# design 1

Fig. 1: design 1, placement density heat map
Drawn at 2 px/µm. The die is cut into 13 by 11 equal tiles; dark purple is low, yellow is high, 0 to 100% covered.
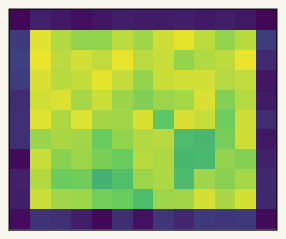

File: src/rtl/sm_accumulator_if.sv
// Handshake and data bundle between a neuron-accumulator client and the accumulator.
// No latency of its own; it only groups the wires.
// The master drives start/bias/in_valid/in_data. The slave answers with in_ready, busy, out_valid and result.
interface sm_accumulator_if;
  logic        start;
  logic [20:0] bias;
  logic        in_valid;
  logic [20:0] in_data;
  logic        in_ready;
  logic        busy;
  logic        out_valid;
  logic [20:0] result;

  modport master (
    output start, bias, in_valid, in_data,
    input  in_ready, busy, out_valid, result
  );

  modport slave (
    input  start, bias, in_valid, in_data,
    output in_ready, busy, out_valid, result
  );
endinterface

File: src/rtl/sm_accumulator.sv
// Sign-magnitude neuron accumulator: bias plus N_INPUTS product terms, then an optional ReLU.
// Latency: out_valid is high N_INPUTS+1 cycles after the accepted start cycle, plus one cycle per stalled beat.
// Backpressure: in_ready is high only in ACC. Beats with in_valid low are simply waited for, and start is ignored while busy.
module sm_accumulator #(
  parameter int N_INPUTS = 62,
  parameter bit RELU_EN  = 1'b1
) (
  input  logic           clk,
  input  logic           rst,
  sm_accumulator_if.slave acc_if
);

  localparam int CW = $clog2(N_INPUTS) + 1;
  localparam logic [CW-1:0] LAST_CNT = CW'(N_INPUTS - 1);

  typedef enum logic [1:0] {IDLE, ACC, DONE} state_t;

  state_t        state;
  logic [20:0]   acc;
  logic [CW-1:0] cnt;
  logic [20:0]   result_q;
  logic          out_valid_q;
  logic          busy_q;
  logic          in_ready_q;
  logic          beat;
  logic [20:0]   acc_next;

  // Any zero magnitude is forced to +0 so that -0 never escapes the block.
  function automatic logic [20:0] sm_canon(input logic [20:0] v);
    return (v[19:0] == 20'd0) ? 21'd0 : v;
  endfunction

  // Sign-magnitude add. A same-sign sum saturates at full scale. A mixed-sign sum takes the sign of the larger magnitude.
  function automatic logic [20:0] sm_add(input logic [20:0] a, input logic [20:0] b);
    logic [20:0] sum;
    logic [20:0] r;
    sum = {1'b0, a[19:0]} + {1'b0, b[19:0]};
    if (a[20] == b[20]) begin
      r = {a[20], (sum[20] ? 20'hFFFFF : sum[19:0])};
    end else if (a[19:0] >= b[19:0]) begin
      r = {a[20], a[19:0] - b[19:0]};
    end else begin
      r = {b[20], b[19:0] - a[19:0]};
    end
    return sm_canon(r);
  endfunction

  // Optional ReLU applied only to the value that gets published.
  function automatic logic [20:0] finish_val(input logic [20:0] v);
    return (RELU_EN && v[20]) ? 21'd0 : v;
  endfunction

  // A beat is consumed only when the FSM is in ACC and the client offers data.
  assign beat     = acc_if.in_valid && in_ready_q;
  assign acc_next = sm_add(acc, acc_if.in_data);

  // Control FSM. All outputs are registered next to the state.
  always_ff @(posedge clk) begin
    if (rst) begin
      state       <= IDLE;
      acc         <= 21'd0;
      cnt         <= '0;
      result_q    <= 21'd0;
      out_valid_q <= 1'b0;
      busy_q      <= 1'b0;
      in_ready_q  <= 1'b0;
    end else begin
      case (state)
        IDLE: begin
          out_valid_q <= 1'b0;
          if (acc_if.start) begin
            acc        <= sm_canon(acc_if.bias);
            cnt        <= '0;
            busy_q     <= 1'b1;
            in_ready_q <= 1'b1;
            state      <= ACC;
          end
        end
        ACC: begin
          if (beat) begin
            acc <= acc_next;
            cnt <= cnt + 1'b1;
            if (cnt == LAST_CNT) begin
              in_ready_q  <= 1'b0;
              out_valid_q <= 1'b1;
              result_q    <= finish_val(acc_next);
              state       <= DONE;
            end
          end
        end
        DONE: begin
          out_valid_q <= 1'b0;
          busy_q      <= 1'b0;
          state       <= IDLE;
        end
        default: begin
          out_valid_q <= 1'b0;
          busy_q      <= 1'b0;
          in_ready_q  <= 1'b0;
          state       <= IDLE;
        end
      endcase
    end
  end

  assign acc_if.in_ready  = in_ready_q;
  assign acc_if.busy      = busy_q;
  assign acc_if.out_valid = out_valid_q;
  assign acc_if.result    = result_q;

endmodule

File: src/flat_wrapper.sv
// flat-port wrapper written by rule: the top's interface ports become plain ports
module sm_accumulator_flat 
#(
  parameter int N_INPUTS = 62,
  parameter bit RELU_EN  = 1'b1
)
  (clk, rst, acc_if_start, acc_if_bias, acc_if_in_valid, acc_if_in_data, acc_if_in_ready, acc_if_busy, acc_if_out_valid, acc_if_result);
  sm_accumulator_if acc_if_i ();
  input  logic clk;
  input  logic rst;
  input wire logic [$bits(acc_if_i.start)-1:0] acc_if_start;
  input wire logic [$bits(acc_if_i.bias)-1:0] acc_if_bias;
  input wire logic [$bits(acc_if_i.in_valid)-1:0] acc_if_in_valid;
  input wire logic [$bits(acc_if_i.in_data)-1:0] acc_if_in_data;
  output wire logic [$bits(acc_if_i.in_ready)-1:0] acc_if_in_ready;
  output wire logic [$bits(acc_if_i.busy)-1:0] acc_if_busy;
  output wire logic [$bits(acc_if_i.out_valid)-1:0] acc_if_out_valid;
  output wire logic [$bits(acc_if_i.result)-1:0] acc_if_result;
  assign acc_if_i.start = acc_if_start;
  assign acc_if_i.bias = acc_if_bias;
  assign acc_if_i.in_valid = acc_if_in_valid;
  assign acc_if_i.in_data = acc_if_in_data;
  assign acc_if_in_ready = acc_if_i.in_ready;
  assign acc_if_busy = acc_if_i.busy;
  assign acc_if_out_valid = acc_if_i.out_valid;
  assign acc_if_result = acc_if_i.result;
  sm_accumulator #(.N_INPUTS(N_INPUTS), .RELU_EN(RELU_EN)) u_core (.clk(clk), .rst(rst), .acc_if(acc_if_i));
endmodule
File: config.mk
export PLATFORM = sky130hd
export DESIGN_NAME = sm_accumulator_flat
export DESIGN_NICKNAME = d
export VERILOG_FILES = /design/src/rtl/sm_accumulator_if.sv /design/src/rtl/sm_accumulator.sv /design/src/flat_wrapper.sv
export SDC_FILE = /design/constraint.sdc
export NUM_CORES = 1
export LEC_CHECK = 0
export CORE_ASPECT_RATIO = 0.8
export CORE_MARGIN = 8
export CORE_UTILIZATION = 50
export DETAILED_ROUTE_END_ITERATION = 7
export PLACE_DENSITY = 0.75
export SLEW_MARGIN = 30
export SYNTH_ARGS = -nofsm -noshare
export SYNTH_HDL_FRONTEND = slang
export SYNTH_SLANG_ARGS = --single-unit
File: constraint.sdc
create_clock -name clk -period 3.11 [get_ports clk]
set_input_delay 0.311 -clock clk [delete_from_list [all_inputs] [get_ports clk]]
set_output_delay 0.311 -clock clk [all_outputs]
set_load 0.02 [all_outputs]
# design 2

--- src/rtl/rtc_hms_ctrl.sv ---
// Real-time clock: divides clk to a 1 s tick and keeps HH:MM:SS as BCD digits, with
// a validated set handshake, 12/24 h output and an optional alarm (macro RTC_ALARM_EN).
module rtc_hms_ctrl #(
   parameter int unsigned CLK_HZ  = 100_000_000,
   parameter int unsigned PRESC_W = 27
) (
   input  logic        clk,
   input  logic        rst,
   input  logic        run,
   input  logic        mode12,
   input  logic        set_valid,
   input  logic [23:0] set_bcd,
   output logic        set_ack,
   output logic        set_err,
   output logic        tick_1s,
   output logic [31:0] hms_bcd,
   input  logic        alarm_en,
   input  logic [23:0] alarm_bcd,
   input  logic        alarm_clr,
   output logic        alarm_irq
);

   localparam logic [PRESC_W-1:0] PRESC_MAX = PRESC_W'(CLK_HZ - 1);

   logic [PRESC_W-1:0] presc_q, presc_d;
   logic [23:0]        time_q, time_d, time_inc;
   logic [31:0]        hms_q, hms_d;
   logic               set_ack_q, set_err_q;
   logic               wrap, set_ok, set_hit;
   logic [8:0]         hour12;

   // Advance {HH,MM,SS} by one second, digit by digit with explicit carries.
   // NOTE: function locals are scratch variables, so blocking '=' is correct here;
   // only the clocked block below updates state, and it uses '<='.
   function automatic logic [23:0] bcd_inc(input logic [23:0] t);
      logic [3:0] h1, h0, m1, m0, s1, s0;
      {h1, h0, m1, m0, s1, s0} = t;
      if (s0 != 4'd9) begin
         s0 = s0 + 4'd1;
      end else begin
         s0 = 4'd0;
         if (s1 != 4'd5) begin
            s1 = s1 + 4'd1;
         end else begin
            s1 = 4'd0;
            if (m0 != 4'd9) begin
               m0 = m0 + 4'd1;
            end else begin
               m0 = 4'd0;
               if (m1 != 4'd5) begin
                  m1 = m1 + 4'd1;
               end else begin
                  m1 = 4'd0;
                  if (h1 == 4'd2 && h0 == 4'd3) begin
                     h1 = 4'd0;
                     h0 = 4'd0;
                  end else if (h0 == 4'd9) begin
                     h0 = 4'd0;
                     h1 = h1 + 4'd1;
                  end else begin
                     h0 = h0 + 4'd1;
                  end
               end
            end
         end
      end
      return {h1, h0, m1, m0, s1, s0};
   endfunction

   function automatic logic bcd_valid(input logic [23:0] t);
      logic [3:0] h1, h0, m1, m0, s1, s0;
      logic       digits_ok;
      {h1, h0, m1, m0, s1, s0} = t;
      digits_ok = (h1 <= 4'd9) && (h0 <= 4'd9) && (m1 <= 4'd9) &&
                  (m0 <= 4'd9) && (s1 <= 4'd9) && (s0 <= 4'd9);
      return digits_ok && (h1 < 4'd2 || (h1 == 4'd2 && h0 <= 4'd3)) &&
             (m1 <= 4'd5) && (s1 <= 4'd5);
   endfunction

   // Returns {pm, hh} for 12 h display; a lookup avoids any BCD arithmetic on hours.
   function automatic logic [8:0] to_12h(input logic [7:0] hh);
      logic [8:0] r;
      case (hh)
         8'h00: r = {1'b0, 8'h12};
         8'h12: r = {1'b1, 8'h12};
         8'h13: r = {1'b1, 8'h01};
         8'h14: r = {1'b1, 8'h02};
         8'h15: r = {1'b1, 8'h03};
         8'h16: r = {1'b1, 8'h04};
         8'h17: r = {1'b1, 8'h05};
         8'h18: r = {1'b1, 8'h06};
         8'h19: r = {1'b1, 8'h07};
         8'h20: r = {1'b1, 8'h08};
         8'h21: r = {1'b1, 8'h09};
         8'h22: r = {1'b1, 8'h10};
         8'h23: r = {1'b1, 8'h11};
         default: r = {1'b0, hh};
      endcase
      return r;
   endfunction

   // NOTE: every signal gets its default before any branch, so no latch can be inferred.
   always_comb begin
      wrap     = run && (presc_q == PRESC_MAX);
      set_ok   = bcd_valid(set_bcd);
      set_hit  = set_valid && set_ok;
      time_inc = bcd_inc(time_q);
      hour12   = to_12h(time_q[23:16]);

      presc_d = presc_q;
      if (set_hit || wrap) begin
         presc_d = '0;
      end else if (run) begin
         presc_d = presc_q + PRESC_W'(1);
      end

      // A set in the wrap cycle wins; that tick's increment is dropped.
      time_d = time_q;
      if (set_hit) begin
         time_d = set_bcd;
      end else if (wrap) begin
         time_d = time_inc;
      end

      hms_d = {8'h00, time_q};
      if (mode12) begin
         hms_d = {7'b0, hour12, time_q[15:0]};
      end
   end

   always_ff @(posedge clk or posedge rst) begin
      if (rst) begin
         presc_q   <= '0;
         time_q    <= '0;
         hms_q     <= '0;
         set_ack_q <= 1'b0;
         set_err_q <= 1'b0;
      end else begin
         presc_q   <= presc_d;
         time_q    <= time_d;
         hms_q     <= hms_d;
         set_ack_q <= set_hit;
         set_err_q <= set_valid && !set_ok;
      end
   end

   assign tick_1s = wrap;
   assign set_ack = set_ack_q;
   assign set_err = set_err_q;
   assign hms_bcd = hms_q;

`ifdef RTC_ALARM_EN
   logic alarm_irq_q, alarm_hit;

   // Only a real tick advance can match; a set load never fires the alarm.
   assign alarm_hit = wrap && !set_hit && alarm_en && (time_inc == alarm_bcd);

   always_ff @(posedge clk or posedge rst) begin
      if (rst) begin
         alarm_irq_q <= 1'b0;
      end else if (alarm_hit) begin
         alarm_irq_q <= 1'b1;
      end else if (alarm_clr) begin
         alarm_irq_q <= 1'b0;
      end
   end

   assign alarm_irq = alarm_irq_q;
`else
   logic unused_alarm;
   assign unused_alarm = ^{alarm_en, alarm_bcd, alarm_clr};
   assign alarm_irq    = 1'b0;
`endif

endmodule

--- config.mk ---
export PLATFORM = sky130hd
export DESIGN_NAME = rtc_hms_ctrl
export DESIGN_NICKNAME = d
export VERILOG_FILES = /design/src/rtl/rtc_hms_ctrl.sv
export SDC_FILE = /design/constraint.sdc
export NUM_CORES = 1
export LEC_CHECK = 0
export CORE_ASPECT_RATIO = 0.75
export CORE_MARGIN = 4
export CORE_UTILIZATION = 30
export CTS_CLUSTER_DIAMETER = 80
export CTS_CLUSTER_SIZE = 28
export DETAILED_ROUTE_END_ITERATION = 16
export SLEW_MARGIN = 30
export SYNTH_ARGS = -nofsm -noshare
export SYNTH_HDL_FRONTEND = slang
export SYNTH_SLANG_ARGS = --single-unit
--- constraint.sdc ---
create_clock -name clk -period 2.2 [get_ports clk]
set_input_delay 0.33 -clock clk [delete_from_list [all_inputs] [get_ports clk]]
set_output_delay 0.33 -clock clk [all_outputs]
set_load 0.01 [all_outputs]
# design 3

$ cat config.mk
export PLATFORM = sky130hd
export DESIGN_NAME = alarm_yonetici
export DESIGN_NICKNAME = d
export VERILOG_FILES = /design/src/rtl/alarm_yonetici.sv
export SDC_FILE = /design/constraint.sdc
export NUM_CORES = 1
export LEC_CHECK = 0
export ABC_AREA = 1
export CAP_MARGIN = 5
export CELL_PAD_IN_SITES_DETAIL_PLACEMENT = 1
export CELL_PAD_IN_SITES_GLOBAL_PLACEMENT = 1
export CORE_MARGIN = 2
export CORE_UTILIZATION = 36
export CTS_BUF_LIST = sky130_fd_sc_hd__clkbuf_16
export DETAILED_ROUTE_END_ITERATION = 10
export GPL_TIMING_DRIVEN = 1
export PLACE_DENSITY = 0.8
export SLEW_MARGIN = 5
export SYNTH_ARGS = -nofsm -noshare
export SYNTH_HDL_FRONTEND = slang
export SYNTH_SLANG_ARGS = --single-unit
$ cat constraint.sdc
create_clock -name saat -period 1.61 [get_ports saat]
set_clock_uncertainty 0.15 [all_clocks]
set_input_delay 0.4025 -clock saat [delete_from_list [all_inputs] [get_ports saat]]
set_output_delay 0.4025 -clock saat [all_outputs]
set_load 0.005 [all_outputs]
$ cat src/rtl/alarm_yonetici.sv
// Alarm manager: confirms the raw alarm flag over consecutive samples, drives a
// pulsed siren with operator silence and auto-clear, and tracks event count and episode peak.
module alarm_yonetici #(
   parameter int C                 = 0,
   parameter int ONAY_SAYISI       = 3,
   parameter int TEMIZ_SAYISI      = 4,
   parameter int BIP_YARIM_PERIYOT = 2,
   localparam int W                = 2*C+7
) (
   input  logic         saat,
   input  logic         reset,
   input  logic         alarm_cal,
   input  logic [W-1:0] ortalama_sicaklik,
   input  logic         onay,
   output logic         siren,
   output logic         alarm_aktif,
   output logic [7:0]   olay_sayisi,
   output logic [W-1:0] tepe_sicaklik
);

   localparam logic [3:0] ONAY_HEDEF  = 4'(ONAY_SAYISI);
   localparam logic [3:0] TEMIZ_HEDEF = 4'(TEMIZ_SAYISI);
   localparam logic [3:0] BIP_HEDEF   = 4'(BIP_YARIM_PERIYOT);

   typedef enum logic [1:0] {
      BEKLE      = 2'd0,
      DOGRULA    = 2'd1,
      CALIYOR    = 2'd2,
      SUSTURULDU = 2'd3
   } durum_t;

   durum_t       durum_q, durum_d;
   logic [3:0]   onay_say_q, onay_say_d;
   logic [3:0]   temiz_q, temiz_d;
   logic [3:0]   faz_q, faz_d;
   logic         siren_q, siren_d;
   logic         aktif_q, aktif_d;
   logic [7:0]   olay_q, olay_d;
   logic [W-1:0] tepe_q, tepe_d;

   logic [3:0]   temiz_art;
   logic [W-1:0] tepe_max;

   always_ff @(posedge saat or negedge reset) begin
      if (!reset) begin
         durum_q    <= BEKLE;
         onay_say_q <= '0;
         temiz_q    <= '0;
         faz_q      <= '0;
         siren_q    <= 1'b0;
         aktif_q    <= 1'b0;
         olay_q     <= '0;
         tepe_q     <= '0;
      end else begin
         durum_q    <= durum_d;
         onay_say_q <= onay_say_d;
         temiz_q    <= temiz_d;
         faz_q      <= faz_d;
         siren_q    <= siren_d;
         aktif_q    <= aktif_d;
         olay_q     <= olay_d;
         tepe_q     <= tepe_d;
      end
   end

   // Clear run restarts on any alarm sample; the peak is tracked while an alarm is confirmed.
   assign temiz_art = alarm_cal ? 4'd0 : temiz_q + 4'd1;
   assign tepe_max  = (ortalama_sicaklik > tepe_q) ? ortalama_sicaklik : tepe_q;

   always_comb begin
      durum_d    = durum_q;
      onay_say_d = onay_say_q;
      temiz_d    = temiz_q;
      faz_d      = faz_q;
      siren_d    = siren_q;
      aktif_d    = aktif_q;
      olay_d     = olay_q;
      tepe_d     = tepe_q;

      case (durum_q)
         BEKLE: begin
            if (alarm_cal) begin
               durum_d    = DOGRULA;
               onay_say_d = 4'd1;
            end
         end

         DOGRULA: begin
            if (!alarm_cal) begin
               durum_d    = BEKLE;
               onay_say_d = 4'd0;
            end else if (onay_say_q + 4'd1 == ONAY_HEDEF) begin
               durum_d    = CALIYOR;
               onay_say_d = 4'd0;
               siren_d    = 1'b1;
               aktif_d    = 1'b1;
               olay_d     = (olay_q == 8'hFF) ? olay_q : olay_q + 8'd1;
               tepe_d     = ortalama_sicaklik;
               faz_d      = 4'd1;
               temiz_d    = 4'd0;
            end else begin
               onay_say_d = onay_say_q + 4'd1;
            end
         end

         CALIYOR: begin
            tepe_d  = tepe_max;
            temiz_d = temiz_art;
            // Auto-clear outranks acknowledge when both land on the same edge.
            if (temiz_art == TEMIZ_HEDEF) begin
               durum_d = BEKLE;
               temiz_d = 4'd0;
               siren_d = 1'b0;
               aktif_d = 1'b0;
            end else if (onay) begin
               durum_d = SUSTURULDU;
               siren_d = 1'b0;
            end else if (faz_q == BIP_HEDEF) begin
               siren_d = ~siren_q;
               faz_d   = 4'd1;
            end else begin
               faz_d   = faz_q + 4'd1;
            end
         end

         SUSTURULDU: begin
            tepe_d  = tepe_max;
            temiz_d = temiz_art;
            if (temiz_art == TEMIZ_HEDEF) begin
               durum_d = BEKLE;
               temiz_d = 4'd0;
               aktif_d = 1'b0;
            end
         end

         default: begin
            durum_d = BEKLE;
         end
      endcase
   end

   assign siren         = siren_q;
   assign alarm_aktif   = aktif_q;
   assign olay_sayisi   = olay_q;
   assign tepe_sicaklik = tepe_q;

endmodule
Fig. 2: design 2, selected gate families
Drawn at 3 px/µm.
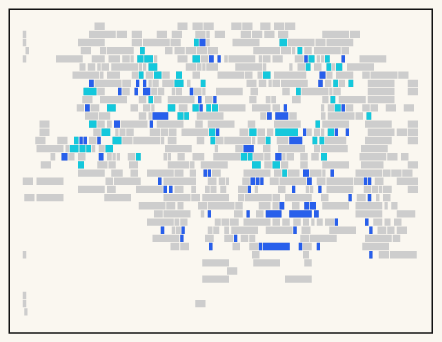
aoi and oai cells -> cyan  # cells 59, most used o21ai_0
nor cells -> blue  # cells 77, most used nor2_1
fin cells: 714
most instantiated logic cell after routing: dfrtp_1
Comb area share: 0.3458

Fig. 3: design 2, wires at chosen ports, followed through buffers
Drawn at 3 px/µm.
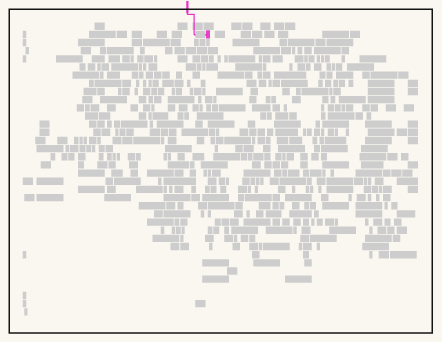
`set_valid` -> magenta  # bits 1, direction input, end cells 1, wire 11.4 µm
PortBufs: 56
Ports: 91

==> impl_metrics.py, design 2 <==
# Synthesis and PnR figures
metrics = {
    "outcome": {
        "violations": "negative setup slack",
        "status": "complete, but fails checks",
    },
    "layout": {
        "antenna_cells": 0,
        "largest_register": "presc_q",
    },
    "setup_path": {
        "worstReg2RegStart": "presc_q[0]$_DFFE_PP0P_",
        "cpMostUsedCell": "or4_4",
        "cp-endpoint": "time_q[5]$_DFFE_PP0P_",
        "cp.depth": 6,
    },
    "place": {
        "gp_congestion": 0.8809,
    },
    "logic_synthesis": {
        "ys_area_um2": 3953,
        "synth_cells": 415,
    },
    "cts": {
        "cts_made_buffers": 9,
        "hold_buffers": 0,
    },
    "grt": {
        "grt_first_pass_wirelength_mm": 17.26,
        "grt_util_met2": 0.2097,
    },
    "final_timing": {
        "setup_violations": 2,
        "worst_slack_ps": -90.09,
    },
    "power": {
        "p_switching_mw": 1.112,
    },
    "detailed_routing": {
        "dr.pass1.iters": 5,
    },
}
## design 2: what timing repair did
| action | CTS | global route |
|---|---|---|
| buffers inserted | 6 | 1 |
| pin swaps | 9 | 15 |
| setup endpoints to repair | 11 | 43 |
| resized | 13 | 26 |
## design 2: logic make-up (layout without fill, tap and decap cells)
family / Yosys count / in the layout / share of synthesized area
other: 1 / 8 / 0.0009488
xor gates and xnor gates: 29 / 29 / 0.06426
AOI/OAI and AO/OA: 63 / 63 / 0.1000
and+or+nand+nor: 187 / 187 / 0.2520
buffers and inverters: 46 / 167 / 0.05761
DFF: 78 / 78 / 0.4938
adders and majority gates: 5 / 5 / 0.01583
muxes: 6 / 6 / 0.01551
## design 2: power by group through the flow
stage               Sequential (mW)  Clock [mW]  Combinational, mW
CTS                            1.67        1.65              0.795
finish                         1.68        1.60              0.819
global route                   1.71        1.70              0.907
global placement               1.69           0              0.764
floorplan                      1.72           0              0.385
detailed placement             1.69           0              0.789
## design 2: layout make-up
type	instances	area share
clock buffers	10	0.04011
flip-flops and latches	78	0.3419
clock inverters	6	0.01644
well taps	171	0.03748
inverters	18	0.01249
repair buffers	133	0.2058
multi-input cells	298	0.3458
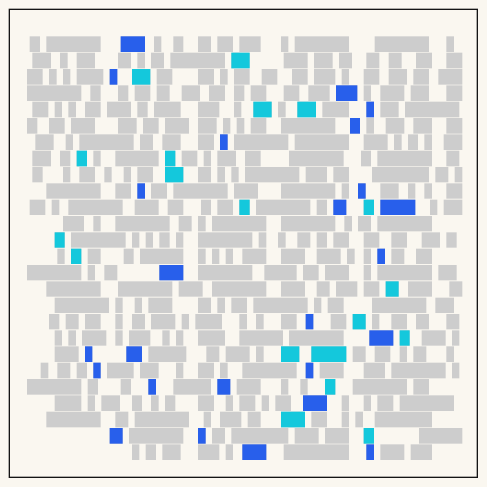
Fig. 4. Selected gate families (design 3).
Drawn at 6 px/µm.
nor cells -> blue  # cells 25, most used nor2_1
aoi and oai cells -> cyan  # cells 19, most used o21ai_1, where widely spread
most instantiated logic cell after routing: buf_4
Comb area share: 0.4197
fin cells: 430

==> impl_metrics.py, design 3 <==
# Synthesis and PnR figures
metrics = {
    "detailed_routing": {
        "drc": 0,
        "vias": 2310,
        "drt_iter0_drc": 95,
        "wl_met1_mm": 3.497,
        "wl_met2_mm": 5.094,
    },
    "logic_synthesis": {
        "top_area_frac": 0.3959,
        "aoi_share": 0.05492,
        "ys_types": 26,
    },
    "setup_path": {
        "crit_type": "reg -> reg",
        "cp.depth": 11,
        "reg2regPathDepth": 11,
    },
    "grt": {
        "grt_first_pass_wirelength_mm": 12.36,
        "busiest_layer": "met2",
        "grt_util_met2": 0.4966,
    },
    "final_timing": {
        "rsz0062_at_grt": "true",
        "worst_slack_ps": -295.2,
        "setup_violations": 31,
        "slew_headroom": 0.7818,
    },
    "place": {
        "dp_hpwl_mm": 4.494,
        "port_buffers": 27,
        "placed_cells": 400,
    },
    "power": {
        "powerComb_mw": 3.83,
        "p_switching_mw": 2.674,
    },
    "outcome": {
        "status": "complete, but fails checks",
        "violations": "negative setup slack",
    },
}
-- design 3: cell type report --
type | count | share of cell area
Sequential cell | 31 | 0.2270
Tap cell | 70 | 0.02550
Clock inverter | 3 | 0.01129
Clock buffer | 5 | 0.03643
Timing Repair Buffer | 97 | 0.2419
Inverter | 33 | 0.03825
Multi-Input combinational cell | 191 | 0.4197
-- design 3: sequential cells by signal (all words and copies together), names as in the netlist --
register	count
alarm_aktif	1
onay_say_q	4
durum_q	2
olay_sayisi	8
siren	1
temiz_q	4
faz_q	4
tepe_sicaklik	7
-- design 3: cells in the mapped netlist --
cell type / number
nor3_1: 2
nand3_2: 2
nor2_1: 20
a21boi_0: 1
o22ai_1: 1
inv_2: 3
nand3_1: 25
ha_1: 17
nor2_4: 1
nand2_1: 82
nand2_4: 2
dfrtp_1: 31
nor3b_1: 1
xnor2_1: 3
o21ai_1: 1
buf_6: 1
inv_1: 29
xor2_1: 4
nor3_4: 1
o21ai_0: 9
a31oi_1: 1
a21oi_1: 6
o21a_1: 1
nand4_1: 4
nand2_2: 7
inv_4: 1
Fig. 5: design 1, selected gate families
Drawn at 4 px/µm.
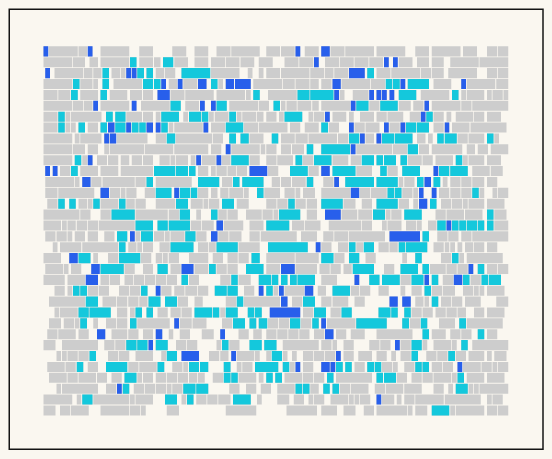
aoi and oai cells -> cyan  # cells 253, most used a21oi_1
nor cells -> blue  # cells 106, most used nor2_1
most instantiated logic cell after routing: buf_4
Comb area share: 0.5151

## Picture notes: Fig. 1
mean over tiles = 63%
fullest tile = 97%
nearly empty tiles = 1.4%
Core Util, Final: 0.8674
core area: 10760 µm²

==> impl_metrics.py, design 1 <==
# Synthesis and PnR figures
metrics = {
    "setup_path": {
        "worstReg2RegStart": "u_core.acc[4]$_SDFFE_PP0P_",
        "crit_type": "reg -> reg",
        "cpMostUsedCell": "buf_4",
        "slowest_delay_ps": 400,
        "crit_slowest_cell": "a311o_1",
    },
    "logic_synthesis": {
        "ys_area_um2": 5479,
        "top_cell": "a21oi_1",
        "syn_area_per_cell_um2": 7.257,
        "yosysCellCount": 755,
    },
    "power": {
        "seqPwrFrac": 0.200,
        "power_clock_mw": 0.628,
    },
    "cts": {
        "cts_sinks": 53,
    },
    "outcome": {
        "status": "complete, but fails checks",
        "violations": "negative setup slack",
    },
    "worst_hold_path": {
        "whs_path_depth": 2,
    },
    "grt": {
        "grt_overflow": 0,
    },
    "final_timing": {
        "worst_slack_ps": -243.2,
        "setup_violations": 11,
    },
}
-- design 1: state kept, by name (all words and copies together), names as in the netlist --
signal and cells:
u_core.acc_if.out_valid 1, u_core.acc 21, u_core.state 2, u_core.acc_if.busy 1, u_core.cnt 7, u_core.acc_if.result 20, u_core.acc_if.in_ready 1
-- design 1: metal layers --
| layer | GRT usage | vias to the layer above | routed length (µm) |
|---|---|---|---|
| met2 | 0.5567 | 543 | 12230 |
| met4 | 0.1722 | 0 | 1457 |
| met1 | 0.3965 | 3555 | 9986 |
| met5 | 0 | - | 0 |
| li1 | - | 3364 | - |
| met3 | 0.05753 | 132 | 2579 |
-- design 1: how the worst max path moves through the flow --
| stage | endpoint | cells after the start | slack [ps] |
|---|---|---|---|
| detailed placement | u_core.acc[20]$_SDFFE_PP0P_ | 16 | -960 |
| CTS | u_core.acc[20]$_SDFFE_PP0P_ | 15 | -130 |
| global placement | u_core.acc[20]$_SDFFE_PP0P_ | 16 | -720 |
| floorplan | u_core.acc[20]$_SDFFE_PP0P_ | 16 | 20 |
| finish | u_core.acc[20]$_SDFFE_PP0P_ | 15 | -240 |
| global route | u_core.acc[20]$_SDFFE_PP0P_ | 14 | -350 |

# design 4

Fig. 6: design 4, placement density heat map
Drawn at 4 px/µm. The die is cut into 7 by 7 equal tiles; dark purple is low, yellow is high, 0 to 100% covered.
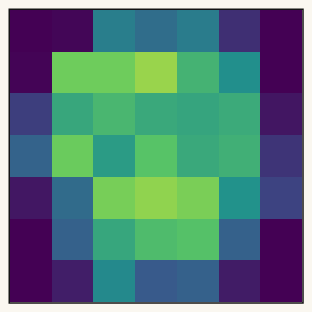

## src/rtl/serial_adder.sv

```systemverilog
// Bit-serial adder: one full-adder cell plus a carry flop, LSB first.
// A start/busy/done handshake launches an add and returns sum, cout and ovf.
module serial_adder #(
  parameter int WIDTH = 8
) (
  input  logic             clk,
  input  logic             rst_n,
  input  logic             start,
  input  logic [WIDTH-1:0] a,
  input  logic [WIDTH-1:0] b,
  input  logic             cin,
  output logic             busy,
  output logic             done,
  output logic [WIDTH-1:0] sum,
  output logic             cout,
  output logic             ovf
);

  localparam int CW = (WIDTH > 1) ? $clog2(WIDTH) : 1;

  typedef enum logic {IDLE, SHIFT} state_t;

  state_t           state, state_nx;
  logic [WIDTH-1:0] ra, rb, rs;
  logic             c, cm;
  logic [CW-1:0]    cnt;

  logic             s_bit, c_nx, last, pre_msb;

  // Full-adder cell on the current LSBs of the operand shifters
  always_comb begin
    s_bit   = ra[0] ^ rb[0] ^ c;
    c_nx    = (ra[0] & rb[0]) | (c & (ra[0] ^ rb[0]));
    last    = (state == SHIFT) && (cnt == CW'(WIDTH-1));
    pre_msb = (state == SHIFT) && (cnt == CW'(WIDTH-2));
  end

  always_comb begin
    state_nx = state;
    case (state)
      IDLE:    if (start) state_nx = SHIFT;
      SHIFT:   if (last)  state_nx = IDLE;
      default: state_nx = IDLE;
    endcase
  end

  always_ff @(posedge clk) begin
    if (!rst_n) begin
      state <= IDLE;
      cnt   <= '0;
      ra    <= '0;
      rb    <= '0;
      rs    <= '0;
      c     <= 1'b0;
      cm    <= 1'b0;
      busy  <= 1'b0;
      done  <= 1'b0;
      sum   <= '0;
      cout  <= 1'b0;
      ovf   <= 1'b0;
    end else begin
      state <= state_nx;
      busy  <= (state_nx == SHIFT);
      done  <= last;
      if (state == IDLE) begin
        if (start) begin
          ra  <= a;
          rb  <= b;
          c   <= cin;
          cnt <= '0;
        end
      end else begin
        c   <= c_nx;
        rs  <= {s_bit, rs[WIDTH-1:1]};
        ra  <= {1'b0, ra[WIDTH-1:1]};
        rb  <= {1'b0, rb[WIDTH-1:1]};
        cnt <= cnt + CW'(1);
        // carry into the MSB, kept for the signed-overflow flag
        if (pre_msb) cm <= c_nx;
        if (last) begin
          sum  <= {s_bit, rs[WIDTH-1:1]};
          cout <= c_nx;
          ovf  <= cm ^ c_nx;
        end
      end
    end
  end

endmodule

```

## config.mk

```make
export PLATFORM = sky130hd
export DESIGN_NAME = serial_adder
export DESIGN_NICKNAME = d
export VERILOG_FILES = /design/src/rtl/serial_adder.sv
export SDC_FILE = /design/constraint.sdc
export NUM_CORES = 1
export LEC_CHECK = 0
export CORE_MARGIN = 5
export CORE_UTILIZATION = 45
export DETAILED_ROUTE_END_ITERATION = 16
export PLACE_DENSITY = 0.73
export SYNTH_ARGS = -nofsm -noshare
export SYNTH_HDL_FRONTEND = slang
export SYNTH_SLANG_ARGS = --single-unit
```

## constraint.sdc

```tcl
create_clock -name clk -period 3.85 [get_ports clk]
set_clock_uncertainty 0.1 [all_clocks]
set_input_delay 0.9625 -clock clk [delete_from_list [all_inputs] [get_ports clk]]
set_output_delay 0.9625 -clock clk [all_outputs]
set_load 0.01 [all_outputs]
```

# design 5

### config.mk
export PLATFORM = sky130hd
export DESIGN_NAME = s2_rr_sched
export DESIGN_NICKNAME = d
export VERILOG_FILES = /design/src/rtl/s2_rr_sched.sv
export SDC_FILE = /design/constraint.sdc
export NUM_CORES = 1
export LEC_CHECK = 0
export CORE_MARGIN = 2
export CORE_UTILIZATION = 40
export CTS_BUF_LIST = sky130_fd_sc_hd__clkbuf_8
export CTS_CLUSTER_SIZE = 40
export DETAILED_ROUTE_END_ITERATION = 12
export PLACE_DENSITY = 0.67
export SLEW_MARGIN = 20
export SYNTH_ARGS = -nofsm -noshare
export SYNTH_HDL_FRONTEND = slang
export SYNTH_SLANG_ARGS = --single-unit
### constraint.sdc
create_clock -name clk -period 1.84 [get_ports clk]
set_input_delay 0.368 -clock clk [delete_from_list [all_inputs] [get_ports clk]]
set_output_delay 0.368 -clock clk [all_outputs]
set_load 0.02 [all_outputs]
### src/rtl/s2_rr_sched.sv
// Round-robin scheduler sharing one s2 registered 4:1 select cell among four requesters.
// Drives the s2 select/clear pins and hands the s2 output downstream via valid/ready.
//
// state | meaning
// IDLE  | no grant, s2 held clear, arbitrating req starting at ptr
// LOAD  | grant and select driven, s2 captures D_k at the end of the cycle
// VALID | s2 word presented downstream, waiting for out_ready
module s2_rr_sched #(
   parameter int MAX_BURST = 4,
   parameter int CW        = 4
) (
   input  logic       clk,
   input  logic       clr_n,
   input  logic [3:0] req,
   output logic [3:0] gnt,
   output logic [3:0] done,
   output logic       A1,
   output logic       B1,
   output logic       A0,
   output logic       B0,
   output logic       s2_clr,
   output logic       out_valid,
   input  logic       out_ready
);

   typedef enum logic [1:0] {IDLE = 2'd0, LOAD = 2'd1, VALID = 2'd2} state_t;

   localparam logic [CW:0] BURST_MAX = (CW+1)'(MAX_BURST);

   state_t        state;
   logic [1:0]    ptr;
   logic [1:0]    idx;
   logic [CW-1:0] burst_cnt;
   logic [2:0]    arb_idle;
   logic [2:0]    arb_rot;
   logic          accept;
   logic          cont;
   logic          load_new;
   logic [1:0]    new_k;

   // Returns {found, index}: first set request scanning p, p+1, ... mod 4.
   function automatic logic [2:0] rr_pick(input logic [3:0] r, input logic [1:0] p);
      logic [2:0] res;
      logic [1:0] c;
      res = 3'b000;
      for (int i = 3; i >= 0; i--) begin
         c = p + 2'(i);
         if (r[c]) res = {1'b1, c};
      end
      return res;
   endfunction

   always_comb begin
      arb_idle = rr_pick(req, ptr);
      arb_rot  = rr_pick(req, idx + 2'd1);
      accept   = (state == VALID) && out_ready;
      cont     = req[idx] && (({1'b0, burst_cnt} + (CW+1)'(1)) < BURST_MAX);
      load_new = ((state == IDLE) && arb_idle[2]) || (accept && !cont && arb_rot[2]);
      new_k    = (state == IDLE) ? arb_idle[1:0] : arb_rot[1:0];
   end

   assign done = accept ? gnt : 4'b0000;
   assign B1   = 1'b0;

   always_ff @(posedge clk or negedge clr_n) begin
      if (!clr_n) begin
         state     <= IDLE;
         gnt       <= 4'b0000;
         A1        <= 1'b0;
         A0        <= 1'b0;
         B0        <= 1'b0;
         s2_clr    <= 1'b1;
         out_valid <= 1'b0;
         ptr       <= 2'd0;
         idx       <= 2'd0;
         burst_cnt <= '0;
      end else begin
         case (state)
            IDLE: if (load_new) state <= LOAD;
            LOAD: begin
               state     <= VALID;
               out_valid <= 1'b1;
            end
            VALID: if (accept) begin
               out_valid <= 1'b0;
               if (cont) begin
                  burst_cnt <= burst_cnt + CW'(1);
                  state     <= LOAD;
               end else begin
                  ptr   <= idx + 2'd1;
                  state <= load_new ? LOAD : IDLE;
                  if (!load_new) begin
                     gnt    <= 4'b0000;
                     A1     <= 1'b0;
                     A0     <= 1'b0;
                     B0     <= 1'b0;
                     s2_clr <= 1'b1;
                  end
               end
            end
            default: state <= IDLE;
         endcase
         // A fresh grant (from IDLE or on rotation) restarts the burst count.
         if (load_new) begin
            idx       <= new_k;
            gnt       <= 4'b0001 << new_k;
            A1        <= new_k[1];
            A0        <= new_k[0];
            B0        <= new_k[0];
            s2_clr    <= 1'b0;
            burst_cnt <= '0;
         end
      end
   end

endmodule


==> layout pictures side by side <==
Where the registers sit.
Plate I
Drawn at 6 px/µm. Other sequential cells in the stronger gray, the rest of the logic in the fainter gray.
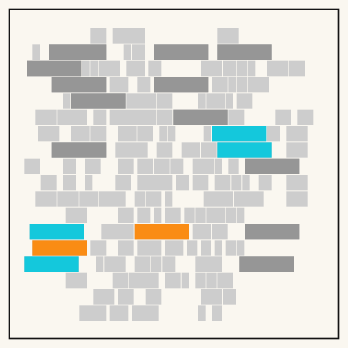
Plate II
Drawn at 4 px/µm. Other sequential cells in the stronger gray, the rest of the logic in the fainter gray.
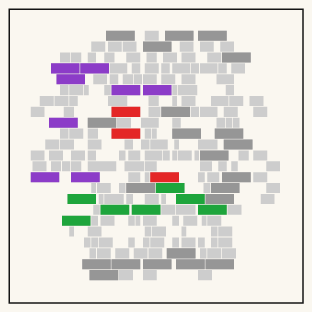
| from | picture |
|---|---|
| design 5 | Plate I |
| design 4 | Plate II |
The one with the most sequential cells is Plate II.
The one with the most cells is Plate II.

Fig. 7: design 4, the clock network
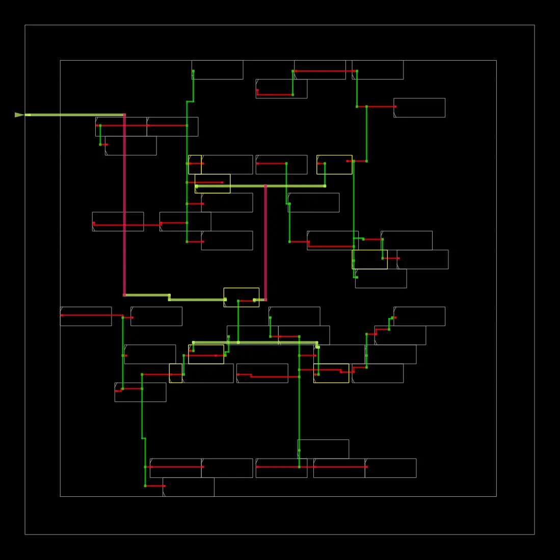
CTS buffer count: 5
clock buffer count in the final layout: 6

## Picture notes: Fig. 6
fullest tile = 84%
mean over tiles = 40%
nearly empty tiles = 18%
densest ninth of the die = center
tiles over 75% full = 14%
core area: 3914 µm²
Core Util, Final: 0.5543
FP Core Util: 0.4575

==> impl_metrics.py, design 4 <==
# Synthesis and PnR figures
metrics = {
    "outcome": {
        "status": "completed",
    },
    "power": {
        "powerComb_mw": 0.0985,
        "power-top-group": "registers",
        "power.leakage_nw": 0.8429,
        "p_int_mw": 0.6257,
        "seqPwrFrac": 0.542,
    },
    "setup_path": {
        "worstReg2RegStart": "cnt[0]$_SDFFE_PN0P_",
        "cp.arrival_ps": 2480,
        "crit_path_start": "start",
        "crit_required_ps": 3960,
        "path_max_fanout": 12,
    },
    "grt": {
        "gr-usage-all-layers": 0.1298,
        "grt_first_pass_wirelength_mm": 5.506,
        "grt_max_degree": 55,
    },
    "worst_hold_path": {
        "holdCritStartpoint": "rs[1]$_SDFFE_PN0P_",
    },
    "layout": {
        "n_fill_cell": 363,
        "mostFrequentLayoutCell": "dfxtp_1",
        "fin_cells": 248,
        "drive_gt1_frac": 0.1414,
        "antenna_cells": 0,
        "area_growth_pct": 21.17,
        "comb_area_um2": 877.1,
    },
    "logic_synthesis": {
        "edf_count": 0,
        "syn_area_per_cell_um2": 10.47,
        "top_area_frac": 0.4472,
        "yosysWarnings": 0,
        "ys_ff": 40,
    },
    "place": {
        "port_buffers": 31,
        "gp_congestion": 0.7387,
        "dp_hpwl_mm": 2.116,
    },
    "detailed_routing": {
        "wl_mm": 3.164,
        "drc": 0,
        "dr.pass1.iters": 4,
    },
    "final_timing": {
        "slew_viol_final": 0,
        "rsz0062_at_grt": "false",
        "fmaxAchievable_ghz": 0.4215,
        "whs_ps": 369.1,
    },
    "cts": {
        "clk_latency_ps": 280,
        "cts.repair.resized": 0,
    },
    "run": {
        "drv_cap": 0,
    },
    "floorplan": {
        "die_w_um": 73.08,
    },
}
## design 4: metal layers
metal | up-vias | wire (µm) | GRT usage
li1 | 654 | - | -
met1 | 612 | 1440 | 0.1596
met2 | 26 | 1539 | 0.2095
met3 | 4 | 141 | 0.04270
met4 | 0 | 42 | 0.04918
met5 | - | 0 | 0
## design 4: kinds of logic after synthesis
logic type,count (synthesis),share of synthesized area
multiplexers,25,0.1398
buffers and inverters,17,0.06289
flip-flops,40,0.4472
AND-OR/OR-AND,40,0.1789
XOR/XNOR,1,0.004893
adder cells (fa/ha/maj),4,0.03215
AND/OR/NAND/NOR,44,0.1342
## design 4: final cells by class
type / count / share of cell area
timing repair buffer: 33 / 0.1499
sequential: 40 / 0.3691
inverter: 3 / 0.005190
tap: 50 / 0.02884
clock buffer: 6 / 0.03806
multi-input combinational: 114 / 0.4043
clock inverter: 2 / 0.004614
## design 4: state kept, by name (all words and copies together), names as in the netlist
name / flops
sum: 8
c: 1
cnt: 3
cout: 1
state: 1
rb: 8
ovf: 1
done: 1
rs: 7
ra: 8
cm: 1
## design 4: worst max-delay path, cell delays in order
cell and delay (ps):
clkdlybuf4s50_1 670, buf_4 340, or3b_1 360, a21oi_1 150
Fig. 8: design 5, the clock network
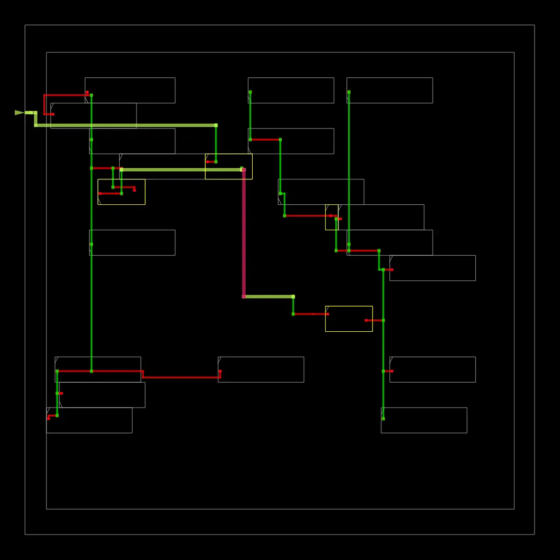
Seq cells: 18
clk pwr: 0.273 mW

Fig. 9: design 5, selected gate families
Drawn at 8 px/µm.
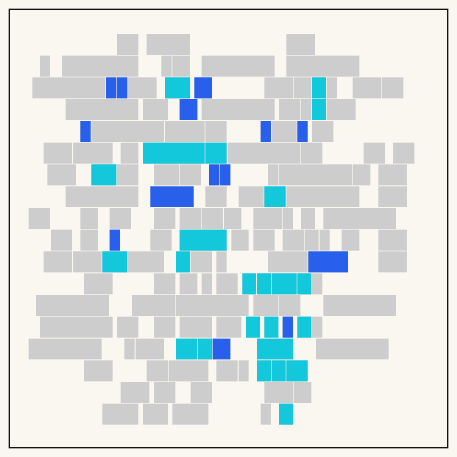
nor cells -> blue  # cells 14, most used nor2_1
aoi and oai cells -> cyan  # cells 24, most used o21ai_0
Comb area share: 0.3789
most instantiated logic cell after routing: buf_4

==> impl_metrics.py, design 5 <==
# Synthesis and PnR figures
metrics = {
    "outcome": {
        "status": "completed",
    },
    "setup_path": {
        "crit_slowest_cell": "clkdlybuf4s50_1",
        "path_max_fanout": 7,
        "crit_family": "buffers and inverters",
        "reg2regPathDepth": 7,
        "crit_type": "in -> out",
        "cp-start-kind": "primary input",
        "slowest_delay_ps": 470,
    },
    "logic_synthesis": {
        "xor_share": 0.01709,
        "ys_seq_frac": 0.4408,
        "synth_cells": 105,
        "top_area_frac": 0.4151,
        "top_cell": "dfrtp_1",
        "syn_area_per_cell_um2": 9.759,
        "ys_area_um2": 1025,
    },
    "grt": {
        "grt_first_pass_wirelength_mm": 3.795,
        "grt_max_degree": 19,
        "grt_overflow": 0,
    },
    "place": {
        "dpl_cell_area_um2": 1373,
        "gp_congestion": 0.8046,
        "place_ws_ps": -434.5,
    },
    "final_timing": {
        "finalCriticalPeriod_ps": 1782,
        "slew_viol_final": 0,
        "setup_violations": 0,
    },
    "detailed_routing": {
        "wire_per_inst_um": 13.54,
        "vias_per_cell": 5.162,
        "wl_mm": 2.424,
    },
    "power": {
        "seqPwrFrac": 0.293,
        "p_sw_frac": 0.3970,
        "ir_worst_vdd_mv": 1.157,
    },
    "floorplan": {
        "num_io_pins": 21,
        "die_h_um": 54.62,
    },
    "layout": {
        "fin_area_um2": 1493,
        "flop_area_um2": 451.7,
    },
    "worst_hold_path": {
        "hp-class": "in -> async",
    },
    "cts": {
        "cts_buffer_depth": 2,
    },
}
[design 5: metal layers]
| metal | GRT usage | vias up |
|---|---|---|
| met1 | 0.2186 | 448 |
| li1 | - | 457 |
| met3 | 0.05191 | 2 |
| met5 | 0 | - |
| met4 | 0.03750 | 0 |
| met2 | 0.3115 | 17 |
[design 5: area by class of cell]
cell class / instances / share of cell area
Multi-Input combinational cell: 78 / 0.3789
Clock inverter: 1 / 0.002515
Inverter: 5 / 0.01257
Clock buffer: 3 / 0.02766
Timing Repair Buffer: 44 / 0.2506
Tap cell: 30 / 0.02515
Sequential cell: 18 / 0.3026
[design 5: metrics by stage]
stage                     TNS (ps)  utilization
after floorplan                  0            -
after global placement       -4333       0.5591
after detailed placement     -4892       0.5591
after CTS                        0       0.5734
after global routing        -111.7       0.6081
final                            0       0.6081
[design 5: flip-flops by register name, summed over array words and instances (netlist names)]
signal and flops:
out_valid 1, A1 1, s2_clr 1, idx 2
burst_cnt 4, ptr 2, state 2, gnt 4
B0 1
[design 5: timing repair]
item | in CTS | in global routing
resized | 18 | 20
pin swaps | 4 | 9
buffers inserted | 1 | 4
hold buffers | 0 | 0
setup endpoints to repair | 8 | 11

# design 6

Fig. 10: design 6, selected gate families
Drawn at 8 px/µm.
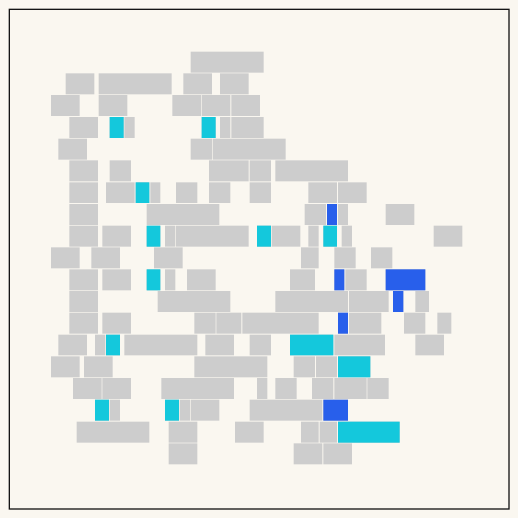

$ cat config.mk
export PLATFORM = sky130hd
export DESIGN_NAME = stream_mux_2_1
export DESIGN_NICKNAME = d
export VERILOG_FILES = /design/src/rtl/stream_mux_2_1.sv
export SDC_FILE = /design/constraint.sdc
export NUM_CORES = 1
export LEC_CHECK = 0
export ABC_CLOCK_PERIOD_IN_PS = 1600
export CELL_PAD_IN_SITES_DETAIL_PLACEMENT = 0
export CELL_PAD_IN_SITES_GLOBAL_PLACEMENT = 1
export CORE_MARGIN = 5
export CORE_UTILIZATION = 25
export CTS_CLUSTER_DIAMETER = 50
export DETAILED_ROUTE_END_ITERATION = 6
export PLACE_DENSITY = 0.74
export SYNTH_ARGS = -nofsm -noshare
export SYNTH_HDL_FRONTEND = slang
export SYNTH_SLANG_ARGS = --single-unit
$ cat constraint.sdc
create_clock -name clk -period 1.6 [get_ports clk]
set_input_delay 0.16 -clock clk [delete_from_list [all_inputs] [get_ports clk]]
set_output_delay 0.16 -clock clk [all_outputs]
set_load 0.005 [all_outputs]
$ cat src/rtl/stream_mux_2_1.sv
// stream_mux_2_1
// Merges two valid/ready byte streams onto one registered output stream.
// Arbitration is round-robin between the two sources. With LOCK_EN=1 the
// grant stays on one source from its first beat to its in_last beat, so
// multi-beat packets are never interleaved. With LOCK_EN=0 the arbiter
// re-arbitrates on every beat.
//
// Ports:
//   clk, rst_n                  clock, asynchronous active-low reset
//   in0_valid/data/last/ready   source 0 stream
//   in1_valid/data/last/ready   source 1 stream
//   out_valid/data/last         registered output stream
//   out_src                     source index of the current output beat
//   out_ready                   sink accepts the output beat
module stream_mux_2_1 #(
    parameter int DATA_W  = 8,
    parameter bit LOCK_EN = 1'b1
) (
    input  logic              clk,
    input  logic              rst_n,

    input  logic              in0_valid,
    input  logic [DATA_W-1:0] in0_data,
    input  logic              in0_last,
    output logic              in0_ready,

    input  logic              in1_valid,
    input  logic [DATA_W-1:0] in1_data,
    input  logic              in1_last,
    output logic              in1_ready,

    output logic              out_valid,
    output logic [DATA_W-1:0] out_data,
    output logic              out_last,
    output logic              out_src,
    input  logic              out_ready
);

    logic              load;
    logic              lock;
    logic              lock_src;
    logic              prio;
    logic              grant_vld;
    logic              grant_src;
    logic              sel_valid;
    logic [DATA_W-1:0] sel_data;
    logic              sel_last;
    logic              xfer;

    // The output register can take a new beat when it is empty or its
    // current beat is being consumed this cycle.
    assign load = ~out_valid | out_ready;

    // While locked the grant sits on the locked source even if that source
    // has dropped valid: the mux stalls instead of letting the other source
    // break into the packet.
    always_comb begin
        grant_vld = 1'b0;
        grant_src = 1'b0;
        if (lock) begin
            grant_vld = 1'b1;
            grant_src = lock_src;
        end else if (in0_valid & in1_valid) begin
            grant_vld = 1'b1;
            grant_src = prio;
        end else if (in1_valid) begin
            grant_vld = 1'b1;
            grant_src = 1'b1;
        end else if (in0_valid) begin
            grant_vld = 1'b1;
            grant_src = 1'b0;
        end
    end

    assign in0_ready = load & grant_vld & ~grant_src;
    assign in1_ready = load & grant_vld &  grant_src;

    assign sel_valid = grant_src ? in1_valid : in0_valid;
    assign sel_data  = grant_src ? in1_data  : in0_data;
    assign sel_last  = grant_src ? in1_last  : in0_last;
    assign xfer      = load & grant_vld & sel_valid;

    // Output register: data/last/src only move on a transfer, so an empty
    // load cycle just clears out_valid and leaves the payload as it was.
    always_ff @(posedge clk or negedge rst_n) begin
        if (!rst_n) begin
            out_valid <= 1'b0;
            out_data  <= '0;
            out_last  <= 1'b0;
            out_src   <= 1'b0;
        end else if (load) begin
            out_valid <= xfer;
            if (xfer) begin
                out_data <= sel_data;
                out_last <= sel_last;
                out_src  <= grant_src;
            end
        end
    end

    // Arbitration state. prio points at the source that wins the next tie;
    // it only flips at a packet end when locking, so a packet's own beats
    // never disturb the round-robin order.
    always_ff @(posedge clk or negedge rst_n) begin
        if (!rst_n) begin
            lock     <= 1'b0;
            lock_src <= 1'b0;
            prio     <= 1'b0;
        end else if (xfer) begin
            if (sel_last) begin
                lock <= 1'b0;
                prio <= ~grant_src;
            end else if (LOCK_EN) begin
                lock     <= 1'b1;
                lock_src <= grant_src;
            end else begin
                prio <= ~grant_src;
            end
        end
    end

endmodule

# design 7

<file path="config.mk">
export PLATFORM = sky130hd
export DESIGN_NAME = bus_arbiter_flat
export DESIGN_NICKNAME = d
export VERILOG_FILES = /design/src/rtl/bus_arbiter_if.sv /design/src/rtl/bus_arbiter.sv /design/src/flat_wrapper.sv
export SDC_FILE = /design/constraint.sdc
export NUM_CORES = 1
export LEC_CHECK = 0
export CAP_MARGIN = 20
export CORE_UTILIZATION = 34
export CTS_BUF_LIST = sky130_fd_sc_hd__clkbuf_8
export CTS_CLUSTER_DIAMETER = 60
export CTS_CLUSTER_SIZE = 10
export DETAILED_ROUTE_END_ITERATION = 8
export GPL_ROUTABILITY_DRIVEN = 1
export HOLD_SLACK_MARGIN = 0.06
export PLACE_DENSITY = 0.85
export SLEW_MARGIN = 20
export SYNTH_ARGS = -nofsm -noshare
export SYNTH_HDL_FRONTEND = slang
export SYNTH_SLANG_ARGS = --single-unit
</file>
<file path="constraint.sdc">
create_clock -name clk -period 4.1 [get_ports clk]
set_clock_uncertainty 0.05 [all_clocks]
set_input_delay 0.41 -clock clk [delete_from_list [all_inputs] [get_ports clk]]
set_output_delay 0.41 -clock clk [all_outputs]
set_load 0.01 [all_outputs]
</file>
<file path="src/rtl/bus_arbiter_if.sv">
// bus_arbiter_if: request/grant and shared-bus signals between two masters, the slave and bus_arbiter
interface bus_arbiter_if #(
  parameter int dwidth = 32,
  parameter int cwidth = 8
);
  logic [1:0]        req;
  logic [dwidth-1:0] m0_data_out;
  logic [cwidth-1:0] m0_ctrl_out;
  logic [dwidth-1:0] m1_data_out;
  logic [cwidth-1:0] m1_ctrl_out;
  logic              slave_wait;
  logic [1:0]        ack;
  logic [dwidth-1:0] bus_data;
  logic [cwidth-1:0] bus_ctrl;
  logic              busy;
  logic              err;
  modport master (
    output req, m0_data_out, m0_ctrl_out, m1_data_out, m1_ctrl_out, slave_wait,
    input  ack, bus_data, bus_ctrl, busy, err
  );
  modport slave (
    input  req, m0_data_out, m0_ctrl_out, m1_data_out, m1_ctrl_out, slave_wait,
    output ack, bus_data, bus_ctrl, busy, err
  );
endinterface

</file>
<file path="src/rtl/bus_arbiter.sv">
// bus_arbiter: two-master round-robin arbiter (IDLE/ADDR/DATA) with burst beat count and slave-wait timeout; ports clk, reset, bus (req/m*_out/slave_wait in, ack/bus_data/bus_ctrl/busy/err out)
module bus_arbiter #(
  parameter int dwidth  = 32,
  parameter int cwidth  = 8,
  parameter int timeout = 16
) (
  input logic         clk,
  input logic         reset,
  bus_arbiter_if.slave bus
);
  localparam logic [1:0] s_idle = 2'd0;
  localparam logic [1:0] s_addr = 2'd1;
  localparam logic [1:0] s_data = 2'd2;
  localparam int ww = $clog2(timeout + 1);
  logic [1:0]    r_state;
  logic [1:0]    r_ack;
  logic          r_busy;
  logic          r_err;
  logic          r_last;
  logic [3:0]    r_beats;
  logic [ww-1:0] r_wait;
  logic              w_win;
  logic              w_own_req;
  logic [cwidth-1:0] w_own_ctrl;
  logic [3:0]        w_beats;
  logic              w_tmo;
  logic              w_end;
  assign w_win      = &bus.req ? ~r_last : bus.req[1];
  assign w_own_req  = bus.req[r_last];
  assign w_own_ctrl = r_last ? bus.m1_ctrl_out : bus.m0_ctrl_out;
  assign w_beats    = {1'b0, w_own_ctrl[4:2]} + 4'd1;
  assign w_tmo      = bus.slave_wait && r_wait == ww'(timeout - 1);
  assign w_end      = !w_own_req || w_tmo || (!bus.slave_wait && r_beats == 4'd1);
  assign bus.ack      = r_ack;
  assign bus.busy     = r_busy;
  assign bus.err      = r_err;
  assign bus.bus_data = r_ack[0] ? bus.m0_data_out : r_ack[1] ? bus.m1_data_out : '0;
  assign bus.bus_ctrl = r_ack[0] ? bus.m0_ctrl_out : r_ack[1] ? bus.m1_ctrl_out : '0;
  always_ff @(posedge clk or posedge reset) begin
    if (reset) begin
      r_state <= s_idle;
      r_ack   <= 2'b00;
      r_busy  <= 1'b0;
      r_err   <= 1'b0;
      r_last  <= 1'b1;
      r_beats <= '0;
      r_wait  <= '0;
    end else begin
      r_err <= 1'b0;
      case (r_state)
        s_idle: if (|bus.req) begin
          r_state <= s_addr;
          r_busy  <= 1'b1;
          r_ack   <= w_win ? 2'b10 : 2'b01;
          r_last  <= w_win;
          r_wait  <= '0;
        end
        s_addr: if (!w_own_req) begin
          r_state <= s_idle;
          r_ack   <= 2'b00;
          r_busy  <= 1'b0;
        end else begin
          r_state <= s_data;
          r_beats <= w_beats;
        end
        s_data: if (w_end) begin
          r_state <= s_idle;
          r_ack   <= 2'b00;
          r_busy  <= 1'b0;
          r_wait  <= '0;
          r_err   <= w_own_req && w_tmo;
        end else if (bus.slave_wait) begin
          r_wait <= r_wait + 1'b1;
        end else begin
          r_wait  <= '0;
          r_beats <= r_beats - 4'd1;
        end
        default: begin
          r_state <= s_idle;
          r_ack   <= 2'b00;
          r_busy  <= 1'b0;
        end
      endcase
    end
  end
endmodule
</file>
<file path="src/flat_wrapper.sv">
// flat-port wrapper written by rule: the top's interface ports become plain ports
module bus_arbiter_flat 
#(
  parameter int dwidth  = 32,
  parameter int cwidth  = 8,
  parameter int timeout = 16
)
  (clk, reset, bus_req, bus_m0_data_out, bus_m0_ctrl_out, bus_m1_data_out, bus_m1_ctrl_out, bus_slave_wait, bus_ack, bus_bus_data, bus_bus_ctrl, bus_busy, bus_err);
  bus_arbiter_if #(.dwidth(dwidth), .cwidth(cwidth)) bus_i ();
  input logic clk;
  input logic reset;
  input wire logic [$bits(bus_i.req)-1:0] bus_req;
  input wire logic [$bits(bus_i.m0_data_out)-1:0] bus_m0_data_out;
  input wire logic [$bits(bus_i.m0_ctrl_out)-1:0] bus_m0_ctrl_out;
  input wire logic [$bits(bus_i.m1_data_out)-1:0] bus_m1_data_out;
  input wire logic [$bits(bus_i.m1_ctrl_out)-1:0] bus_m1_ctrl_out;
  input wire logic [$bits(bus_i.slave_wait)-1:0] bus_slave_wait;
  output wire logic [$bits(bus_i.ack)-1:0] bus_ack;
  output wire logic [$bits(bus_i.bus_data)-1:0] bus_bus_data;
  output wire logic [$bits(bus_i.bus_ctrl)-1:0] bus_bus_ctrl;
  output wire logic [$bits(bus_i.busy)-1:0] bus_busy;
  output wire logic [$bits(bus_i.err)-1:0] bus_err;
  assign bus_i.req = bus_req;
  assign bus_i.m0_data_out = bus_m0_data_out;
  assign bus_i.m0_ctrl_out = bus_m0_ctrl_out;
  assign bus_i.m1_data_out = bus_m1_data_out;
  assign bus_i.m1_ctrl_out = bus_m1_ctrl_out;
  assign bus_i.slave_wait = bus_slave_wait;
  assign bus_ack = bus_i.ack;
  assign bus_bus_data = bus_i.bus_data;
  assign bus_bus_ctrl = bus_i.bus_ctrl;
  assign bus_busy = bus_i.busy;
  assign bus_err = bus_i.err;
  bus_arbiter #(.dwidth(dwidth), .cwidth(cwidth), .timeout(timeout)) u_core (.clk(clk), .reset(reset), .bus(bus_i));
endmodule
</file>

==> notes/layouts.md <==
Pictures saved along the way, in no particular order.

Wires at chosen ports, followed through buffers.
Drawn at 6 px/µm.
picture 1
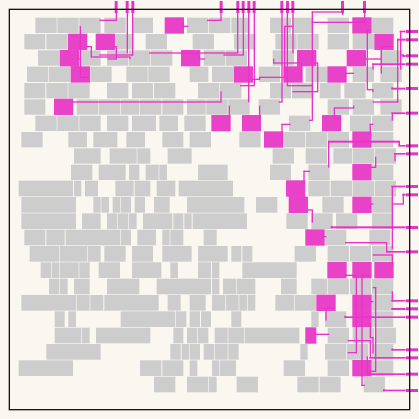
picture 2
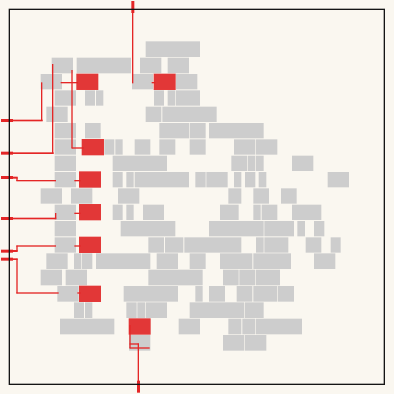
For design 7, see picture 1.
For design 6, see picture 2.

Fig. 11: design 7, selected gate families
Drawn at 8 px/µm.
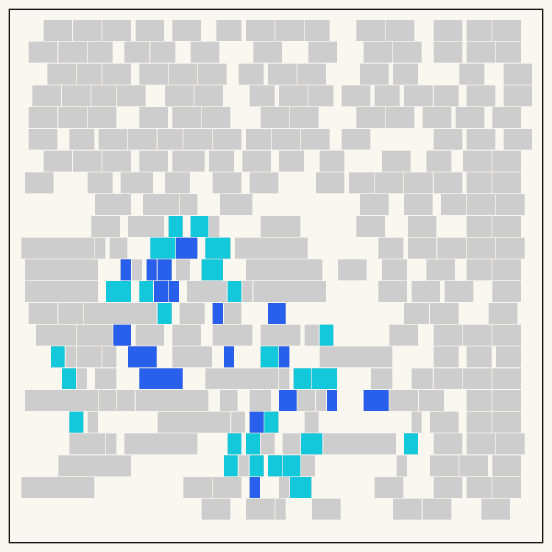
aoi and oai cells -> cyan  # cells 26, most used o21ai_0
nor cells -> blue  # cells 18, most used nor2_1
most instantiated logic cell after routing: clkdlybuf4s50_1
fin cells: 332
Comb area share: 0.3367

Fig. 12: design 7, the clock network
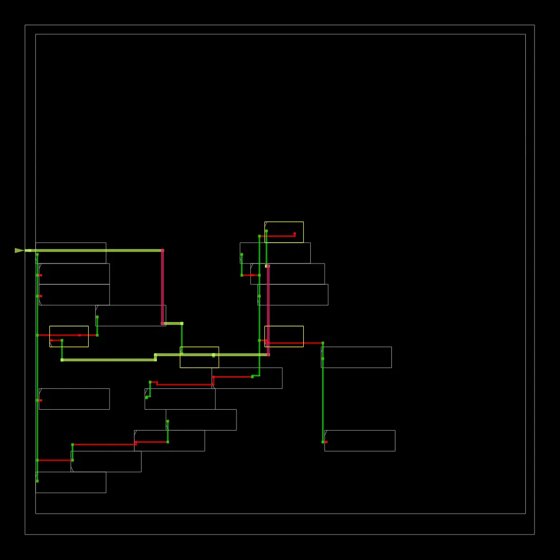
TritonCTS sink count: 16
clock buffer count in the final layout: 4
CTS buffer count: 3
clk pwr: 0.139 mW
Seq cells: 16

==> impl_metrics.py, design 7 <==
# Synthesis and PnR figures
metrics = {
    "outcome": {
        "status": "completed",
    },
    "setup_path": {
        "slowest_delay_ps": 550,
        "cp.arrival_ps": 2000,
        "cp-endpoint": "bus_bus_data[7]",
    },
    "logic_synthesis": {
        "ys_ff": 16,
        "top_cells_by_area": "dfrtp_1, a22o_1, ha_1",
        "syn_area_um2": 1414,
        "top_cell": "a22o_1",
    },
    "cts": {
        "clockRootBuffer": "clkbuf_8",
        "cts.repair.resized": 0,
        "path_clk_slew_ps": 60,
    },
    "worst_hold_path": {
        "hp-class": "reg -> reg",
    },
    "power": {
        "p_clk_frac": 0.090,
        "p_sw_frac": 0.3970,
    },
    "detailed_routing": {
        "dr.pass1.iters": 4,
        "drt_iter0_drc": 59,
    },
    "layout": {
        "area_growth_pct": 95.58,
        "dominant-cell-class": "buffers",
        "largest_register_ffs": 5,
    },
    "final_timing": {
        "whs_ps": 435.2,
        "finalCriticalPeriod_ps": 2456,
        "finalCritPeriodShare": 0.5989,
    },
    "place": {
        "gp_congestion": 0.7920,
    },
    "grt": {
        "grt_max_degree": 40,
    },
    "floorplan": {
        "die_w_um": 66.49,
    },
    "run": {
        "drv_cap": 0,
    },
}
==> design 7: cells in the final DEF, fill, tap and decap left out, types with 2 or more instances in the layout <==
master	Yosys	routed
a21oi_1	5	5
a22o_1	40	40
a2bb2oi_1	2	2
a31oi_1	2	2
and3_1	3	3
buf_4	2	2
clkbuf_8	0	4
clkdlybuf4s50_1	0	128
dfrtp_1	15	15
ha_1	5	5
inv_1	5	5
mux2_2	3	3
mux2i_1	2	2
nand2_1	10	10
nand2b_1	2	2
nand3_1	7	7
nor2_1	8	8
nor2b_1	4	3
nor3_1	3	3
o21ai_0	10	10
o22ai_1	2	2
or3_1	2	2
xor2_1	2	2
==> design 7: cells by family (layout without fill, tap and decap cells) <==
group / count (synthesis) / after routing / synth area share
buffers and inverters: 19 / 139 / 0.05929
multiplexers: 6 / 6 / 0.04778
adder cells (fa/ha/maj): 5 / 5 / 0.04425
AND/OR/NAND/NOR: 45 / 45 / 0.1743
flip-flops: 16 / 16 / 0.2841
XOR/XNOR: 2 / 2 / 0.01239
AND-OR/OR-AND: 69 / 69 / 0.3779
Fig. 13: design 6, drive-strength map
Drawn at 8 px/µm.
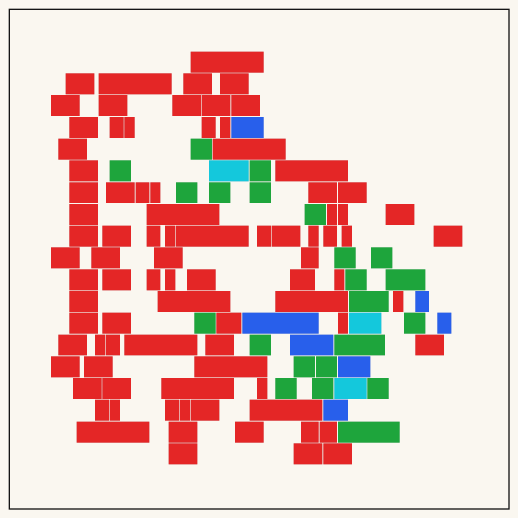
_2 cells -> blue  # cells 7, share 5.9%
_3 and _4 cells -> green  # cells 22, share 18%
_6 and larger -> cyan  # cells 3, share 2.5%
_0 and _1 cells -> red  # cells 87, share 73%
min setup slack post-route: 43.62 ps
Non-CTS buffers: 52
cell area after layout: 1261 µm²
area grow syn2layout: 84.62%

## Picture notes: Fig. 10
aoi and oai cells -> cyan  # cells 13, most used o21ai_1
nor cells -> blue  # cells 6, most used nor2_1
fin cells: 150
Comb area share: 0.2788
most instantiated logic cell after routing: clkdlybuf4s50_1

==> impl_metrics.py, design 6 <==
# Synthesis and PnR figures
metrics = {
    "floorplan": {
        "fp_util": 0.2543,
        "coreArea_um2": 2686,
        "die_area_um2": 3878,
        "num_tap_cells": 31,
    },
    "logic_synthesis": {
        "synth_cells": 66,
        "syn_nets": 89,
        "ys_types": 18,
    },
    "setup_path": {
        "slowest_delay_ps": 400,
        "path_buffers": 1,
        "cp-start-kind": "register",
        "crit_path_start": "prio$_DFFE_PN0P_",
    },
    "place": {
        "port_buffers": 35,
    },
    "layout": {
        "nNetsFinal": 143,
        "antenna_cells": 0,
        "ff_count": 14,
    },
    "cts": {
        "path_clk_slew_ps": 80,
        "cts_buffer_depth": 2,
    },
    "final_timing": {
        "slew_headroom": 0.8585,
        "fin_setup_tns_ps": 0,
        "slew_viol_final": 0,
    },
    "outcome": {
        "status": "completed",
    },
    "grt": {
        "grt_first_pass_wirelength_mm": 3.187,
        "grt_use_met3": 0.03784,
    },
    "detailed_routing": {
        "drc": 0,
    },
    "power": {
        "ir_worst_vdd_mv": 0.8037,
    },
}
-- design 6: synthesized netlist by cell type --
| library cell | number |
|---|---|
| inv_1 | 2 |
| o2bb2a_1 | 1 |
| nand2b_1 | 3 |
| mux2i_1 | 9 |
| mux2_2 | 1 |
| or3_1 | 1 |
| nand2_1 | 10 |
| dfrtp_1 | 14 |
| buf_2 | 2 |
| a22o_1 | 3 |
| o21ai_1 | 8 |
| nor2b_1 | 2 |
| o221ai_2 | 1 |
| a21boi_1 | 1 |
| o21ai_0 | 2 |
| nor2_1 | 4 |
| o31ai_1 | 1 |
| buf_4 | 1 |
-- design 6: where the power goes --
group	total [mW]	switching (mW)	internal, mW
clock network	0.248	0.110	0.138
registers	0.647	0.120	0.527
logic	1.10	0.404	0.698
-- design 6: cell usage in the layout, fill, tap and decap left out, drive strengths merged --
master and instances:
dfrtp 14, clkdlybuf4s50 33, mux2 1, o2bb2a 1
o221ai 1, nand2 10, nor2b 2, or3 1
inv 2, a21boi 1, mux2i 9, a22o 3
nand2b 3, nor2 4, clkbuf 6, o31ai 1
buf 17, o21ai 10

# design 8

Fig. 14: design 8, where the registers sit
Drawn at 3 px/µm. Other sequential cells in the stronger gray, the rest of the logic in the fainter gray.
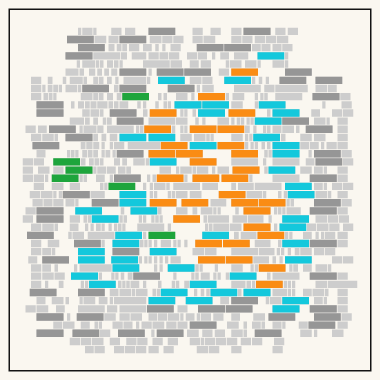

File: src/rtl/cordic_table_loader.sv
// Writer side of the CORDIC/DDS coefficient-table port: packs three 16-bit beats into
// each 48-bit table word, writes DEPTH entries from index 0, then enables the core.
module cordic_table_loader #(
  parameter int DEPTH  = 64,
  parameter int IDX_W  = 6,
  parameter int BEAT_W = 16,
  localparam int WORD_W = 3 * BEAT_W
) (
  input  logic              clk,
  input  logic              reset,
  input  logic              start,
  input  logic [BEAT_W-1:0] in_data,
  input  logic              in_valid,
  output logic              in_ready,
  output logic              wen,
  output logic [IDX_W-1:0]  index_wri,
  output logic [WORD_W-1:0] D,
  output logic              cen,
  output logic              busy,
  output logic              done,
  output logic [WORD_W-1:0] checksum
);

  typedef enum logic [1:0] {
    IDLE,
    COLLECT,
    WRITE,
    DONE
  } state_t;

  localparam logic [IDX_W-1:0] LAST_ENTRY = IDX_W'(DEPTH - 1);

  state_t              state;
  logic [1:0]          beat;
  logic [IDX_W-1:0]    entry;
  logic [2*BEAT_W-1:0] acc;

  logic beat_fire;
  assign beat_fire = in_valid && in_ready;

  // NOTE: every register, including the beat accumulator, is reset so no X can reach
  // the table port or the checksum even if the first load is abandoned.
  always_ff @(posedge clk or negedge reset) begin
    if (!reset) begin
      state     <= IDLE;
      beat      <= '0;
      entry     <= '0;
      acc       <= '0;
      in_ready  <= 1'b0;
      wen       <= 1'b0;
      index_wri <= '0;
      D         <= '0;
      cen       <= 1'b0;
      busy      <= 1'b0;
      done      <= 1'b0;
      checksum  <= '0;
    end else begin
      // NOTE: non-blocking assignments throughout; strobes default low and are
      // overridden below, so each one lasts exactly one cycle.
      wen  <= 1'b0;
      done <= 1'b0;

      case (state)
        IDLE, DONE: begin
          if (start) begin
            state    <= COLLECT;
            checksum <= '0;
            entry    <= '0;
            beat     <= '0;
            cen      <= 1'b0;
            busy     <= 1'b1;
            in_ready <= 1'b1;
          end
        end

        COLLECT: begin
          // Beats arrive most-significant first; the third completes the word directly.
          if (beat_fire) begin
            case (beat)
              2'd0: begin
                acc[2*BEAT_W-1:BEAT_W] <= in_data;
                beat                   <= 2'd1;
              end
              2'd1: begin
                acc[BEAT_W-1:0] <= in_data;
                beat            <= 2'd2;
              end
              default: begin
                D         <= {acc, in_data};
                index_wri <= entry;
                wen       <= 1'b1;
                in_ready  <= 1'b0;
                beat      <= '0;
                state     <= WRITE;
              end
            endcase
          end
        end

        WRITE: begin
          checksum <= checksum ^ D;
          if (entry == LAST_ENTRY) begin
            state <= DONE;
            done  <= 1'b1;
            cen   <= 1'b1;
            busy  <= 1'b0;
          end else begin
            entry    <= entry + 1'b1;
            in_ready <= 1'b1;
            state    <= COLLECT;
          end
        end

        default: state <= IDLE;
      endcase
    end
  end

endmodule
File: config.mk
export PLATFORM = sky130hd
export DESIGN_NAME = cordic_table_loader
export DESIGN_NICKNAME = d
export VERILOG_FILES = /design/src/rtl/cordic_table_loader.sv
export SDC_FILE = /design/constraint.sdc
export NUM_CORES = 1
export LEC_CHECK = 0
export CAP_MARGIN = 20
export CORE_MARGIN = 4
export CORE_UTILIZATION = 52
export CTS_CLUSTER_SIZE = 40
export DETAILED_ROUTE_END_ITERATION = 7
export GPL_TIMING_DRIVEN = 0
export PLACE_DENSITY_LB_ADDON = 0.2
export SYNTH_ARGS = -nofsm -noshare
export SYNTH_HDL_FRONTEND = slang
export SYNTH_SLANG_ARGS = --single-unit
File: constraint.sdc
create_clock -name clk -period 3.05 [get_ports clk]
set_input_delay 0.61 -clock clk [delete_from_list [all_inputs] [get_ports clk]]
set_output_delay 0.61 -clock clk [all_outputs]
set_load 0.01 [all_outputs]
# design 9

**src/rtl/gate_pkg.sv**
```systemverilog
// ---------------------------------------------------------------------------
// gate_pkg
// Shared definitions for the two-input gate library test logic:
//   - 3-bit classification codes GATE_UNKNOWN .. GATE_NOT_A
//   - 4-bit truth patterns TT_OR .. TT_NOT_A, indexed as truth[{a,b}]
//   - state encoding of the gate_prober FSM
// ---------------------------------------------------------------------------
package gate_pkg;

  localparam logic [2:0] GATE_UNKNOWN = 3'd0;
  localparam logic [2:0] GATE_OR      = 3'd1;
  localparam logic [2:0] GATE_NOR     = 3'd2;
  localparam logic [2:0] GATE_AND     = 3'd3;
  localparam logic [2:0] GATE_NAND    = 3'd4;
  localparam logic [2:0] GATE_XOR     = 3'd5;
  localparam logic [2:0] GATE_XNOR    = 3'd6;
  localparam logic [2:0] GATE_NOT_A   = 3'd7;

  // Bit n holds the gate output for input vector n = {a,b}.
  localparam logic [3:0] TT_OR    = 4'b1110;
  localparam logic [3:0] TT_NOR   = 4'b0001;
  localparam logic [3:0] TT_AND   = 4'b1000;
  localparam logic [3:0] TT_NAND  = 4'b0111;
  localparam logic [3:0] TT_XOR   = 4'b0110;
  localparam logic [3:0] TT_XNOR  = 4'b1001;
  localparam logic [3:0] TT_NOT_A = 4'b0011;

  typedef enum logic [1:0] {
    ST_IDLE   = 2'd0,
    ST_SETTLE = 2'd1,
    ST_SAMPLE = 2'd2,
    ST_REPORT = 2'd3
  } prober_state_t;

endpackage

```
**src/rtl/gate_classify.sv**
```systemverilog
// ---------------------------------------------------------------------------
// gate_classify
// Purely combinational classifier: maps a 4-bit truth table to the library
// gate code. An unreliable table (x_flag set) always classifies as UNKNOWN.
// Ports:
//   i_truth     [3:0] truth table, bit {a,b} = gate output
//   i_x_flag          a non-0/1 value was sampled while building i_truth
//   o_gate_code [2:0] classification code
// ---------------------------------------------------------------------------
module gate_classify
  import gate_pkg::*;
(
  input  logic [3:0] i_truth,
  input  logic       i_x_flag,
  output logic [2:0] o_gate_code
);

  always_comb begin
    // NOTE: every output of a combinational block gets a default first, so
    // no path through the block leaves it unassigned and infers a latch.
    o_gate_code = GATE_UNKNOWN;
    if (!i_x_flag) begin
      case (i_truth)
        TT_OR:    o_gate_code = GATE_OR;
        TT_NOR:   o_gate_code = GATE_NOR;
        TT_AND:   o_gate_code = GATE_AND;
        TT_NAND:  o_gate_code = GATE_NAND;
        TT_XOR:   o_gate_code = GATE_XOR;
        TT_XNOR:  o_gate_code = GATE_XNOR;
        TT_NOT_A: o_gate_code = GATE_NOT_A;
        default:  o_gate_code = GATE_UNKNOWN;
      endcase
    end
  end

endmodule

```
**src/rtl/gate_prober.sv**
```systemverilog
// ---------------------------------------------------------------------------
// gate_prober
// Sequential truth-table prober. On start it drives the vectors 00,01,10,11
// ({a,b}) onto an external gate, holds each for SETTLE_CYCLES cycles, samples
// the gate output in a following one-cycle SAMPLE state, then reports the
// 4-bit truth table and its classification.
// Ports:
//   clk, rst        clock (rising edge), synchronous active-high reset
//   start           begin a probe run (taken only when no run is active)
//   a_out, b_out    drive gate inputs a and b
//   y_in            gate under test output
//   busy            high from the start-accept edge until REPORT is entered
//   done            one-cycle pulse while in REPORT
//   truth [3:0]     truth[{a,b}] = sampled y, held between runs
//   gate_code [2:0] classification, held between runs
// ---------------------------------------------------------------------------
module gate_prober
  import gate_pkg::*;
#(
  parameter int SETTLE_CYCLES = 2
) (
  input  logic       clk,
  input  logic       rst,
  input  logic       start,
  output logic       a_out,
  output logic       b_out,
  input  logic       y_in,
  output logic       busy,
  output logic       done,
  output logic [3:0] truth,
  output logic [2:0] gate_code
);

  localparam int CNT_W = (SETTLE_CYCLES > 1) ? $clog2(SETTLE_CYCLES) : 1;
  localparam logic [CNT_W-1:0] CNT_LAST = CNT_W'(SETTLE_CYCLES - 1);

  prober_state_t    r_state,  w_state_nxt;
  logic [1:0]       r_idx,    w_idx_nxt;
  logic [CNT_W-1:0] r_cnt,    w_cnt_nxt;
  logic [1:0]       r_ab,     w_ab_nxt;
  logic [3:0]       r_shadow, w_shadow_nxt;
  logic             r_x_flag, w_x_flag_nxt;
  logic             r_busy,   w_busy_nxt;
  logic             r_done,   w_done_nxt;
  logic [3:0]       r_truth,  w_truth_nxt;
  logic [2:0]       r_code,   w_code_nxt;

  logic [3:0]       w_table_cap;
  logic             w_x_cap;
  logic             w_y_is_x;
  logic [2:0]       w_code_cls;

  // Case-inequality catches X/Z on y_in in simulation; in hardware it is
  // constant false.
  assign w_y_is_x = (y_in !== 1'b0) && (y_in !== 1'b1);

  // Table and flag as they stand once the current sample is folded in. The
  // last sample and the report land on the same edge, so REPORT publishes
  // these rather than waiting a cycle for the shadow register.
  always_comb begin
    w_table_cap        = r_shadow;
    w_table_cap[r_idx] = y_in;
  end
  assign w_x_cap = r_x_flag | w_y_is_x;

  gate_classify u_classify (
    .i_truth     (w_table_cap),
    .i_x_flag    (w_x_cap),
    .o_gate_code (w_code_cls)
  );

  always_comb begin
    w_state_nxt  = r_state;
    w_idx_nxt    = r_idx;
    w_cnt_nxt    = r_cnt;
    w_ab_nxt     = r_ab;
    w_shadow_nxt = r_shadow;
    w_x_flag_nxt = r_x_flag;
    w_busy_nxt   = r_busy;
    w_done_nxt   = 1'b0;
    w_truth_nxt  = r_truth;
    w_code_nxt   = r_code;

    case (r_state)
      // REPORT's closing edge may already accept the next start, giving a
      // held start one run every 4*(SETTLE_CYCLES+1)+1 cycles.
      ST_IDLE, ST_REPORT: begin
        w_state_nxt = ST_IDLE;
        if (start) begin
          w_state_nxt  = ST_SETTLE;
          w_idx_nxt    = 2'd0;
          w_cnt_nxt    = '0;
          w_ab_nxt     = 2'b00;
          w_shadow_nxt = 4'b0000;
          w_x_flag_nxt = 1'b0;
          w_busy_nxt   = 1'b1;
        end
      end

      ST_SETTLE: begin
        if (r_cnt == CNT_LAST) begin
          w_state_nxt = ST_SAMPLE;
        end else begin
          w_cnt_nxt = r_cnt + CNT_W'(1);
        end
      end

      ST_SAMPLE: begin
        w_shadow_nxt = w_table_cap;
        w_x_flag_nxt = w_x_cap;
        if (r_idx != 2'd3) begin
          w_idx_nxt   = r_idx + 2'd1;
          w_ab_nxt    = r_idx + 2'd1;
          w_cnt_nxt   = '0;
          w_state_nxt = ST_SETTLE;
        end else begin
          w_state_nxt = ST_REPORT;
          w_busy_nxt  = 1'b0;
          w_done_nxt  = 1'b1;
          w_truth_nxt = w_table_cap;
          w_code_nxt  = w_code_cls;
        end
      end

      default: w_state_nxt = ST_IDLE;
    endcase
  end

  // NOTE: state registers use non-blocking assignments so every flop samples
  // the pre-edge values, independent of statement order.
  always_ff @(posedge clk) begin
    if (rst) begin
      r_state  <= ST_IDLE;
      r_idx    <= 2'd0;
      r_cnt    <= '0;
      r_ab     <= 2'b00;
      r_shadow <= 4'b0000;
      r_x_flag <= 1'b0;
      r_busy   <= 1'b0;
      r_done   <= 1'b0;
      r_truth  <= 4'b0000;
      r_code   <= GATE_UNKNOWN;
    end else begin
      r_state  <= w_state_nxt;
      r_idx    <= w_idx_nxt;
      r_cnt    <= w_cnt_nxt;
      r_ab     <= w_ab_nxt;
      r_shadow <= w_shadow_nxt;
      r_x_flag <= w_x_flag_nxt;
      r_busy   <= w_busy_nxt;
      r_done   <= w_done_nxt;
      r_truth  <= w_truth_nxt;
      r_code   <= w_code_nxt;
    end
  end

  assign a_out     = r_ab[1];
  assign b_out     = r_ab[0];
  assign busy      = r_busy;
  assign done      = r_done;
  assign truth     = r_truth;
  assign gate_code = r_code;

endmodule
```
**config.mk**
```make
export PLATFORM = sky130hd
export DESIGN_NAME = gate_prober
export DESIGN_NICKNAME = d
export VERILOG_FILES = /design/src/rtl/gate_pkg.sv /design/src/rtl/gate_classify.sv /design/src/rtl/gate_prober.sv
export SDC_FILE = /design/constraint.sdc
export NUM_CORES = 1
export LEC_CHECK = 0
export CAP_MARGIN = 20
export CORE_MARGIN = 2
export CORE_UTILIZATION = 51
export DETAILED_ROUTE_END_ITERATION = 10
export PLACE_DENSITY = 0.77
export SYNTH_ARGS = -nofsm -noshare
export SYNTH_HDL_FRONTEND = slang
export SYNTH_HIERARCHICAL = 1
export SYNTH_SLANG_ARGS = --single-unit
```
**constraint.sdc**
```tcl
create_clock -name clk -period 2.3 [get_ports clk]
set_clock_uncertainty 0.15 [all_clocks]
set_input_delay 0.46 -clock clk [delete_from_list [all_inputs] [get_ports clk]]
set_output_delay 0.46 -clock clk [all_outputs]
set_load 0.03 [all_outputs]
```
# design 10

File: src/rtl/shift_add_mult_pkg.sv
// Shared definitions for the iterative arithmetic units: default operand
// width and the controller state encoding.
package shift_add_mult_pkg;

   localparam int DEFAULT_WIDTH = 4;

   typedef enum logic [1:0] {
      IDLE = 2'd0,
      RUN  = 2'd1,
      DONE = 2'd2
   } mult_state_t;

endpackage

File: src/rtl/shift_add_mult_ripple_adder.sv
// Parameterized combinational ripple-carry adder built from per-bit
// full-adder cells (sum = a^b^c, carry = majority(a, b, c)).
module ripple_adder #(
   parameter int WIDTH = 4
) (
   input  logic [WIDTH-1:0] a,
   input  logic [WIDTH-1:0] b,
   input  logic             cin,
   output logic [WIDTH-1:0] s,
   output logic             cout
);

   logic [WIDTH:0] c;

   // Ripple the carry from bit 0 upward through a chain of full adders.
   always_comb begin
      c    = '0;
      s    = '0;
      c[0] = cin;
      for (int unsigned i = 0; i < WIDTH; i++) begin
         s[i]     = a[i] ^ b[i] ^ c[i];
         c[i+1]   = (a[i] & b[i]) | (a[i] & c[i]) | (b[i] & c[i]);
      end
   end

   assign cout = c[WIDTH];

endmodule

File: src/rtl/shift_add_mult.sv
// Sequential unsigned shift-and-add multiplier. Accepts an operand pair in
// IDLE, performs WIDTH add/shift steps in RUN, and holds the 2*WIDTH-bit
// product in DONE until the consumer takes it.
module shift_add_mult
   import shift_add_mult_pkg::*;
#(
   parameter int WIDTH = DEFAULT_WIDTH
) (
   input  logic                 clk,
   input  logic                 rst_n,
   input  logic                 in_valid,
   output logic                 in_ready,
   input  logic [WIDTH-1:0]     a,
   input  logic [WIDTH-1:0]     b,
   output logic                 out_valid,
   input  logic                 out_ready,
   output logic [2*WIDTH-1:0]   product
);

   localparam int               CNT_W = $clog2(WIDTH + 1);
   localparam logic [CNT_W-1:0] LAST  = CNT_W'(WIDTH - 1);

   mult_state_t      state;
   logic [WIDTH-1:0] mcand;
   logic [WIDTH-1:0] acc_hi;
   logic [WIDTH-1:0] mq;
   logic [CNT_W-1:0] cnt;
   logic [WIDTH-1:0] addend;
   logic [WIDTH-1:0] sum;
   logic             carry;

   // Partial-product selection: add the multiplicand only when the current
   // multiplier LSB is set.
   always_comb begin
      addend = mq[0] ? mcand : '0;
   end

   ripple_adder #(
      .WIDTH (WIDTH)
   ) u_adder (
      .a    (acc_hi),
      .b    (addend),
      .cin  (1'b0),
      .s    (sum),
      .cout (carry)
   );

   // Controller and datapath: load on accept, one add/shift per RUN cycle,
   // hold the result in DONE until taken; the unused encoding falls to IDLE.
   always_ff @(posedge clk or negedge rst_n) begin
      if (!rst_n) begin
         state  <= IDLE;
         mcand  <= '0;
         acc_hi <= '0;
         mq     <= '0;
         cnt    <= '0;
      end else begin
         case (state)
            IDLE: begin
               if (in_valid) begin
                  mcand  <= a;
                  mq     <= b;
                  acc_hi <= '0;
                  cnt    <= '0;
                  state  <= RUN;
               end
            end
            RUN: begin
               // Carry enters the MSB so the full product range stays exact.
               {acc_hi, mq} <= {carry, sum, mq[WIDTH-1:1]};
               cnt          <= cnt + 1'b1;
               if (cnt == LAST) begin
                  state <= DONE;
               end
            end
            DONE: begin
               if (out_ready) begin
                  state <= IDLE;
               end
            end
            default: begin
               state <= IDLE;
            end
         endcase
      end
   end

   assign in_ready  = (state == IDLE);
   assign out_valid = (state == DONE);
   // Gated so that partial accumulator contents never appear on the output.
   assign product   = out_valid ? {acc_hi, mq} : '0;

endmodule
File: config.mk
export PLATFORM = sky130hd
export DESIGN_NAME = shift_add_mult
export DESIGN_NICKNAME = d
export VERILOG_FILES = /design/src/rtl/shift_add_mult_pkg.sv /design/src/rtl/shift_add_mult_ripple_adder.sv /design/src/rtl/shift_add_mult.sv
export SDC_FILE = /design/constraint.sdc
export NUM_CORES = 1
export LEC_CHECK = 0
export CAP_MARGIN = 20
export CORE_MARGIN = 2
export CORE_UTILIZATION = 36
export CTS_CLUSTER_SIZE = 25
export DETAILED_ROUTE_END_ITERATION = 7
export PLACE_DENSITY_LB_ADDON = 0.25
export SYNTH_ARGS = -nofsm -noshare
export SYNTH_HDL_FRONTEND = slang
export SYNTH_SLANG_ARGS = --single-unit
File: constraint.sdc
create_clock -name clk -period 3.3 [get_ports clk]
set_input_delay 0.495 -clock clk [delete_from_list [all_inputs] [get_ports clk]]
set_output_delay 0.495 -clock clk [all_outputs]
set_load 0.02 [all_outputs]
Fig. 15: design 9, selected gate families
Drawn at 10 px/µm.
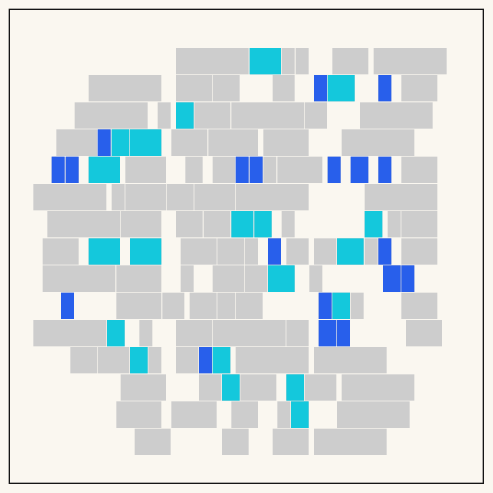
nor cells -> blue  # cells 19, most used nor2_1
aoi and oai cells -> cyan  # cells 20, most used a21oi_1
most instantiated logic cell after routing: dfxtp_1
fin cells: 152

==> impl_metrics.py, design 9 <==
# Synthesis and PnR figures
metrics = {
    "floorplan": {
        "die_w_um": 47.27,
    },
    "detailed_routing": {
        "drt_iter0_drc": 12,
        "vias": 808,
    },
    "worst_hold_path": {
        "holdCritStartpoint": "gate_code[1]$_SDFFE_PP0P_",
    },
    "grt": {
        "first_global_vias": 745,
        "grt_antenna_before_repair": 0,
    },
    "cts": {
        "cts_sinks": 19,
    },
    "power": {
        "p_clk_frac": 0.288,
        "p_int_mw": 0.4287,
        "seqPwrFrac": 0.593,
        "power.leakage_nw": 0.4349,
        "powerComb_mw": 0.0680,
    },
    "logic_synthesis": {
        "ys_seq_frac": 0.3984,
        "async_flop_share": 0,
        "syn_area_um2": 954.7,
        "flop_cell": "dfxtp_1",
        "simple_gate_share": 0.2543,
        "yosysWarnings": 6,
    },
    "place": {
        "placed_cells": 148,
        "gp_congestion": 0.8459,
    },
    "layout": {
        "antenna_cells": 0,
        "ff_count": 19,
        "drive_gt1_frac": 0.1260,
        "flop_area_um2": 380.4,
        "nClkBuffers": 3,
        "n_fill_cell": 152,
    },
    "final_timing": {
        "rsz0062_at_grt": "false",
        "worst_slack_ps": 168.8,
        "tightest_slew_ps": 509.6,
    },
    "setup_path": {
        "path_max_fanout": 6,
        "reg2reg_slack_ps": 170,
    },
    "outcome": {
        "status": "completed",
    },
}
## design 9: worst max-delay path: stages (launching register included)
cell     delay (ps)
dfxtp_1         430
inv_1            90
ha_1            210
mux2_2          320
or4b_1          530
a31oi_1         150
nand2_1          60
a21oi_1         120
## design 9: cell usage after synthesis, types with 2 or more instances
cell type | n | area, µm²
mux2_2 | 4 | 45.04
nor3_1 | 3 | 15.01
nand2_1 | 10 | 37.54
nor2_1 | 16 | 60.06
a211oi_1 | 3 | 22.52
clkbuf_1 | 2 | 7.510
nand3b_1 | 2 | 15.01
and2_1 | 2 | 12.51
inv_1 | 5 | 18.77
o21ai_0 | 3 | 15.01
nand2b_1 | 6 | 37.54
buf_2 | 2 | 10.01
a32oi_1 | 5 | 43.79
ha_1 | 7 | 87.58
dfxtp_1 | 19 | 380.4
a21oi_1 | 8 | 40.04
## design 9: routing by layer
layer | routed length [µm] | global-route usage | vias to the layer above
li1 | - | - | 414
met3 | 65 | 0.03846 | 6
met5 | 0 | 0 | -
met1 | 884 | 0.2401 | 370
met4 | 60 | 0.1222 | 0
met2 | 948 | 0.3486 | 18
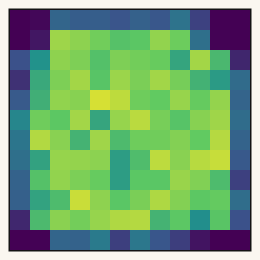
Fig. 16. Placement density heat map (design 8).
Drawn at 2 px/µm. The die is cut into 12 by 12 equal tiles; dark purple is low, yellow is high, 0 to 100% covered.
tiles over 75% full = 44%
mean over tiles = 59%
emptiest ninth of the die = upper right
fullest tile = 94%
FP Core Util: 0.5364
core area: 12160 µm²

Notes on Fig. 14 above:
`D` -> cyan  # sequential cells 48
`acc` -> orange  # sequential cells 32
`index_wri` -> green  # sequential cells 6, where middle left
sequential power: 1.98 mW
Core Util, Final: 0.7138
Reg area: 3729 µm²
sequential cell area share: 0.4295

==> impl_metrics.py, design 8 <==
# Synthesis and PnR figures
metrics = {
    "layout": {
        "mostFrequentLayoutCell": "nand2_1",
        "final_cell_mix": "nand2_1, dfrtp_1, clkdlybuf4s50_1",
        "drive_gt1_frac": 0.1786,
    },
    "detailed_routing": {
        "vias": 4925,
        "wl_mm": 16.31,
        "wl_met1_mm": 7.052,
        "wire_per_inst_um": 17.65,
        "drt_iter0_drc": 281,
    },
    "logic_synthesis": {
        "syn_area_um2": 6524,
        "syn_area_per_cell_um2": 10.93,
        "ys_area_um2": 6524,
        "synth_cells": 597,
        "top_cells_by_area": "dfrtp_1, mux2_2, nand2_1",
        "mux_share": 0.1519,
        "async_flop_share": 1.000,
        "yosysWarnings": 0,
        "syn_nets": 621,
    },
    "setup_path": {
        "crit_slowest_cell": "mux2i_2",
        "crit_type": "reg -> reg",
        "worstSetupEndpointType": "register",
        "worstReg2RegStart": "state[0]$_DFFE_PN0P_",
        "crit_required_ps": 3350,
        "r2r_end": "checksum[36]$_DFFE_PN0P_",
        "slowest_delay_ps": 660,
    },
    "cts": {
        "cts_tree": "yes",
        "clk_latency_ps": 420,
        "clockRootBuffer": "clkbuf_16",
        "cts_buffer_depth": 2,
    },
    "final_timing": {
        "slew_viol_final": 0,
        "skew_ps": 6.503,
        "tightest_slew_ps": 713.5,
        "finalCriticalPeriod_ps": 2809,
    },
    "grt": {
        "grt_max_degree": 79,
        "grt_antenna_before_repair": 0,
    },
    "floorplan": {
        "die_w_um": 120.0,
        "std_cell_rows": 40,
    },
    "power": {
        "power_density_nw_per_um2": 499.0,
        "finalPower_mw": 4.332,
    },
    "outcome": {
        "status": "completed",
    },
    "run": {
        "warnings": 28,
    },
    "place": {
        "placed_cells": 892,
    },
}
-- design 8: worst max-delay path, delay by kind of cell, from the launching register on --
kind | cells | cell delay [ps]
AND-OR/OR-AND | 1 | 190
buffers and inverters | 3 | 830
multiplexers | 2 | 930
adder cells (fa/ha/maj) | 1 | 270
AND/OR/NAND/NOR | 1 | 60
flip-flops | 1 | 410
-- design 8: registers in the layout, summed over array words and instances, names as in the netlist, 2 cells and up --
signal	flops
checksum	48
index_wri	6
state	2
D	48
beat	2
acc	32
entry	6
-- design 8: cell type report --
type / instances / area (µm²)
Sequential cell: 149 / 3729
Fill cell: 866 / 3481
Multi-Input combinational cell: 407 / 2608
Timing Repair Buffer: 127 / 1290
Clock buffer: 23 / 508.0
Tap cell: 168 / 210.2
Buffer: 34 / 165.2
Clock inverter: 9 / 145.1
Inverter: 7 / 26.28
-- design 8: where the power goes --
part / internal, mW / switching (mW)
Sequential: 1.98 / 0
Combinational: 0.0264 / 0.0579
Clock: 1.49 / 0.777
Total: 3.50 / 0.835
Fig. 17: design 10, wires at chosen ports, followed through buffers
Drawn at 6 px/µm.
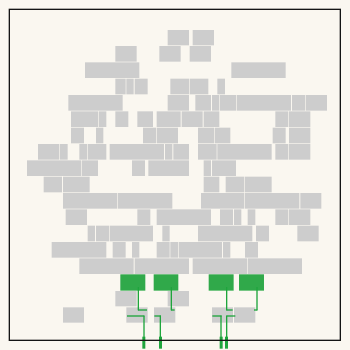
`a` -> green  # bits 4, direction input, end cells 4, wire 38.9 µm
PortBufs: 21
Ports: 22

==> impl_metrics.py, design 10 <==
# Synthesis and PnR figures
metrics = {
    "outcome": {
        "status": "completed",
    },
    "setup_path": {
        "cp-endpoint": "product[6]",
        "crit_required_ps": 2800,
        "r2r_end": "acc_hi[2]$_DFFE_PN0P_",
        "crit_path_start": "state[1]$_DFFE_PN0P_",
        "cp-start-kind": "register",
    },
    "logic_synthesis": {
        "synth_cells": 82,
        "syn_area_per_cell_um2": 11.38,
        "ys_area_um2": 933.4,
        "ys_types": 25,
        "adder_share": 0.1046,
    },
    "power": {
        "power_clock_mw": 0.109,
        "p_comb_frac": 0.459,
        "p_switching_mw": 0.3648,
        "powerComb_mw": 0.433,
        "seqPwrFrac": 0.425,
    },
    "grt": {
        "grt_first_pass_wirelength_mm": 2.801,
        "grt_use_met3": 0.04839,
    },
    "detailed_routing": {
        "met3WireLength_um": 87,
        "vias_per_cell": 4.895,
    },
    "layout": {
        "inv_count": 11,
        "drive_gt1_frac": 0.09709,
        "comb_cells": 50,
        "final_cell_mix": "clkdlybuf4s50_1, dfrtp_1, inv_1",
    },
    "place": {
        "placed_cells": 129,
        "dpl_cell_area_um2": 1152,
    },
    "worst_hold_path": {
        "holdCritStartpoint": "cnt[0]$_DFFE_PN0P_",
        "hp-class": "reg -> reg",
    },
    "final_timing": {
        "slew_headroom": 0.5063,
        "finalCriticalPeriod_ps": 2724,
        "fmaxAchievable_ghz": 0.3671,
    },
    "cts": {
        "htree_levels": 1,
        "cts_sinks": 17,
    },
}
==> design 10: Yosys cell counts <==
cell type / count / area (µm²)
and2_1: 9 / 56.30
o22ai_1: 4 / 25.02
dfrtp_1: 17 / 425.4
o2bb2ai_1: 3 / 26.28
buf_6: 1 / 11.26
o21bai_2: 1 / 11.26
nand2b_1: 3 / 18.77
a21oi_1: 1 / 5.000
nor2_1: 1 / 3.750
nor3b_4: 1 / 18.77
ha_1: 3 / 37.54
o21ba_2: 1 / 10.01
mux2_2: 4 / 45.04
buf_4: 1 / 7.510
o221a_1: 1 / 11.26
nand2_1: 3 / 11.26
nor4b_1: 3 / 26.28
a211oi_1: 3 / 22.52
fa_1: 3 / 60.06
buf_2: 2 / 10.01
nor3b_1: 3 / 22.52
inv_1: 11 / 41.29
mux2i_1: 1 / 10.01
nor2b_1: 1 / 6.260
or4b_1: 1 / 10.01
==> design 10: critical path, cell delays in order (launching register included) <==
cell and delay, ps:
dfrtp_1 620, nor2b_1 520, and2_1 210, clkdlybuf4s50_1 600

==> gallery <==
The clock network.
image #1
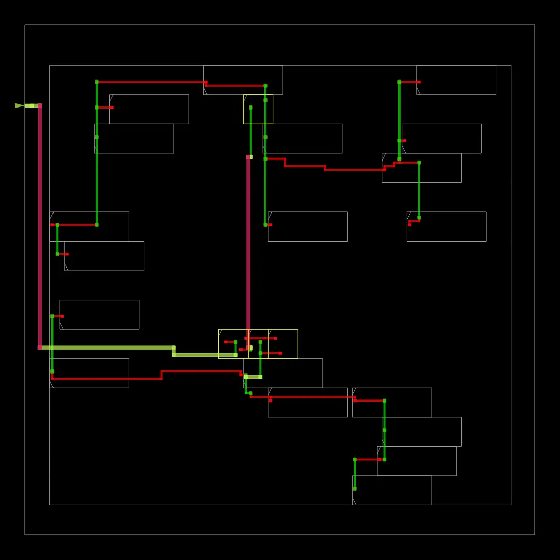
image #2
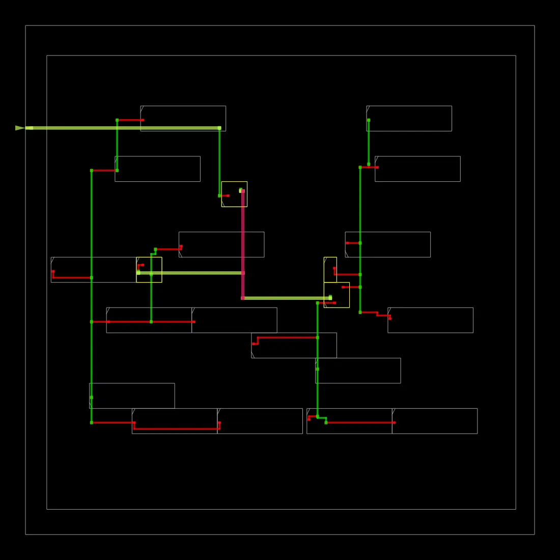
image #3
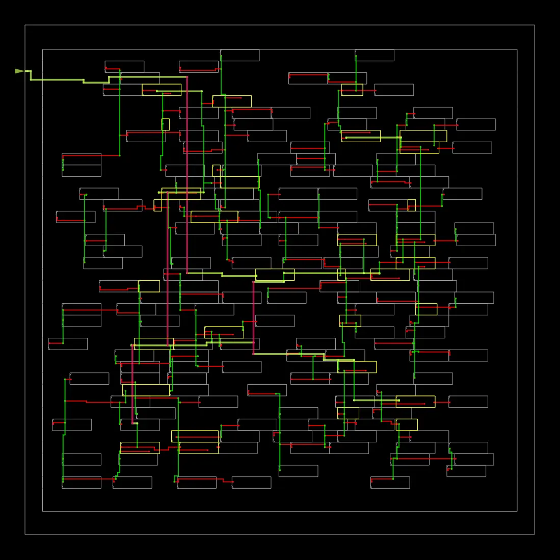
| picture | from |
|---|---|
| image #3 | design 8 |
| image #1 | design 9 |
| image #2 | design 10 |
The one with the most sequential cells is image #3.


# design 11

Fig. 18: design 11, selected gate families
Drawn at 3 px/µm.
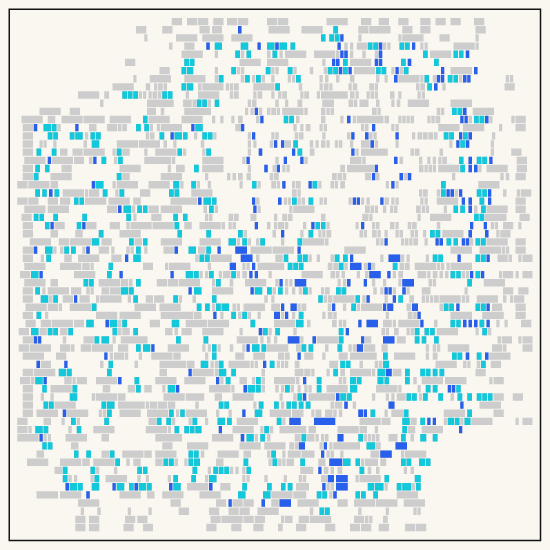

File: config.mk
export PLATFORM = sky130hd
export DESIGN_NAME = fetch_unit_flat
export DESIGN_NICKNAME = d
export VERILOG_FILES = /design/src/rtl/fetch_unit_pkg.sv /design/src/rtl/fetch_unit_if.sv /design/src/rtl/fetch_unit_if_id_reg.sv /design/src/rtl/fetch_unit.sv /design/src/flat_wrapper.sv
export SDC_FILE = /design/constraint.sdc
export NUM_CORES = 1
export LEC_CHECK = 0
export ABC_AREA = 1
export CAP_MARGIN = 15
export CORE_MARGIN = 2
export CORE_UTILIZATION = 38
export DETAILED_ROUTE_END_ITERATION = 10
export PLACE_DENSITY_LB_ADDON = 0.2
export SLEW_MARGIN = 20
export SYNTH_ARGS = -nofsm -noshare
export SYNTH_HDL_FRONTEND = slang
export SYNTH_SLANG_ARGS = --single-unit
File: constraint.sdc
create_clock -name clk -period 3.3 [get_ports clk]
set_clock_uncertainty 0.2 [all_clocks]
set_input_delay 0.495 -clock clk [delete_from_list [all_inputs] [get_ports clk]]
set_output_delay 0.495 -clock clk [all_outputs]
set_load 0.01 [all_outputs]
File: src/rtl/fetch_unit_pkg.sv
// fetch_unit_pkg
//   Definitions shared by the fetch stage and the decode stage:
//   fetch FSM state encoding, the bubble instruction word, RV32I major
//   opcodes (also used by decode / immediate generation) and a small
//   address-alignment helper.
package fetch_unit_pkg;

    typedef enum logic [1:0] {
        ST_IDLE    = 2'd0,
        ST_FETCH   = 2'd1,
        ST_HOLD    = 2'd2,
        ST_DISCARD = 2'd3
    } fetch_state_e;

    // addi x0,x0,0 -- the bubble shown to decode when IF/ID is empty
    localparam logic [31:0] NOP_INSTR = 32'h0000_0013;

    // RV32I major opcodes (instr[6:0])
    localparam logic [6:0] OPC_LUI    = 7'b0110111;
    localparam logic [6:0] OPC_AUIPC  = 7'b0010111;
    localparam logic [6:0] OPC_JAL    = 7'b1101111;
    localparam logic [6:0] OPC_JALR   = 7'b1100111;
    localparam logic [6:0] OPC_BRANCH = 7'b1100011;
    localparam logic [6:0] OPC_LOAD   = 7'b0000011;
    localparam logic [6:0] OPC_STORE  = 7'b0100011;
    localparam logic [6:0] OPC_OP_IMM = 7'b0010011;
    localparam logic [6:0] OPC_OP     = 7'b0110011;

    // Instruction addresses are word aligned; low two bits are dropped.
    function automatic logic [31:0] word_align(input logic [31:0] addr);
        return {addr[31:2], 2'b00};
    endfunction

endpackage

File: src/rtl/fetch_unit_if.sv
// fetch_unit_if
//   Instruction-memory request/response bus.
//   imem_req   : fetch request (driven by fetch unit)
//   imem_addr  : fetch address, stable while a request is pending
//   imem_ready : memory returns data this cycle
//   imem_rdata : instruction word, valid when imem_req && imem_ready
interface fetch_unit_if;
    logic        imem_req;
    logic [31:0] imem_addr;
    logic        imem_ready;
    logic [31:0] imem_rdata;

    modport master (
        output imem_req,
        output imem_addr,
        input  imem_ready,
        input  imem_rdata
    );

    modport slave (
        input  imem_req,
        input  imem_addr,
        output imem_ready,
        output imem_rdata
    );
endinterface

File: src/rtl/fetch_unit_if_id_reg.sv
// if_id_reg
//   IF/ID pipeline register feeding decode.
//   clk, rst_n      : clock, synchronous active-low reset
//   i_flush         : invalidate (instruction -> NOP, pc kept), wins over load
//   i_load          : capture i_instr / i_pc as a valid instruction
//   o_instr/o_pc    : registered instruction and its PC
//   o_valid         : register holds a real instruction
module if_id_reg #(
    parameter logic [31:0] NOP_INSTR = fetch_unit_pkg::NOP_INSTR
) (
    input  logic        clk,
    input  logic        rst_n,
    input  logic        i_load,
    input  logic        i_flush,
    input  logic [31:0] i_instr,
    input  logic [31:0] i_pc,
    output logic [31:0] o_instr,
    output logic [31:0] o_pc,
    output logic        o_valid
);
    logic [31:0] r_instr;
    logic [31:0] r_pc;
    logic        r_valid;

    always_ff @(posedge clk) begin
        if (!rst_n) begin
            r_instr <= NOP_INSTR;
            r_pc    <= '0;
            r_valid <= 1'b0;
        end else if (i_flush) begin
            // PC is left alone so decode still sees where the bubble sits
            r_instr <= NOP_INSTR;
            r_valid <= 1'b0;
        end else if (i_load) begin
            r_instr <= i_instr;
            r_pc    <= i_pc;
            r_valid <= 1'b1;
        end
    end

    assign o_instr = r_instr;
    assign o_pc    = r_pc;
    assign o_valid = r_valid;
endmodule

File: src/rtl/fetch_unit.sv
// fetch_unit
//   Instruction fetch stage: PC, single-outstanding instruction-memory
//   handshake, one-entry hold buffer for decode stalls, redirect with
//   discard of a stale in-flight fetch, and the IF/ID register.
//   clk, rst_n     : clock, synchronous active-low reset
//   stall          : decode cannot accept, IF/ID holds
//   flush          : redirect to branch_target (low 2 bits ignored)
//   imem           : instruction-memory bus (master side)
//   instrucao      : IF/ID instruction (NOP when invalid)
//   pc_out         : PC of instrucao
//   valid_out      : IF/ID holds a real instruction
module fetch_unit #(
    parameter logic [31:0] RESET_PC  = 32'h0000_0000,
    parameter logic [31:0] NOP_INSTR = fetch_unit_pkg::NOP_INSTR
) (
    input  logic               clk,
    input  logic               rst_n,
    input  logic               stall,
    input  logic               flush,
    input  logic [31:0]        branch_target,
    fetch_unit_if.master       imem,
    output logic [31:0]        instrucao,
    output logic [31:0]        pc_out,
    output logic               valid_out
);
    import fetch_unit_pkg::*;

    fetch_state_e r_state, w_state_next;
    logic [31:0]  r_pc, w_pc_next;
    logic         r_req, w_req_next;
    logic [31:0]  r_addr, w_addr_next;
    logic [31:0]  r_buf_instr, w_buf_instr_next;
    logic [31:0]  r_buf_addr, w_buf_addr_next;

    logic         w_xfer;
    logic [31:0]  w_target;
    logic [31:0]  w_addr_inc;
    logic [31:0]  w_buf_inc;
    logic         w_ifid_load;
    logic         w_ifid_flush;
    logic [31:0]  w_ifid_instr;
    logic [31:0]  w_ifid_pc;

    assign w_xfer     = r_req && imem.imem_ready;
    assign w_target   = word_align(branch_target);
    assign w_addr_inc = r_addr + 32'd4;      // wraps modulo 2^32
    assign w_buf_inc  = r_buf_addr + 32'd4;

    always_comb begin
        w_state_next     = r_state;
        w_pc_next        = r_pc;
        w_req_next       = r_req;
        w_addr_next      = r_addr;
        w_buf_instr_next = r_buf_instr;
        w_buf_addr_next  = r_buf_addr;
        w_ifid_load      = 1'b0;
        w_ifid_flush     = 1'b0;
        w_ifid_instr     = imem.imem_rdata;
        w_ifid_pc        = r_addr;

        if (flush) begin
            w_ifid_flush     = 1'b1;
            w_pc_next        = w_target;
            w_buf_instr_next = NOP_INSTR;
            w_buf_addr_next  = '0;
            if ((r_state == ST_FETCH || r_state == ST_DISCARD) && !w_xfer) begin
                // A request is still pending: its address must stay put,
                // so let it complete and throw the data away.
                w_state_next = ST_DISCARD;
            end else begin
                w_addr_next  = w_target;
                w_req_next   = 1'b1;
                w_state_next = ST_FETCH;
            end
        end else begin
            case (r_state)
                ST_IDLE: begin
                    w_state_next = ST_FETCH;
                    w_req_next   = 1'b1;
                    w_addr_next  = r_pc;
                end
                ST_FETCH: begin
                    if (w_xfer) begin
                        if (!stall) begin
                            // Issue the next fetch immediately: no bubble
                            w_ifid_load = 1'b1;
                            w_pc_next   = w_addr_inc;
                            w_addr_next = w_addr_inc;
                        end else begin
                            // Decode busy: park the word, stop fetching
                            w_buf_instr_next = imem.imem_rdata;
                            w_buf_addr_next  = r_addr;
                            w_req_next       = 1'b0;
                            w_state_next     = ST_HOLD;
                        end
                    end
                end
                ST_HOLD: begin
                    if (!stall) begin
                        w_ifid_load  = 1'b1;
                        w_ifid_instr = r_buf_instr;
                        w_ifid_pc    = r_buf_addr;
                        w_pc_next    = w_buf_inc;
                        w_addr_next  = w_buf_inc;
                        w_req_next   = 1'b1;
                        w_state_next = ST_FETCH;
                    end
                end
                ST_DISCARD: begin
                    if (w_xfer) begin
                        // Stale word dropped; pc already holds the redirect
                        w_addr_next  = r_pc;
                        w_state_next = ST_FETCH;
                    end
                end
                default: w_state_next = ST_IDLE;
            endcase
        end
    end

    always_ff @(posedge clk) begin
        if (!rst_n) begin
            r_state     <= ST_IDLE;
            r_pc        <= RESET_PC;
            r_req       <= 1'b0;
            r_addr      <= RESET_PC;
            r_buf_instr <= NOP_INSTR;
            r_buf_addr  <= '0;
        end else begin
            r_state     <= w_state_next;
            r_pc        <= w_pc_next;
            r_req       <= w_req_next;
            r_addr      <= w_addr_next;
            r_buf_instr <= w_buf_instr_next;
            r_buf_addr  <= w_buf_addr_next;
        end
    end

    assign imem.imem_req  = r_req;
    assign imem.imem_addr = r_addr;

    if_id_reg #(
        .NOP_INSTR (NOP_INSTR)
    ) u_if_id_reg (
        .clk     (clk),
        .rst_n   (rst_n),
        .i_load  (w_ifid_load),
        .i_flush (w_ifid_flush),
        .i_instr (w_ifid_instr),
        .i_pc    (w_ifid_pc),
        .o_instr (instrucao),
        .o_pc    (pc_out),
        .o_valid (valid_out)
    );
endmodule
File: src/flat_wrapper.sv
// flat-port wrapper written by rule: the top's interface ports become plain ports
module fetch_unit_flat import fetch_unit_pkg::*;
#(
    parameter logic [31:0] RESET_PC  = 32'h0000_0000,
    parameter logic [31:0] NOP_INSTR = fetch_unit_pkg::NOP_INSTR
)
  (clk, rst_n, stall, flush, branch_target, instrucao, pc_out, valid_out, imem_imem_req, imem_imem_addr, imem_imem_ready, imem_imem_rdata);
  fetch_unit_if imem_i ();
  input  logic clk;
  input  logic rst_n;
  input  logic stall;
  input  logic flush;
  input  logic [31:0] branch_target;
  output logic [31:0] instrucao;
  output logic [31:0] pc_out;
  output logic valid_out;
  output wire logic [$bits(imem_i.imem_req)-1:0] imem_imem_req;
  output wire logic [$bits(imem_i.imem_addr)-1:0] imem_imem_addr;
  input wire logic [$bits(imem_i.imem_ready)-1:0] imem_imem_ready;
  input wire logic [$bits(imem_i.imem_rdata)-1:0] imem_imem_rdata;
  assign imem_imem_req = imem_i.imem_req;
  assign imem_imem_addr = imem_i.imem_addr;
  assign imem_i.imem_ready = imem_imem_ready;
  assign imem_i.imem_rdata = imem_imem_rdata;
  fetch_unit #(.RESET_PC(RESET_PC), .NOP_INSTR(NOP_INSTR)) u_core (.clk(clk), .rst_n(rst_n), .stall(stall), .flush(flush), .branch_target(branch_target), .imem(imem_i), .instrucao(instrucao), .pc_out(pc_out), .valid_out(valid_out));
endmodule
# design 12

==> config.mk <==
export PLATFORM = sky130hd
export DESIGN_NAME = reg_dump_flat
export DESIGN_NICKNAME = d
export VERILOG_FILES = /design/src/rtl/reg_dump_if.sv /design/src/rtl/reg_dump.sv /design/src/flat_wrapper.sv
export SDC_FILE = /design/constraint.sdc
export NUM_CORES = 1
export LEC_CHECK = 0
export ABC_AREA = 1
export CAP_MARGIN = 20
export CELL_PAD_IN_SITES_DETAIL_PLACEMENT = 1
export CELL_PAD_IN_SITES_GLOBAL_PLACEMENT = 1
export CORE_MARGIN = 1
export CORE_UTILIZATION = 28
export DETAILED_ROUTE_END_ITERATION = 6
export PLACE_DENSITY = 0.74
export RECOVER_POWER = 100
export SLEW_MARGIN = 20
export SYNTH_ARGS = -nofsm -noshare
export SYNTH_HDL_FRONTEND = slang
export SYNTH_SLANG_ARGS = --single-unit
==> constraint.sdc <==
create_clock -name clk -period 1.1 [get_ports clk]
set_clock_uncertainty 0.05 [all_clocks]
set_input_delay 0.33 -clock clk [delete_from_list [all_inputs] [get_ports clk]]
set_output_delay 0.33 -clock clk [all_outputs]
set_load 0.005 [all_outputs]
==> src/rtl/reg_dump_if.sv <==
// Register-dump bus: dump control, register-file read port and the output word stream.
interface reg_dump_if #(parameter int n = 8);
    logic         start;
    logic         abort;
    logic [4:0]   first_addr;
    logic [4:0]   last_addr;
    logic [4:0]   raddr;
    logic [n-1:0] rdata;
    logic [n-1:0] out_data;
    logic [4:0]   out_addr;
    logic         out_valid;
    logic         out_ready;
    logic         out_last;
    logic         busy;
    logic         done;

    modport master (
        input  start, abort, first_addr, last_addr, rdata, out_ready,
        output raddr, out_data, out_addr, out_valid, out_last, busy, done
    );

    modport slave (
        output start, abort, first_addr, last_addr, rdata, out_ready,
        input  raddr, out_data, out_addr, out_valid, out_last, busy, done
    );
endinterface

==> src/rtl/reg_dump.sv <==
// Walks register indices first..last (wrapping at 31) and streams each value out
// with a valid/ready handshake; one word per two clocks at best.
module reg_dump #(
    parameter int n = 8
) (
    input  logic       clk,
    input  logic       reset,
    reg_dump_if.master bus
);

    typedef enum logic [1:0] {IDLE, READ, HOLD} state_t;

    typedef struct packed {
        logic [n-1:0] data;
        logic [4:0]   addr;
        logic         valid;
        logic         last;
    } word_t;

    state_t     state, state_d;
    word_t      word_q;
    logic [4:0] raddr_q;
    logic [4:0] last_q;
    logic       done_q;

    logic load, capture, advance, finish, drop;

    always_ff @(posedge clk) begin
        if (reset) state <= IDLE;
        else       state <= state_d;
    end

    // abort outranks both start and a handshake seen in the same cycle
    always_comb begin
        state_d = state;
        load    = 1'b0;
        capture = 1'b0;
        advance = 1'b0;
        finish  = 1'b0;
        drop    = 1'b0;
        case (state)
            IDLE: if (bus.start && !bus.abort) begin
                load    = 1'b1;
                state_d = READ;
            end
            READ: if (bus.abort) begin
                drop    = 1'b1;
                state_d = IDLE;
            end else begin
                capture = 1'b1;
                state_d = HOLD;
            end
            HOLD: if (bus.abort) begin
                drop    = 1'b1;
                state_d = IDLE;
            end else if (word_q.valid && bus.out_ready) begin
                if (word_q.last) begin
                    finish  = 1'b1;
                    state_d = IDLE;
                end else begin
                    advance = 1'b1;
                    state_d = READ;
                end
            end
            default: state_d = IDLE;
        endcase
    end

    always_ff @(posedge clk) begin
        if (reset) begin
            word_q  <= '0;
            raddr_q <= '0;
            last_q  <= '0;
            done_q  <= 1'b0;
        end else begin
            done_q <= finish;
            if (load) begin
                raddr_q <= bus.first_addr;
                last_q  <= bus.last_addr;
            end
            if (capture) begin
                word_q.data  <= bus.rdata;
                word_q.addr  <= raddr_q;
                word_q.valid <= 1'b1;
                word_q.last  <= (raddr_q == last_q);
            end
            if (advance) raddr_q <= raddr_q + 5'd1;
            if (advance || finish || drop) begin
                word_q.valid <= 1'b0;
                word_q.last  <= 1'b0;
            end
        end
    end

    assign bus.raddr     = raddr_q;
    assign bus.out_data  = word_q.data;
    assign bus.out_addr  = word_q.addr;
    assign bus.out_valid = word_q.valid;
    assign bus.out_last  = word_q.last;
    assign bus.busy      = (state != IDLE);
    assign bus.done      = done_q;

endmodule

==> src/flat_wrapper.sv <==
// flat-port wrapper written by rule: the top's interface ports become plain ports
module reg_dump_flat 
#(
    parameter int n = 8
)
  (clk, reset, bus_start, bus_abort, bus_first_addr, bus_last_addr, bus_rdata, bus_out_ready, bus_raddr, bus_out_data, bus_out_addr, bus_out_valid, bus_out_last, bus_busy, bus_done);
  reg_dump_if #(.n(n)) bus_i ();
  input  logic clk;
  input  logic reset;
  input wire logic [$bits(bus_i.start)-1:0] bus_start;
  input wire logic [$bits(bus_i.abort)-1:0] bus_abort;
  input wire logic [$bits(bus_i.first_addr)-1:0] bus_first_addr;
  input wire logic [$bits(bus_i.last_addr)-1:0] bus_last_addr;
  input wire logic [$bits(bus_i.rdata)-1:0] bus_rdata;
  input wire logic [$bits(bus_i.out_ready)-1:0] bus_out_ready;
  output wire logic [$bits(bus_i.raddr)-1:0] bus_raddr;
  output wire logic [$bits(bus_i.out_data)-1:0] bus_out_data;
  output wire logic [$bits(bus_i.out_addr)-1:0] bus_out_addr;
  output wire logic [$bits(bus_i.out_valid)-1:0] bus_out_valid;
  output wire logic [$bits(bus_i.out_last)-1:0] bus_out_last;
  output wire logic [$bits(bus_i.busy)-1:0] bus_busy;
  output wire logic [$bits(bus_i.done)-1:0] bus_done;
  assign bus_i.start = bus_start;
  assign bus_i.abort = bus_abort;
  assign bus_i.first_addr = bus_first_addr;
  assign bus_i.last_addr = bus_last_addr;
  assign bus_i.rdata = bus_rdata;
  assign bus_i.out_ready = bus_out_ready;
  assign bus_raddr = bus_i.raddr;
  assign bus_out_data = bus_i.out_data;
  assign bus_out_addr = bus_i.out_addr;
  assign bus_out_valid = bus_i.out_valid;
  assign bus_out_last = bus_i.out_last;
  assign bus_busy = bus_i.busy;
  assign bus_done = bus_i.done;
  reg_dump #(.n(n)) u_core (.clk(clk), .reset(reset), .bus(bus_i));
endmodule
Fig. 19: design 12, where the registers sit
Drawn at 6 px/µm. Other sequential cells in the stronger gray, the rest of the logic in the fainter gray.
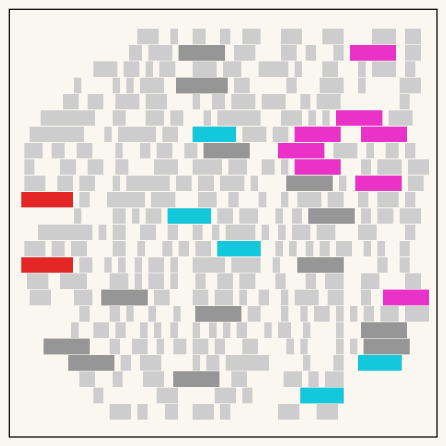
`u_core.last_q` -> cyan  # sequential cells 5
`u_core.bus.out_data` -> magenta  # sequential cells 8
`u_core.state` -> red  # sequential cells 2
Core Util, Final: 0.5495
Reg area: 596.8 µm²

==> impl_metrics.py, design 12 <==
# Synthesis and PnR figures
metrics = {
    "setup_path": {
        "crit_required_ps": 720,
        "worstSetupEndpointType": "output port",
        "path_buffers": 3,
        "cp.arrival_ps": 990,
    },
    "logic_synthesis": {
        "yosysCellCount": 187,
        "ys_area_um2": 1335,
        "ys_ff": 28,
        "async_flop_share": 0,
    },
    "layout": {
        "nClkBuffers": 4,
        "sh_comb_area": 0.3461,
        "buffer_area_frac": 0.3196,
        "inv_count": 22,
        "ff_count": 28,
        "comb_area_um2": 850.8,
        "dominant-cell-class": "logic gates",
        "fin_cells": 331,
        "drive_gt1_frac": 0.5448,
        "mostFrequentLayoutCell": "buf_4",
        "area_growth_pct": 84.16,
        "final_cell_mix": "buf_4, nand2_1, clkdlybuf4s50_1",
        "fin_area_um2": 2459,
    },
    "final_timing": {
        "finalCritPeriodShare": 1.246,
        "whs_ps": 434.0,
        "tightest_slew_ps": 195.3,
        "finalCriticalPeriod_ps": 1371,
        "setup_violations": 49,
        "final-hold-violation-count": 0,
        "worst_slack_ps": -270.5,
    },
    "outcome": {
        "violations": "design-rule violations, negative setup slack",
        "status": "complete, but fails checks",
    },
    "place": {
        "place_ws_ps": -593.7,
        "dpl_cell_area_um2": 2117,
    },
    "detailed_routing": {
        "drc": 6,
        "wire_per_inst_um": 13.86,
        "wl_mm": 4.588,
    },
    "cts": {
        "clk_latency_ps": 280,
    },
    "floorplan": {
        "fp_util": 0.2984,
        "die_w_um": 71.05,
    },
    "grt": {
        "gr-usage-all-layers": 0.1852,
    },
}
design 12: routing by layer:
metal  track usage  vias to the layer above  routed length, µm
met2        0.3536                       30               2472
met4       0.04000                        0                 38
met1        0.2175                      735               1880
met5             0                        -                  0
li1              -                      782                  -
met3       0.02707                        5                196
design 12: what timing repair did:
item,CTS,global route
pin swaps,15,5
gates cloned,2,0
resized,163,15
setup buffers,8,10
hold buffers,0,0
endpoints found under the setup margin,50,50
design 12: final timing paths:
path	startpoint	end	cells past startpoint
min reg2reg	u_core.bus.out_data[3]$_SDFFE_PP0P_	u_core.bus.out_data[3]$_SDFFE_PP0P_	2
min	u_core.bus.out_data[3]$_SDFFE_PP0P_	u_core.bus.out_data[3]$_SDFFE_PP0P_	2
max	u_core.state[0]$_SDFFE_PP0P_	bus_busy	4
max reg2reg	u_core.state[1]$_SDFFE_PP0P_	u_core.bus.out_last$_SDFFE_PP0P_	8
design 12: report_power, final:
part	switching, mW	internal, mW	total, mW	leakage [nW]
clock network	0.350	0.322	0.672	0.0288
registers	0.0596	1.12	1.18	0.240
logic	0.503	0.586	1.09	0.834
total	0.913	2.03	2.95	1.10
Fig. 20: design 11, wires at chosen ports, followed through buffers
Drawn at 2 px/µm.
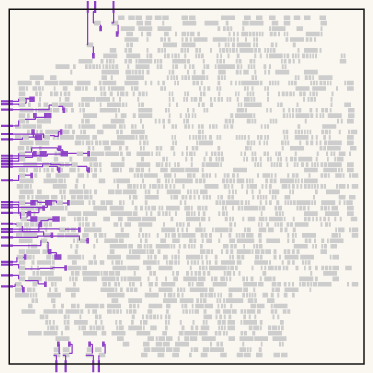
`imem_imem_rdata` -> purple  # bits 32, direction input, end cells 40, wire 630 µm
Ports: 167
PortBufs: 164

About Fig. 18:
nor cells -> blue  # cells 232, most used nor2_1, where widely spread
aoi and oai cells -> cyan  # cells 445, most used a21oi_1, where widely spread
most instantiated logic cell after routing: nand2_1
fin cells: 2271
Comb area share: 0.4645

==> impl_metrics.py, design 11 <==
# Synthesis and PnR figures
metrics = {
    "outcome": {
        "status": "completed",
    },
    "logic_synthesis": {
        "synth_cells": 1768,
        "simple_gate_share": 0.2999,
        "syn_area_um2": 11320,
        "ys_types": 39,
    },
    "final_timing": {
        "slew_headroom": 0.3813,
        "tightest_slew_ps": 927.0,
        "whs_ps": 257.6,
    },
    "setup_path": {
        "cp.depth": 7,
        "cp-start-kind": "register",
        "cp.arrival_ps": 3250,
        "crit_slowest_cell": "o31ai_1",
    },
    "power": {
        "ir_worst_vdd_mv": 0.3074,
        "power_density_nw_per_um2": 542.9,
    },
    "layout": {
        "nNetsFinal": 1944,
        "fin_area_um2": 13730,
        "nClkBuffers": 18,
        "n_fill_cell": 3094,
        "antenna_cells": 0,
        "inv_count": 139,
    },
    "cts": {
        "cts_tree": "yes",
        "cts.repair.resized": 0,
        "path_clk_slew_ps": 80,
        "cts_buffer_depth": 2,
    },
    "grt": {
        "grt_use_met3": 0.05512,
        "busiest_layer": "met2",
        "grt_first_pass_wirelength_mm": 59.87,
    },
    "run": {
        "warnings": 31,
    },
    "worst_hold_path": {
        "whs_path_depth": 2,
        "hp-class": "reg -> reg",
    },
    "detailed_routing": {
        "vias_per_cell": 5.188,
        "wl_met1_mm": 17.77,
    },
    "floorplan": {
        "die_h_um": 176.6,
        "coreArea_um2": 29480,
    },
}
[design 11: placed cells by master, fill, tap and decap left out, types with 5 or more instances in the layout]
master | netlist | final
nand2_1 | 479 | 479
nor2_1 | 202 | 202
dfxtp_1 | 196 | 196
a21oi_1 | 193 | 193
o21ai_0 | 172 | 172
clkdlybuf4s50_1 | 0 | 161
inv_1 | 127 | 127
nand3_1 | 89 | 89
a22oi_1 | 45 | 45
o21a_1 | 38 | 38
buf_4 | 12 | 22
clkbuf_16 | 0 | 17
nor2_4 | 16 | 16
xor2_1 | 14 | 14
a31oi_1 | 13 | 13
nor2_2 | 9 | 10
inv_2 | 9 | 9
mux2i_1 | 9 | 9
o21ai_1 | 6 | 6
nand2_2 | 6 | 6
ha_1 | 6 | 6
and2_1 | 5 | 5
inv_6 | 0 | 5
[design 11: report_power, final]
group	internal [mW]	total [mW]	switching, mW	leakage, nW
logic	0.865	2.40	1.53	3.54
registers	2.63	2.95	0.327	1.60
clock network	1.07	2.11	1.04	0.278
total	4.56	7.46	2.90	5.41

## Gallery

The clock network.
panel A
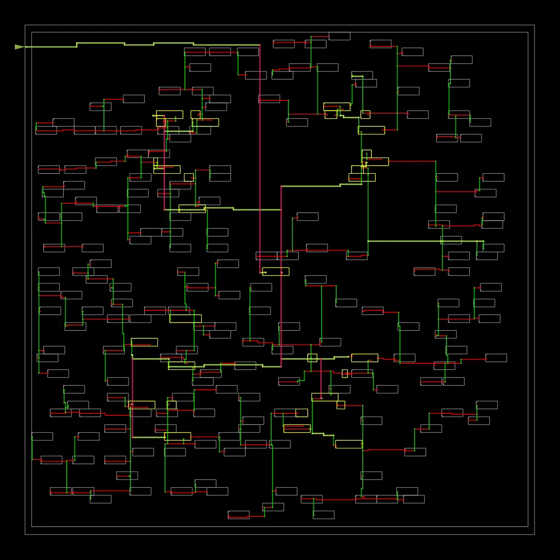
panel B
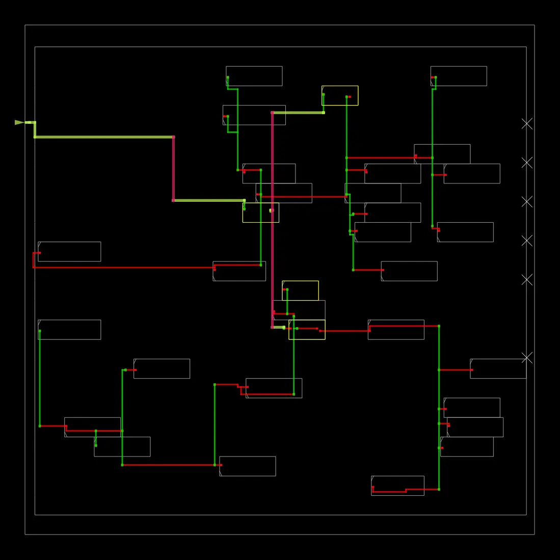
- panel B = design 12
- panel A = design 11
The one with the most clock buffers is panel A.
The one with the most sequential cells is panel A.



## Gallery

Wires at chosen ports, followed through buffers.
shot_01.png
Drawn at 3 px/µm.
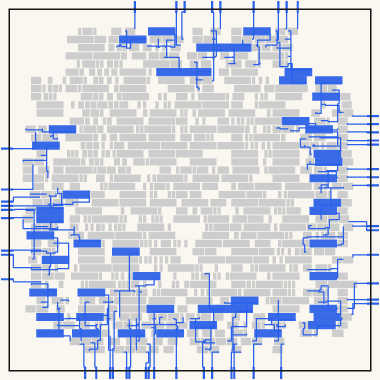
shot_02.png
Drawn at 4 px/µm.
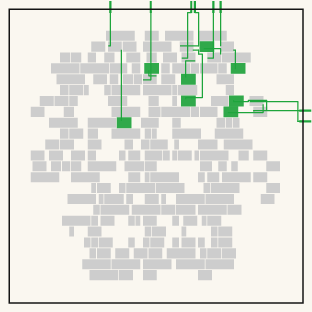
shot_03.png
Drawn at 8 px/µm.
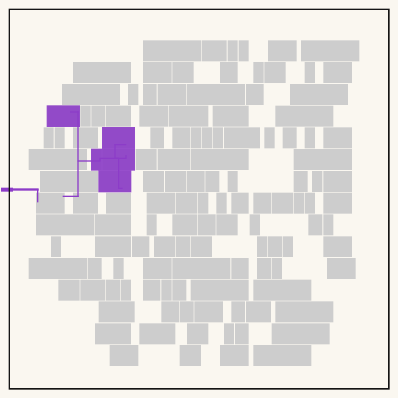
shot_04.png
Drawn at 6 px/µm.
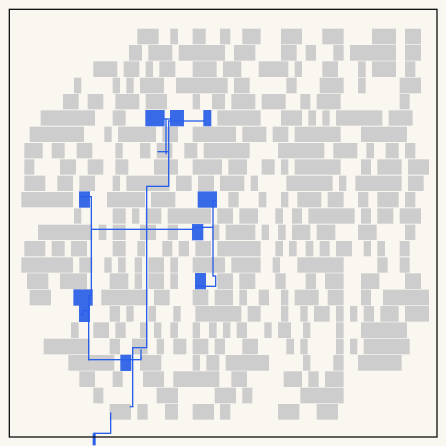
shot_05.png
Drawn at 6 px/µm.
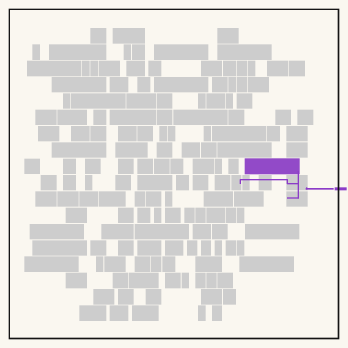
shot_06.png
Drawn at 4 px/µm.
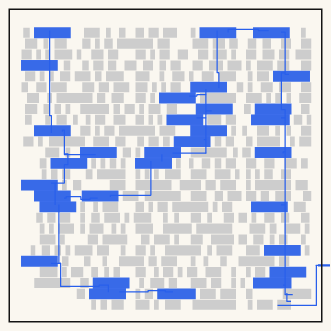
shot_03.png comes from design 9.
shot_02.png comes from design 4.
shot_04.png comes from design 12.
shot_05.png comes from design 5.
shot_06.png comes from design 3.
shot_01.png comes from design 8.
- fewest cells: shot_03.png

Key to shot_05.png:
`A0` -> purple  # bits 1, direction output, end cells 1, wire 21.8 µm


==> screenshots <==
Where the registers sit.
(a)
Drawn at 3 px/µm. Other sequential cells in the stronger gray, the rest of the logic in the fainter gray.
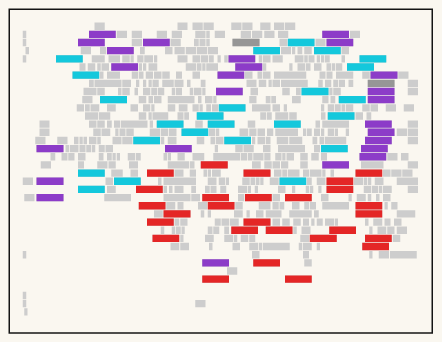
(b)
Drawn at 8 px/µm. Other sequential cells in the stronger gray, the rest of the logic in the fainter gray.
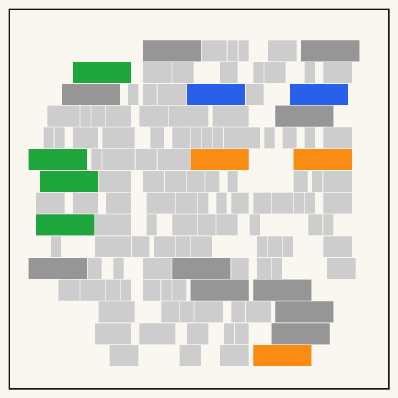
(c)
Drawn at 3 px/µm. Other sequential cells in the stronger gray, the rest of the logic in the fainter gray.
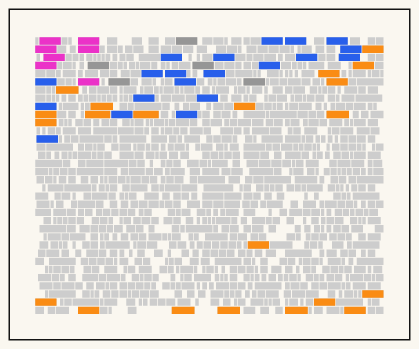
(d)
Drawn at 6 px/µm. Other sequential cells in the stronger gray, the rest of the logic in the fainter gray.
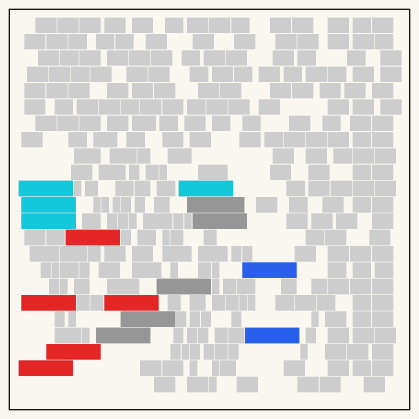
(e)
Drawn at 6 px/µm. Other sequential cells in the stronger gray, the rest of the logic in the fainter gray.
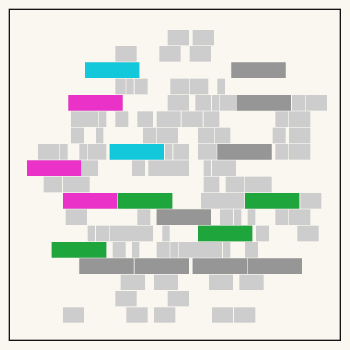
(f)
Drawn at 4 px/µm. Other sequential cells in the stronger gray, the rest of the logic in the fainter gray.
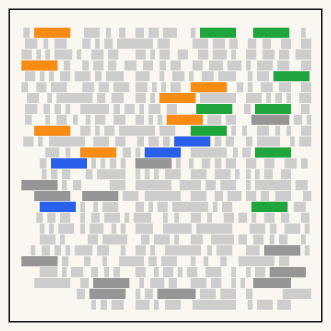
| from | picture |
|---|---|
| design 1 | (c) |
| design 9 | (b) |
| design 7 | (d) |
| design 2 | (a) |
| design 10 | (e) |
| design 3 | (f) |
- most sequential cells: (a)
- smallest die: (b)

No activity file was given, so power comes from the tool's default toggle rates.
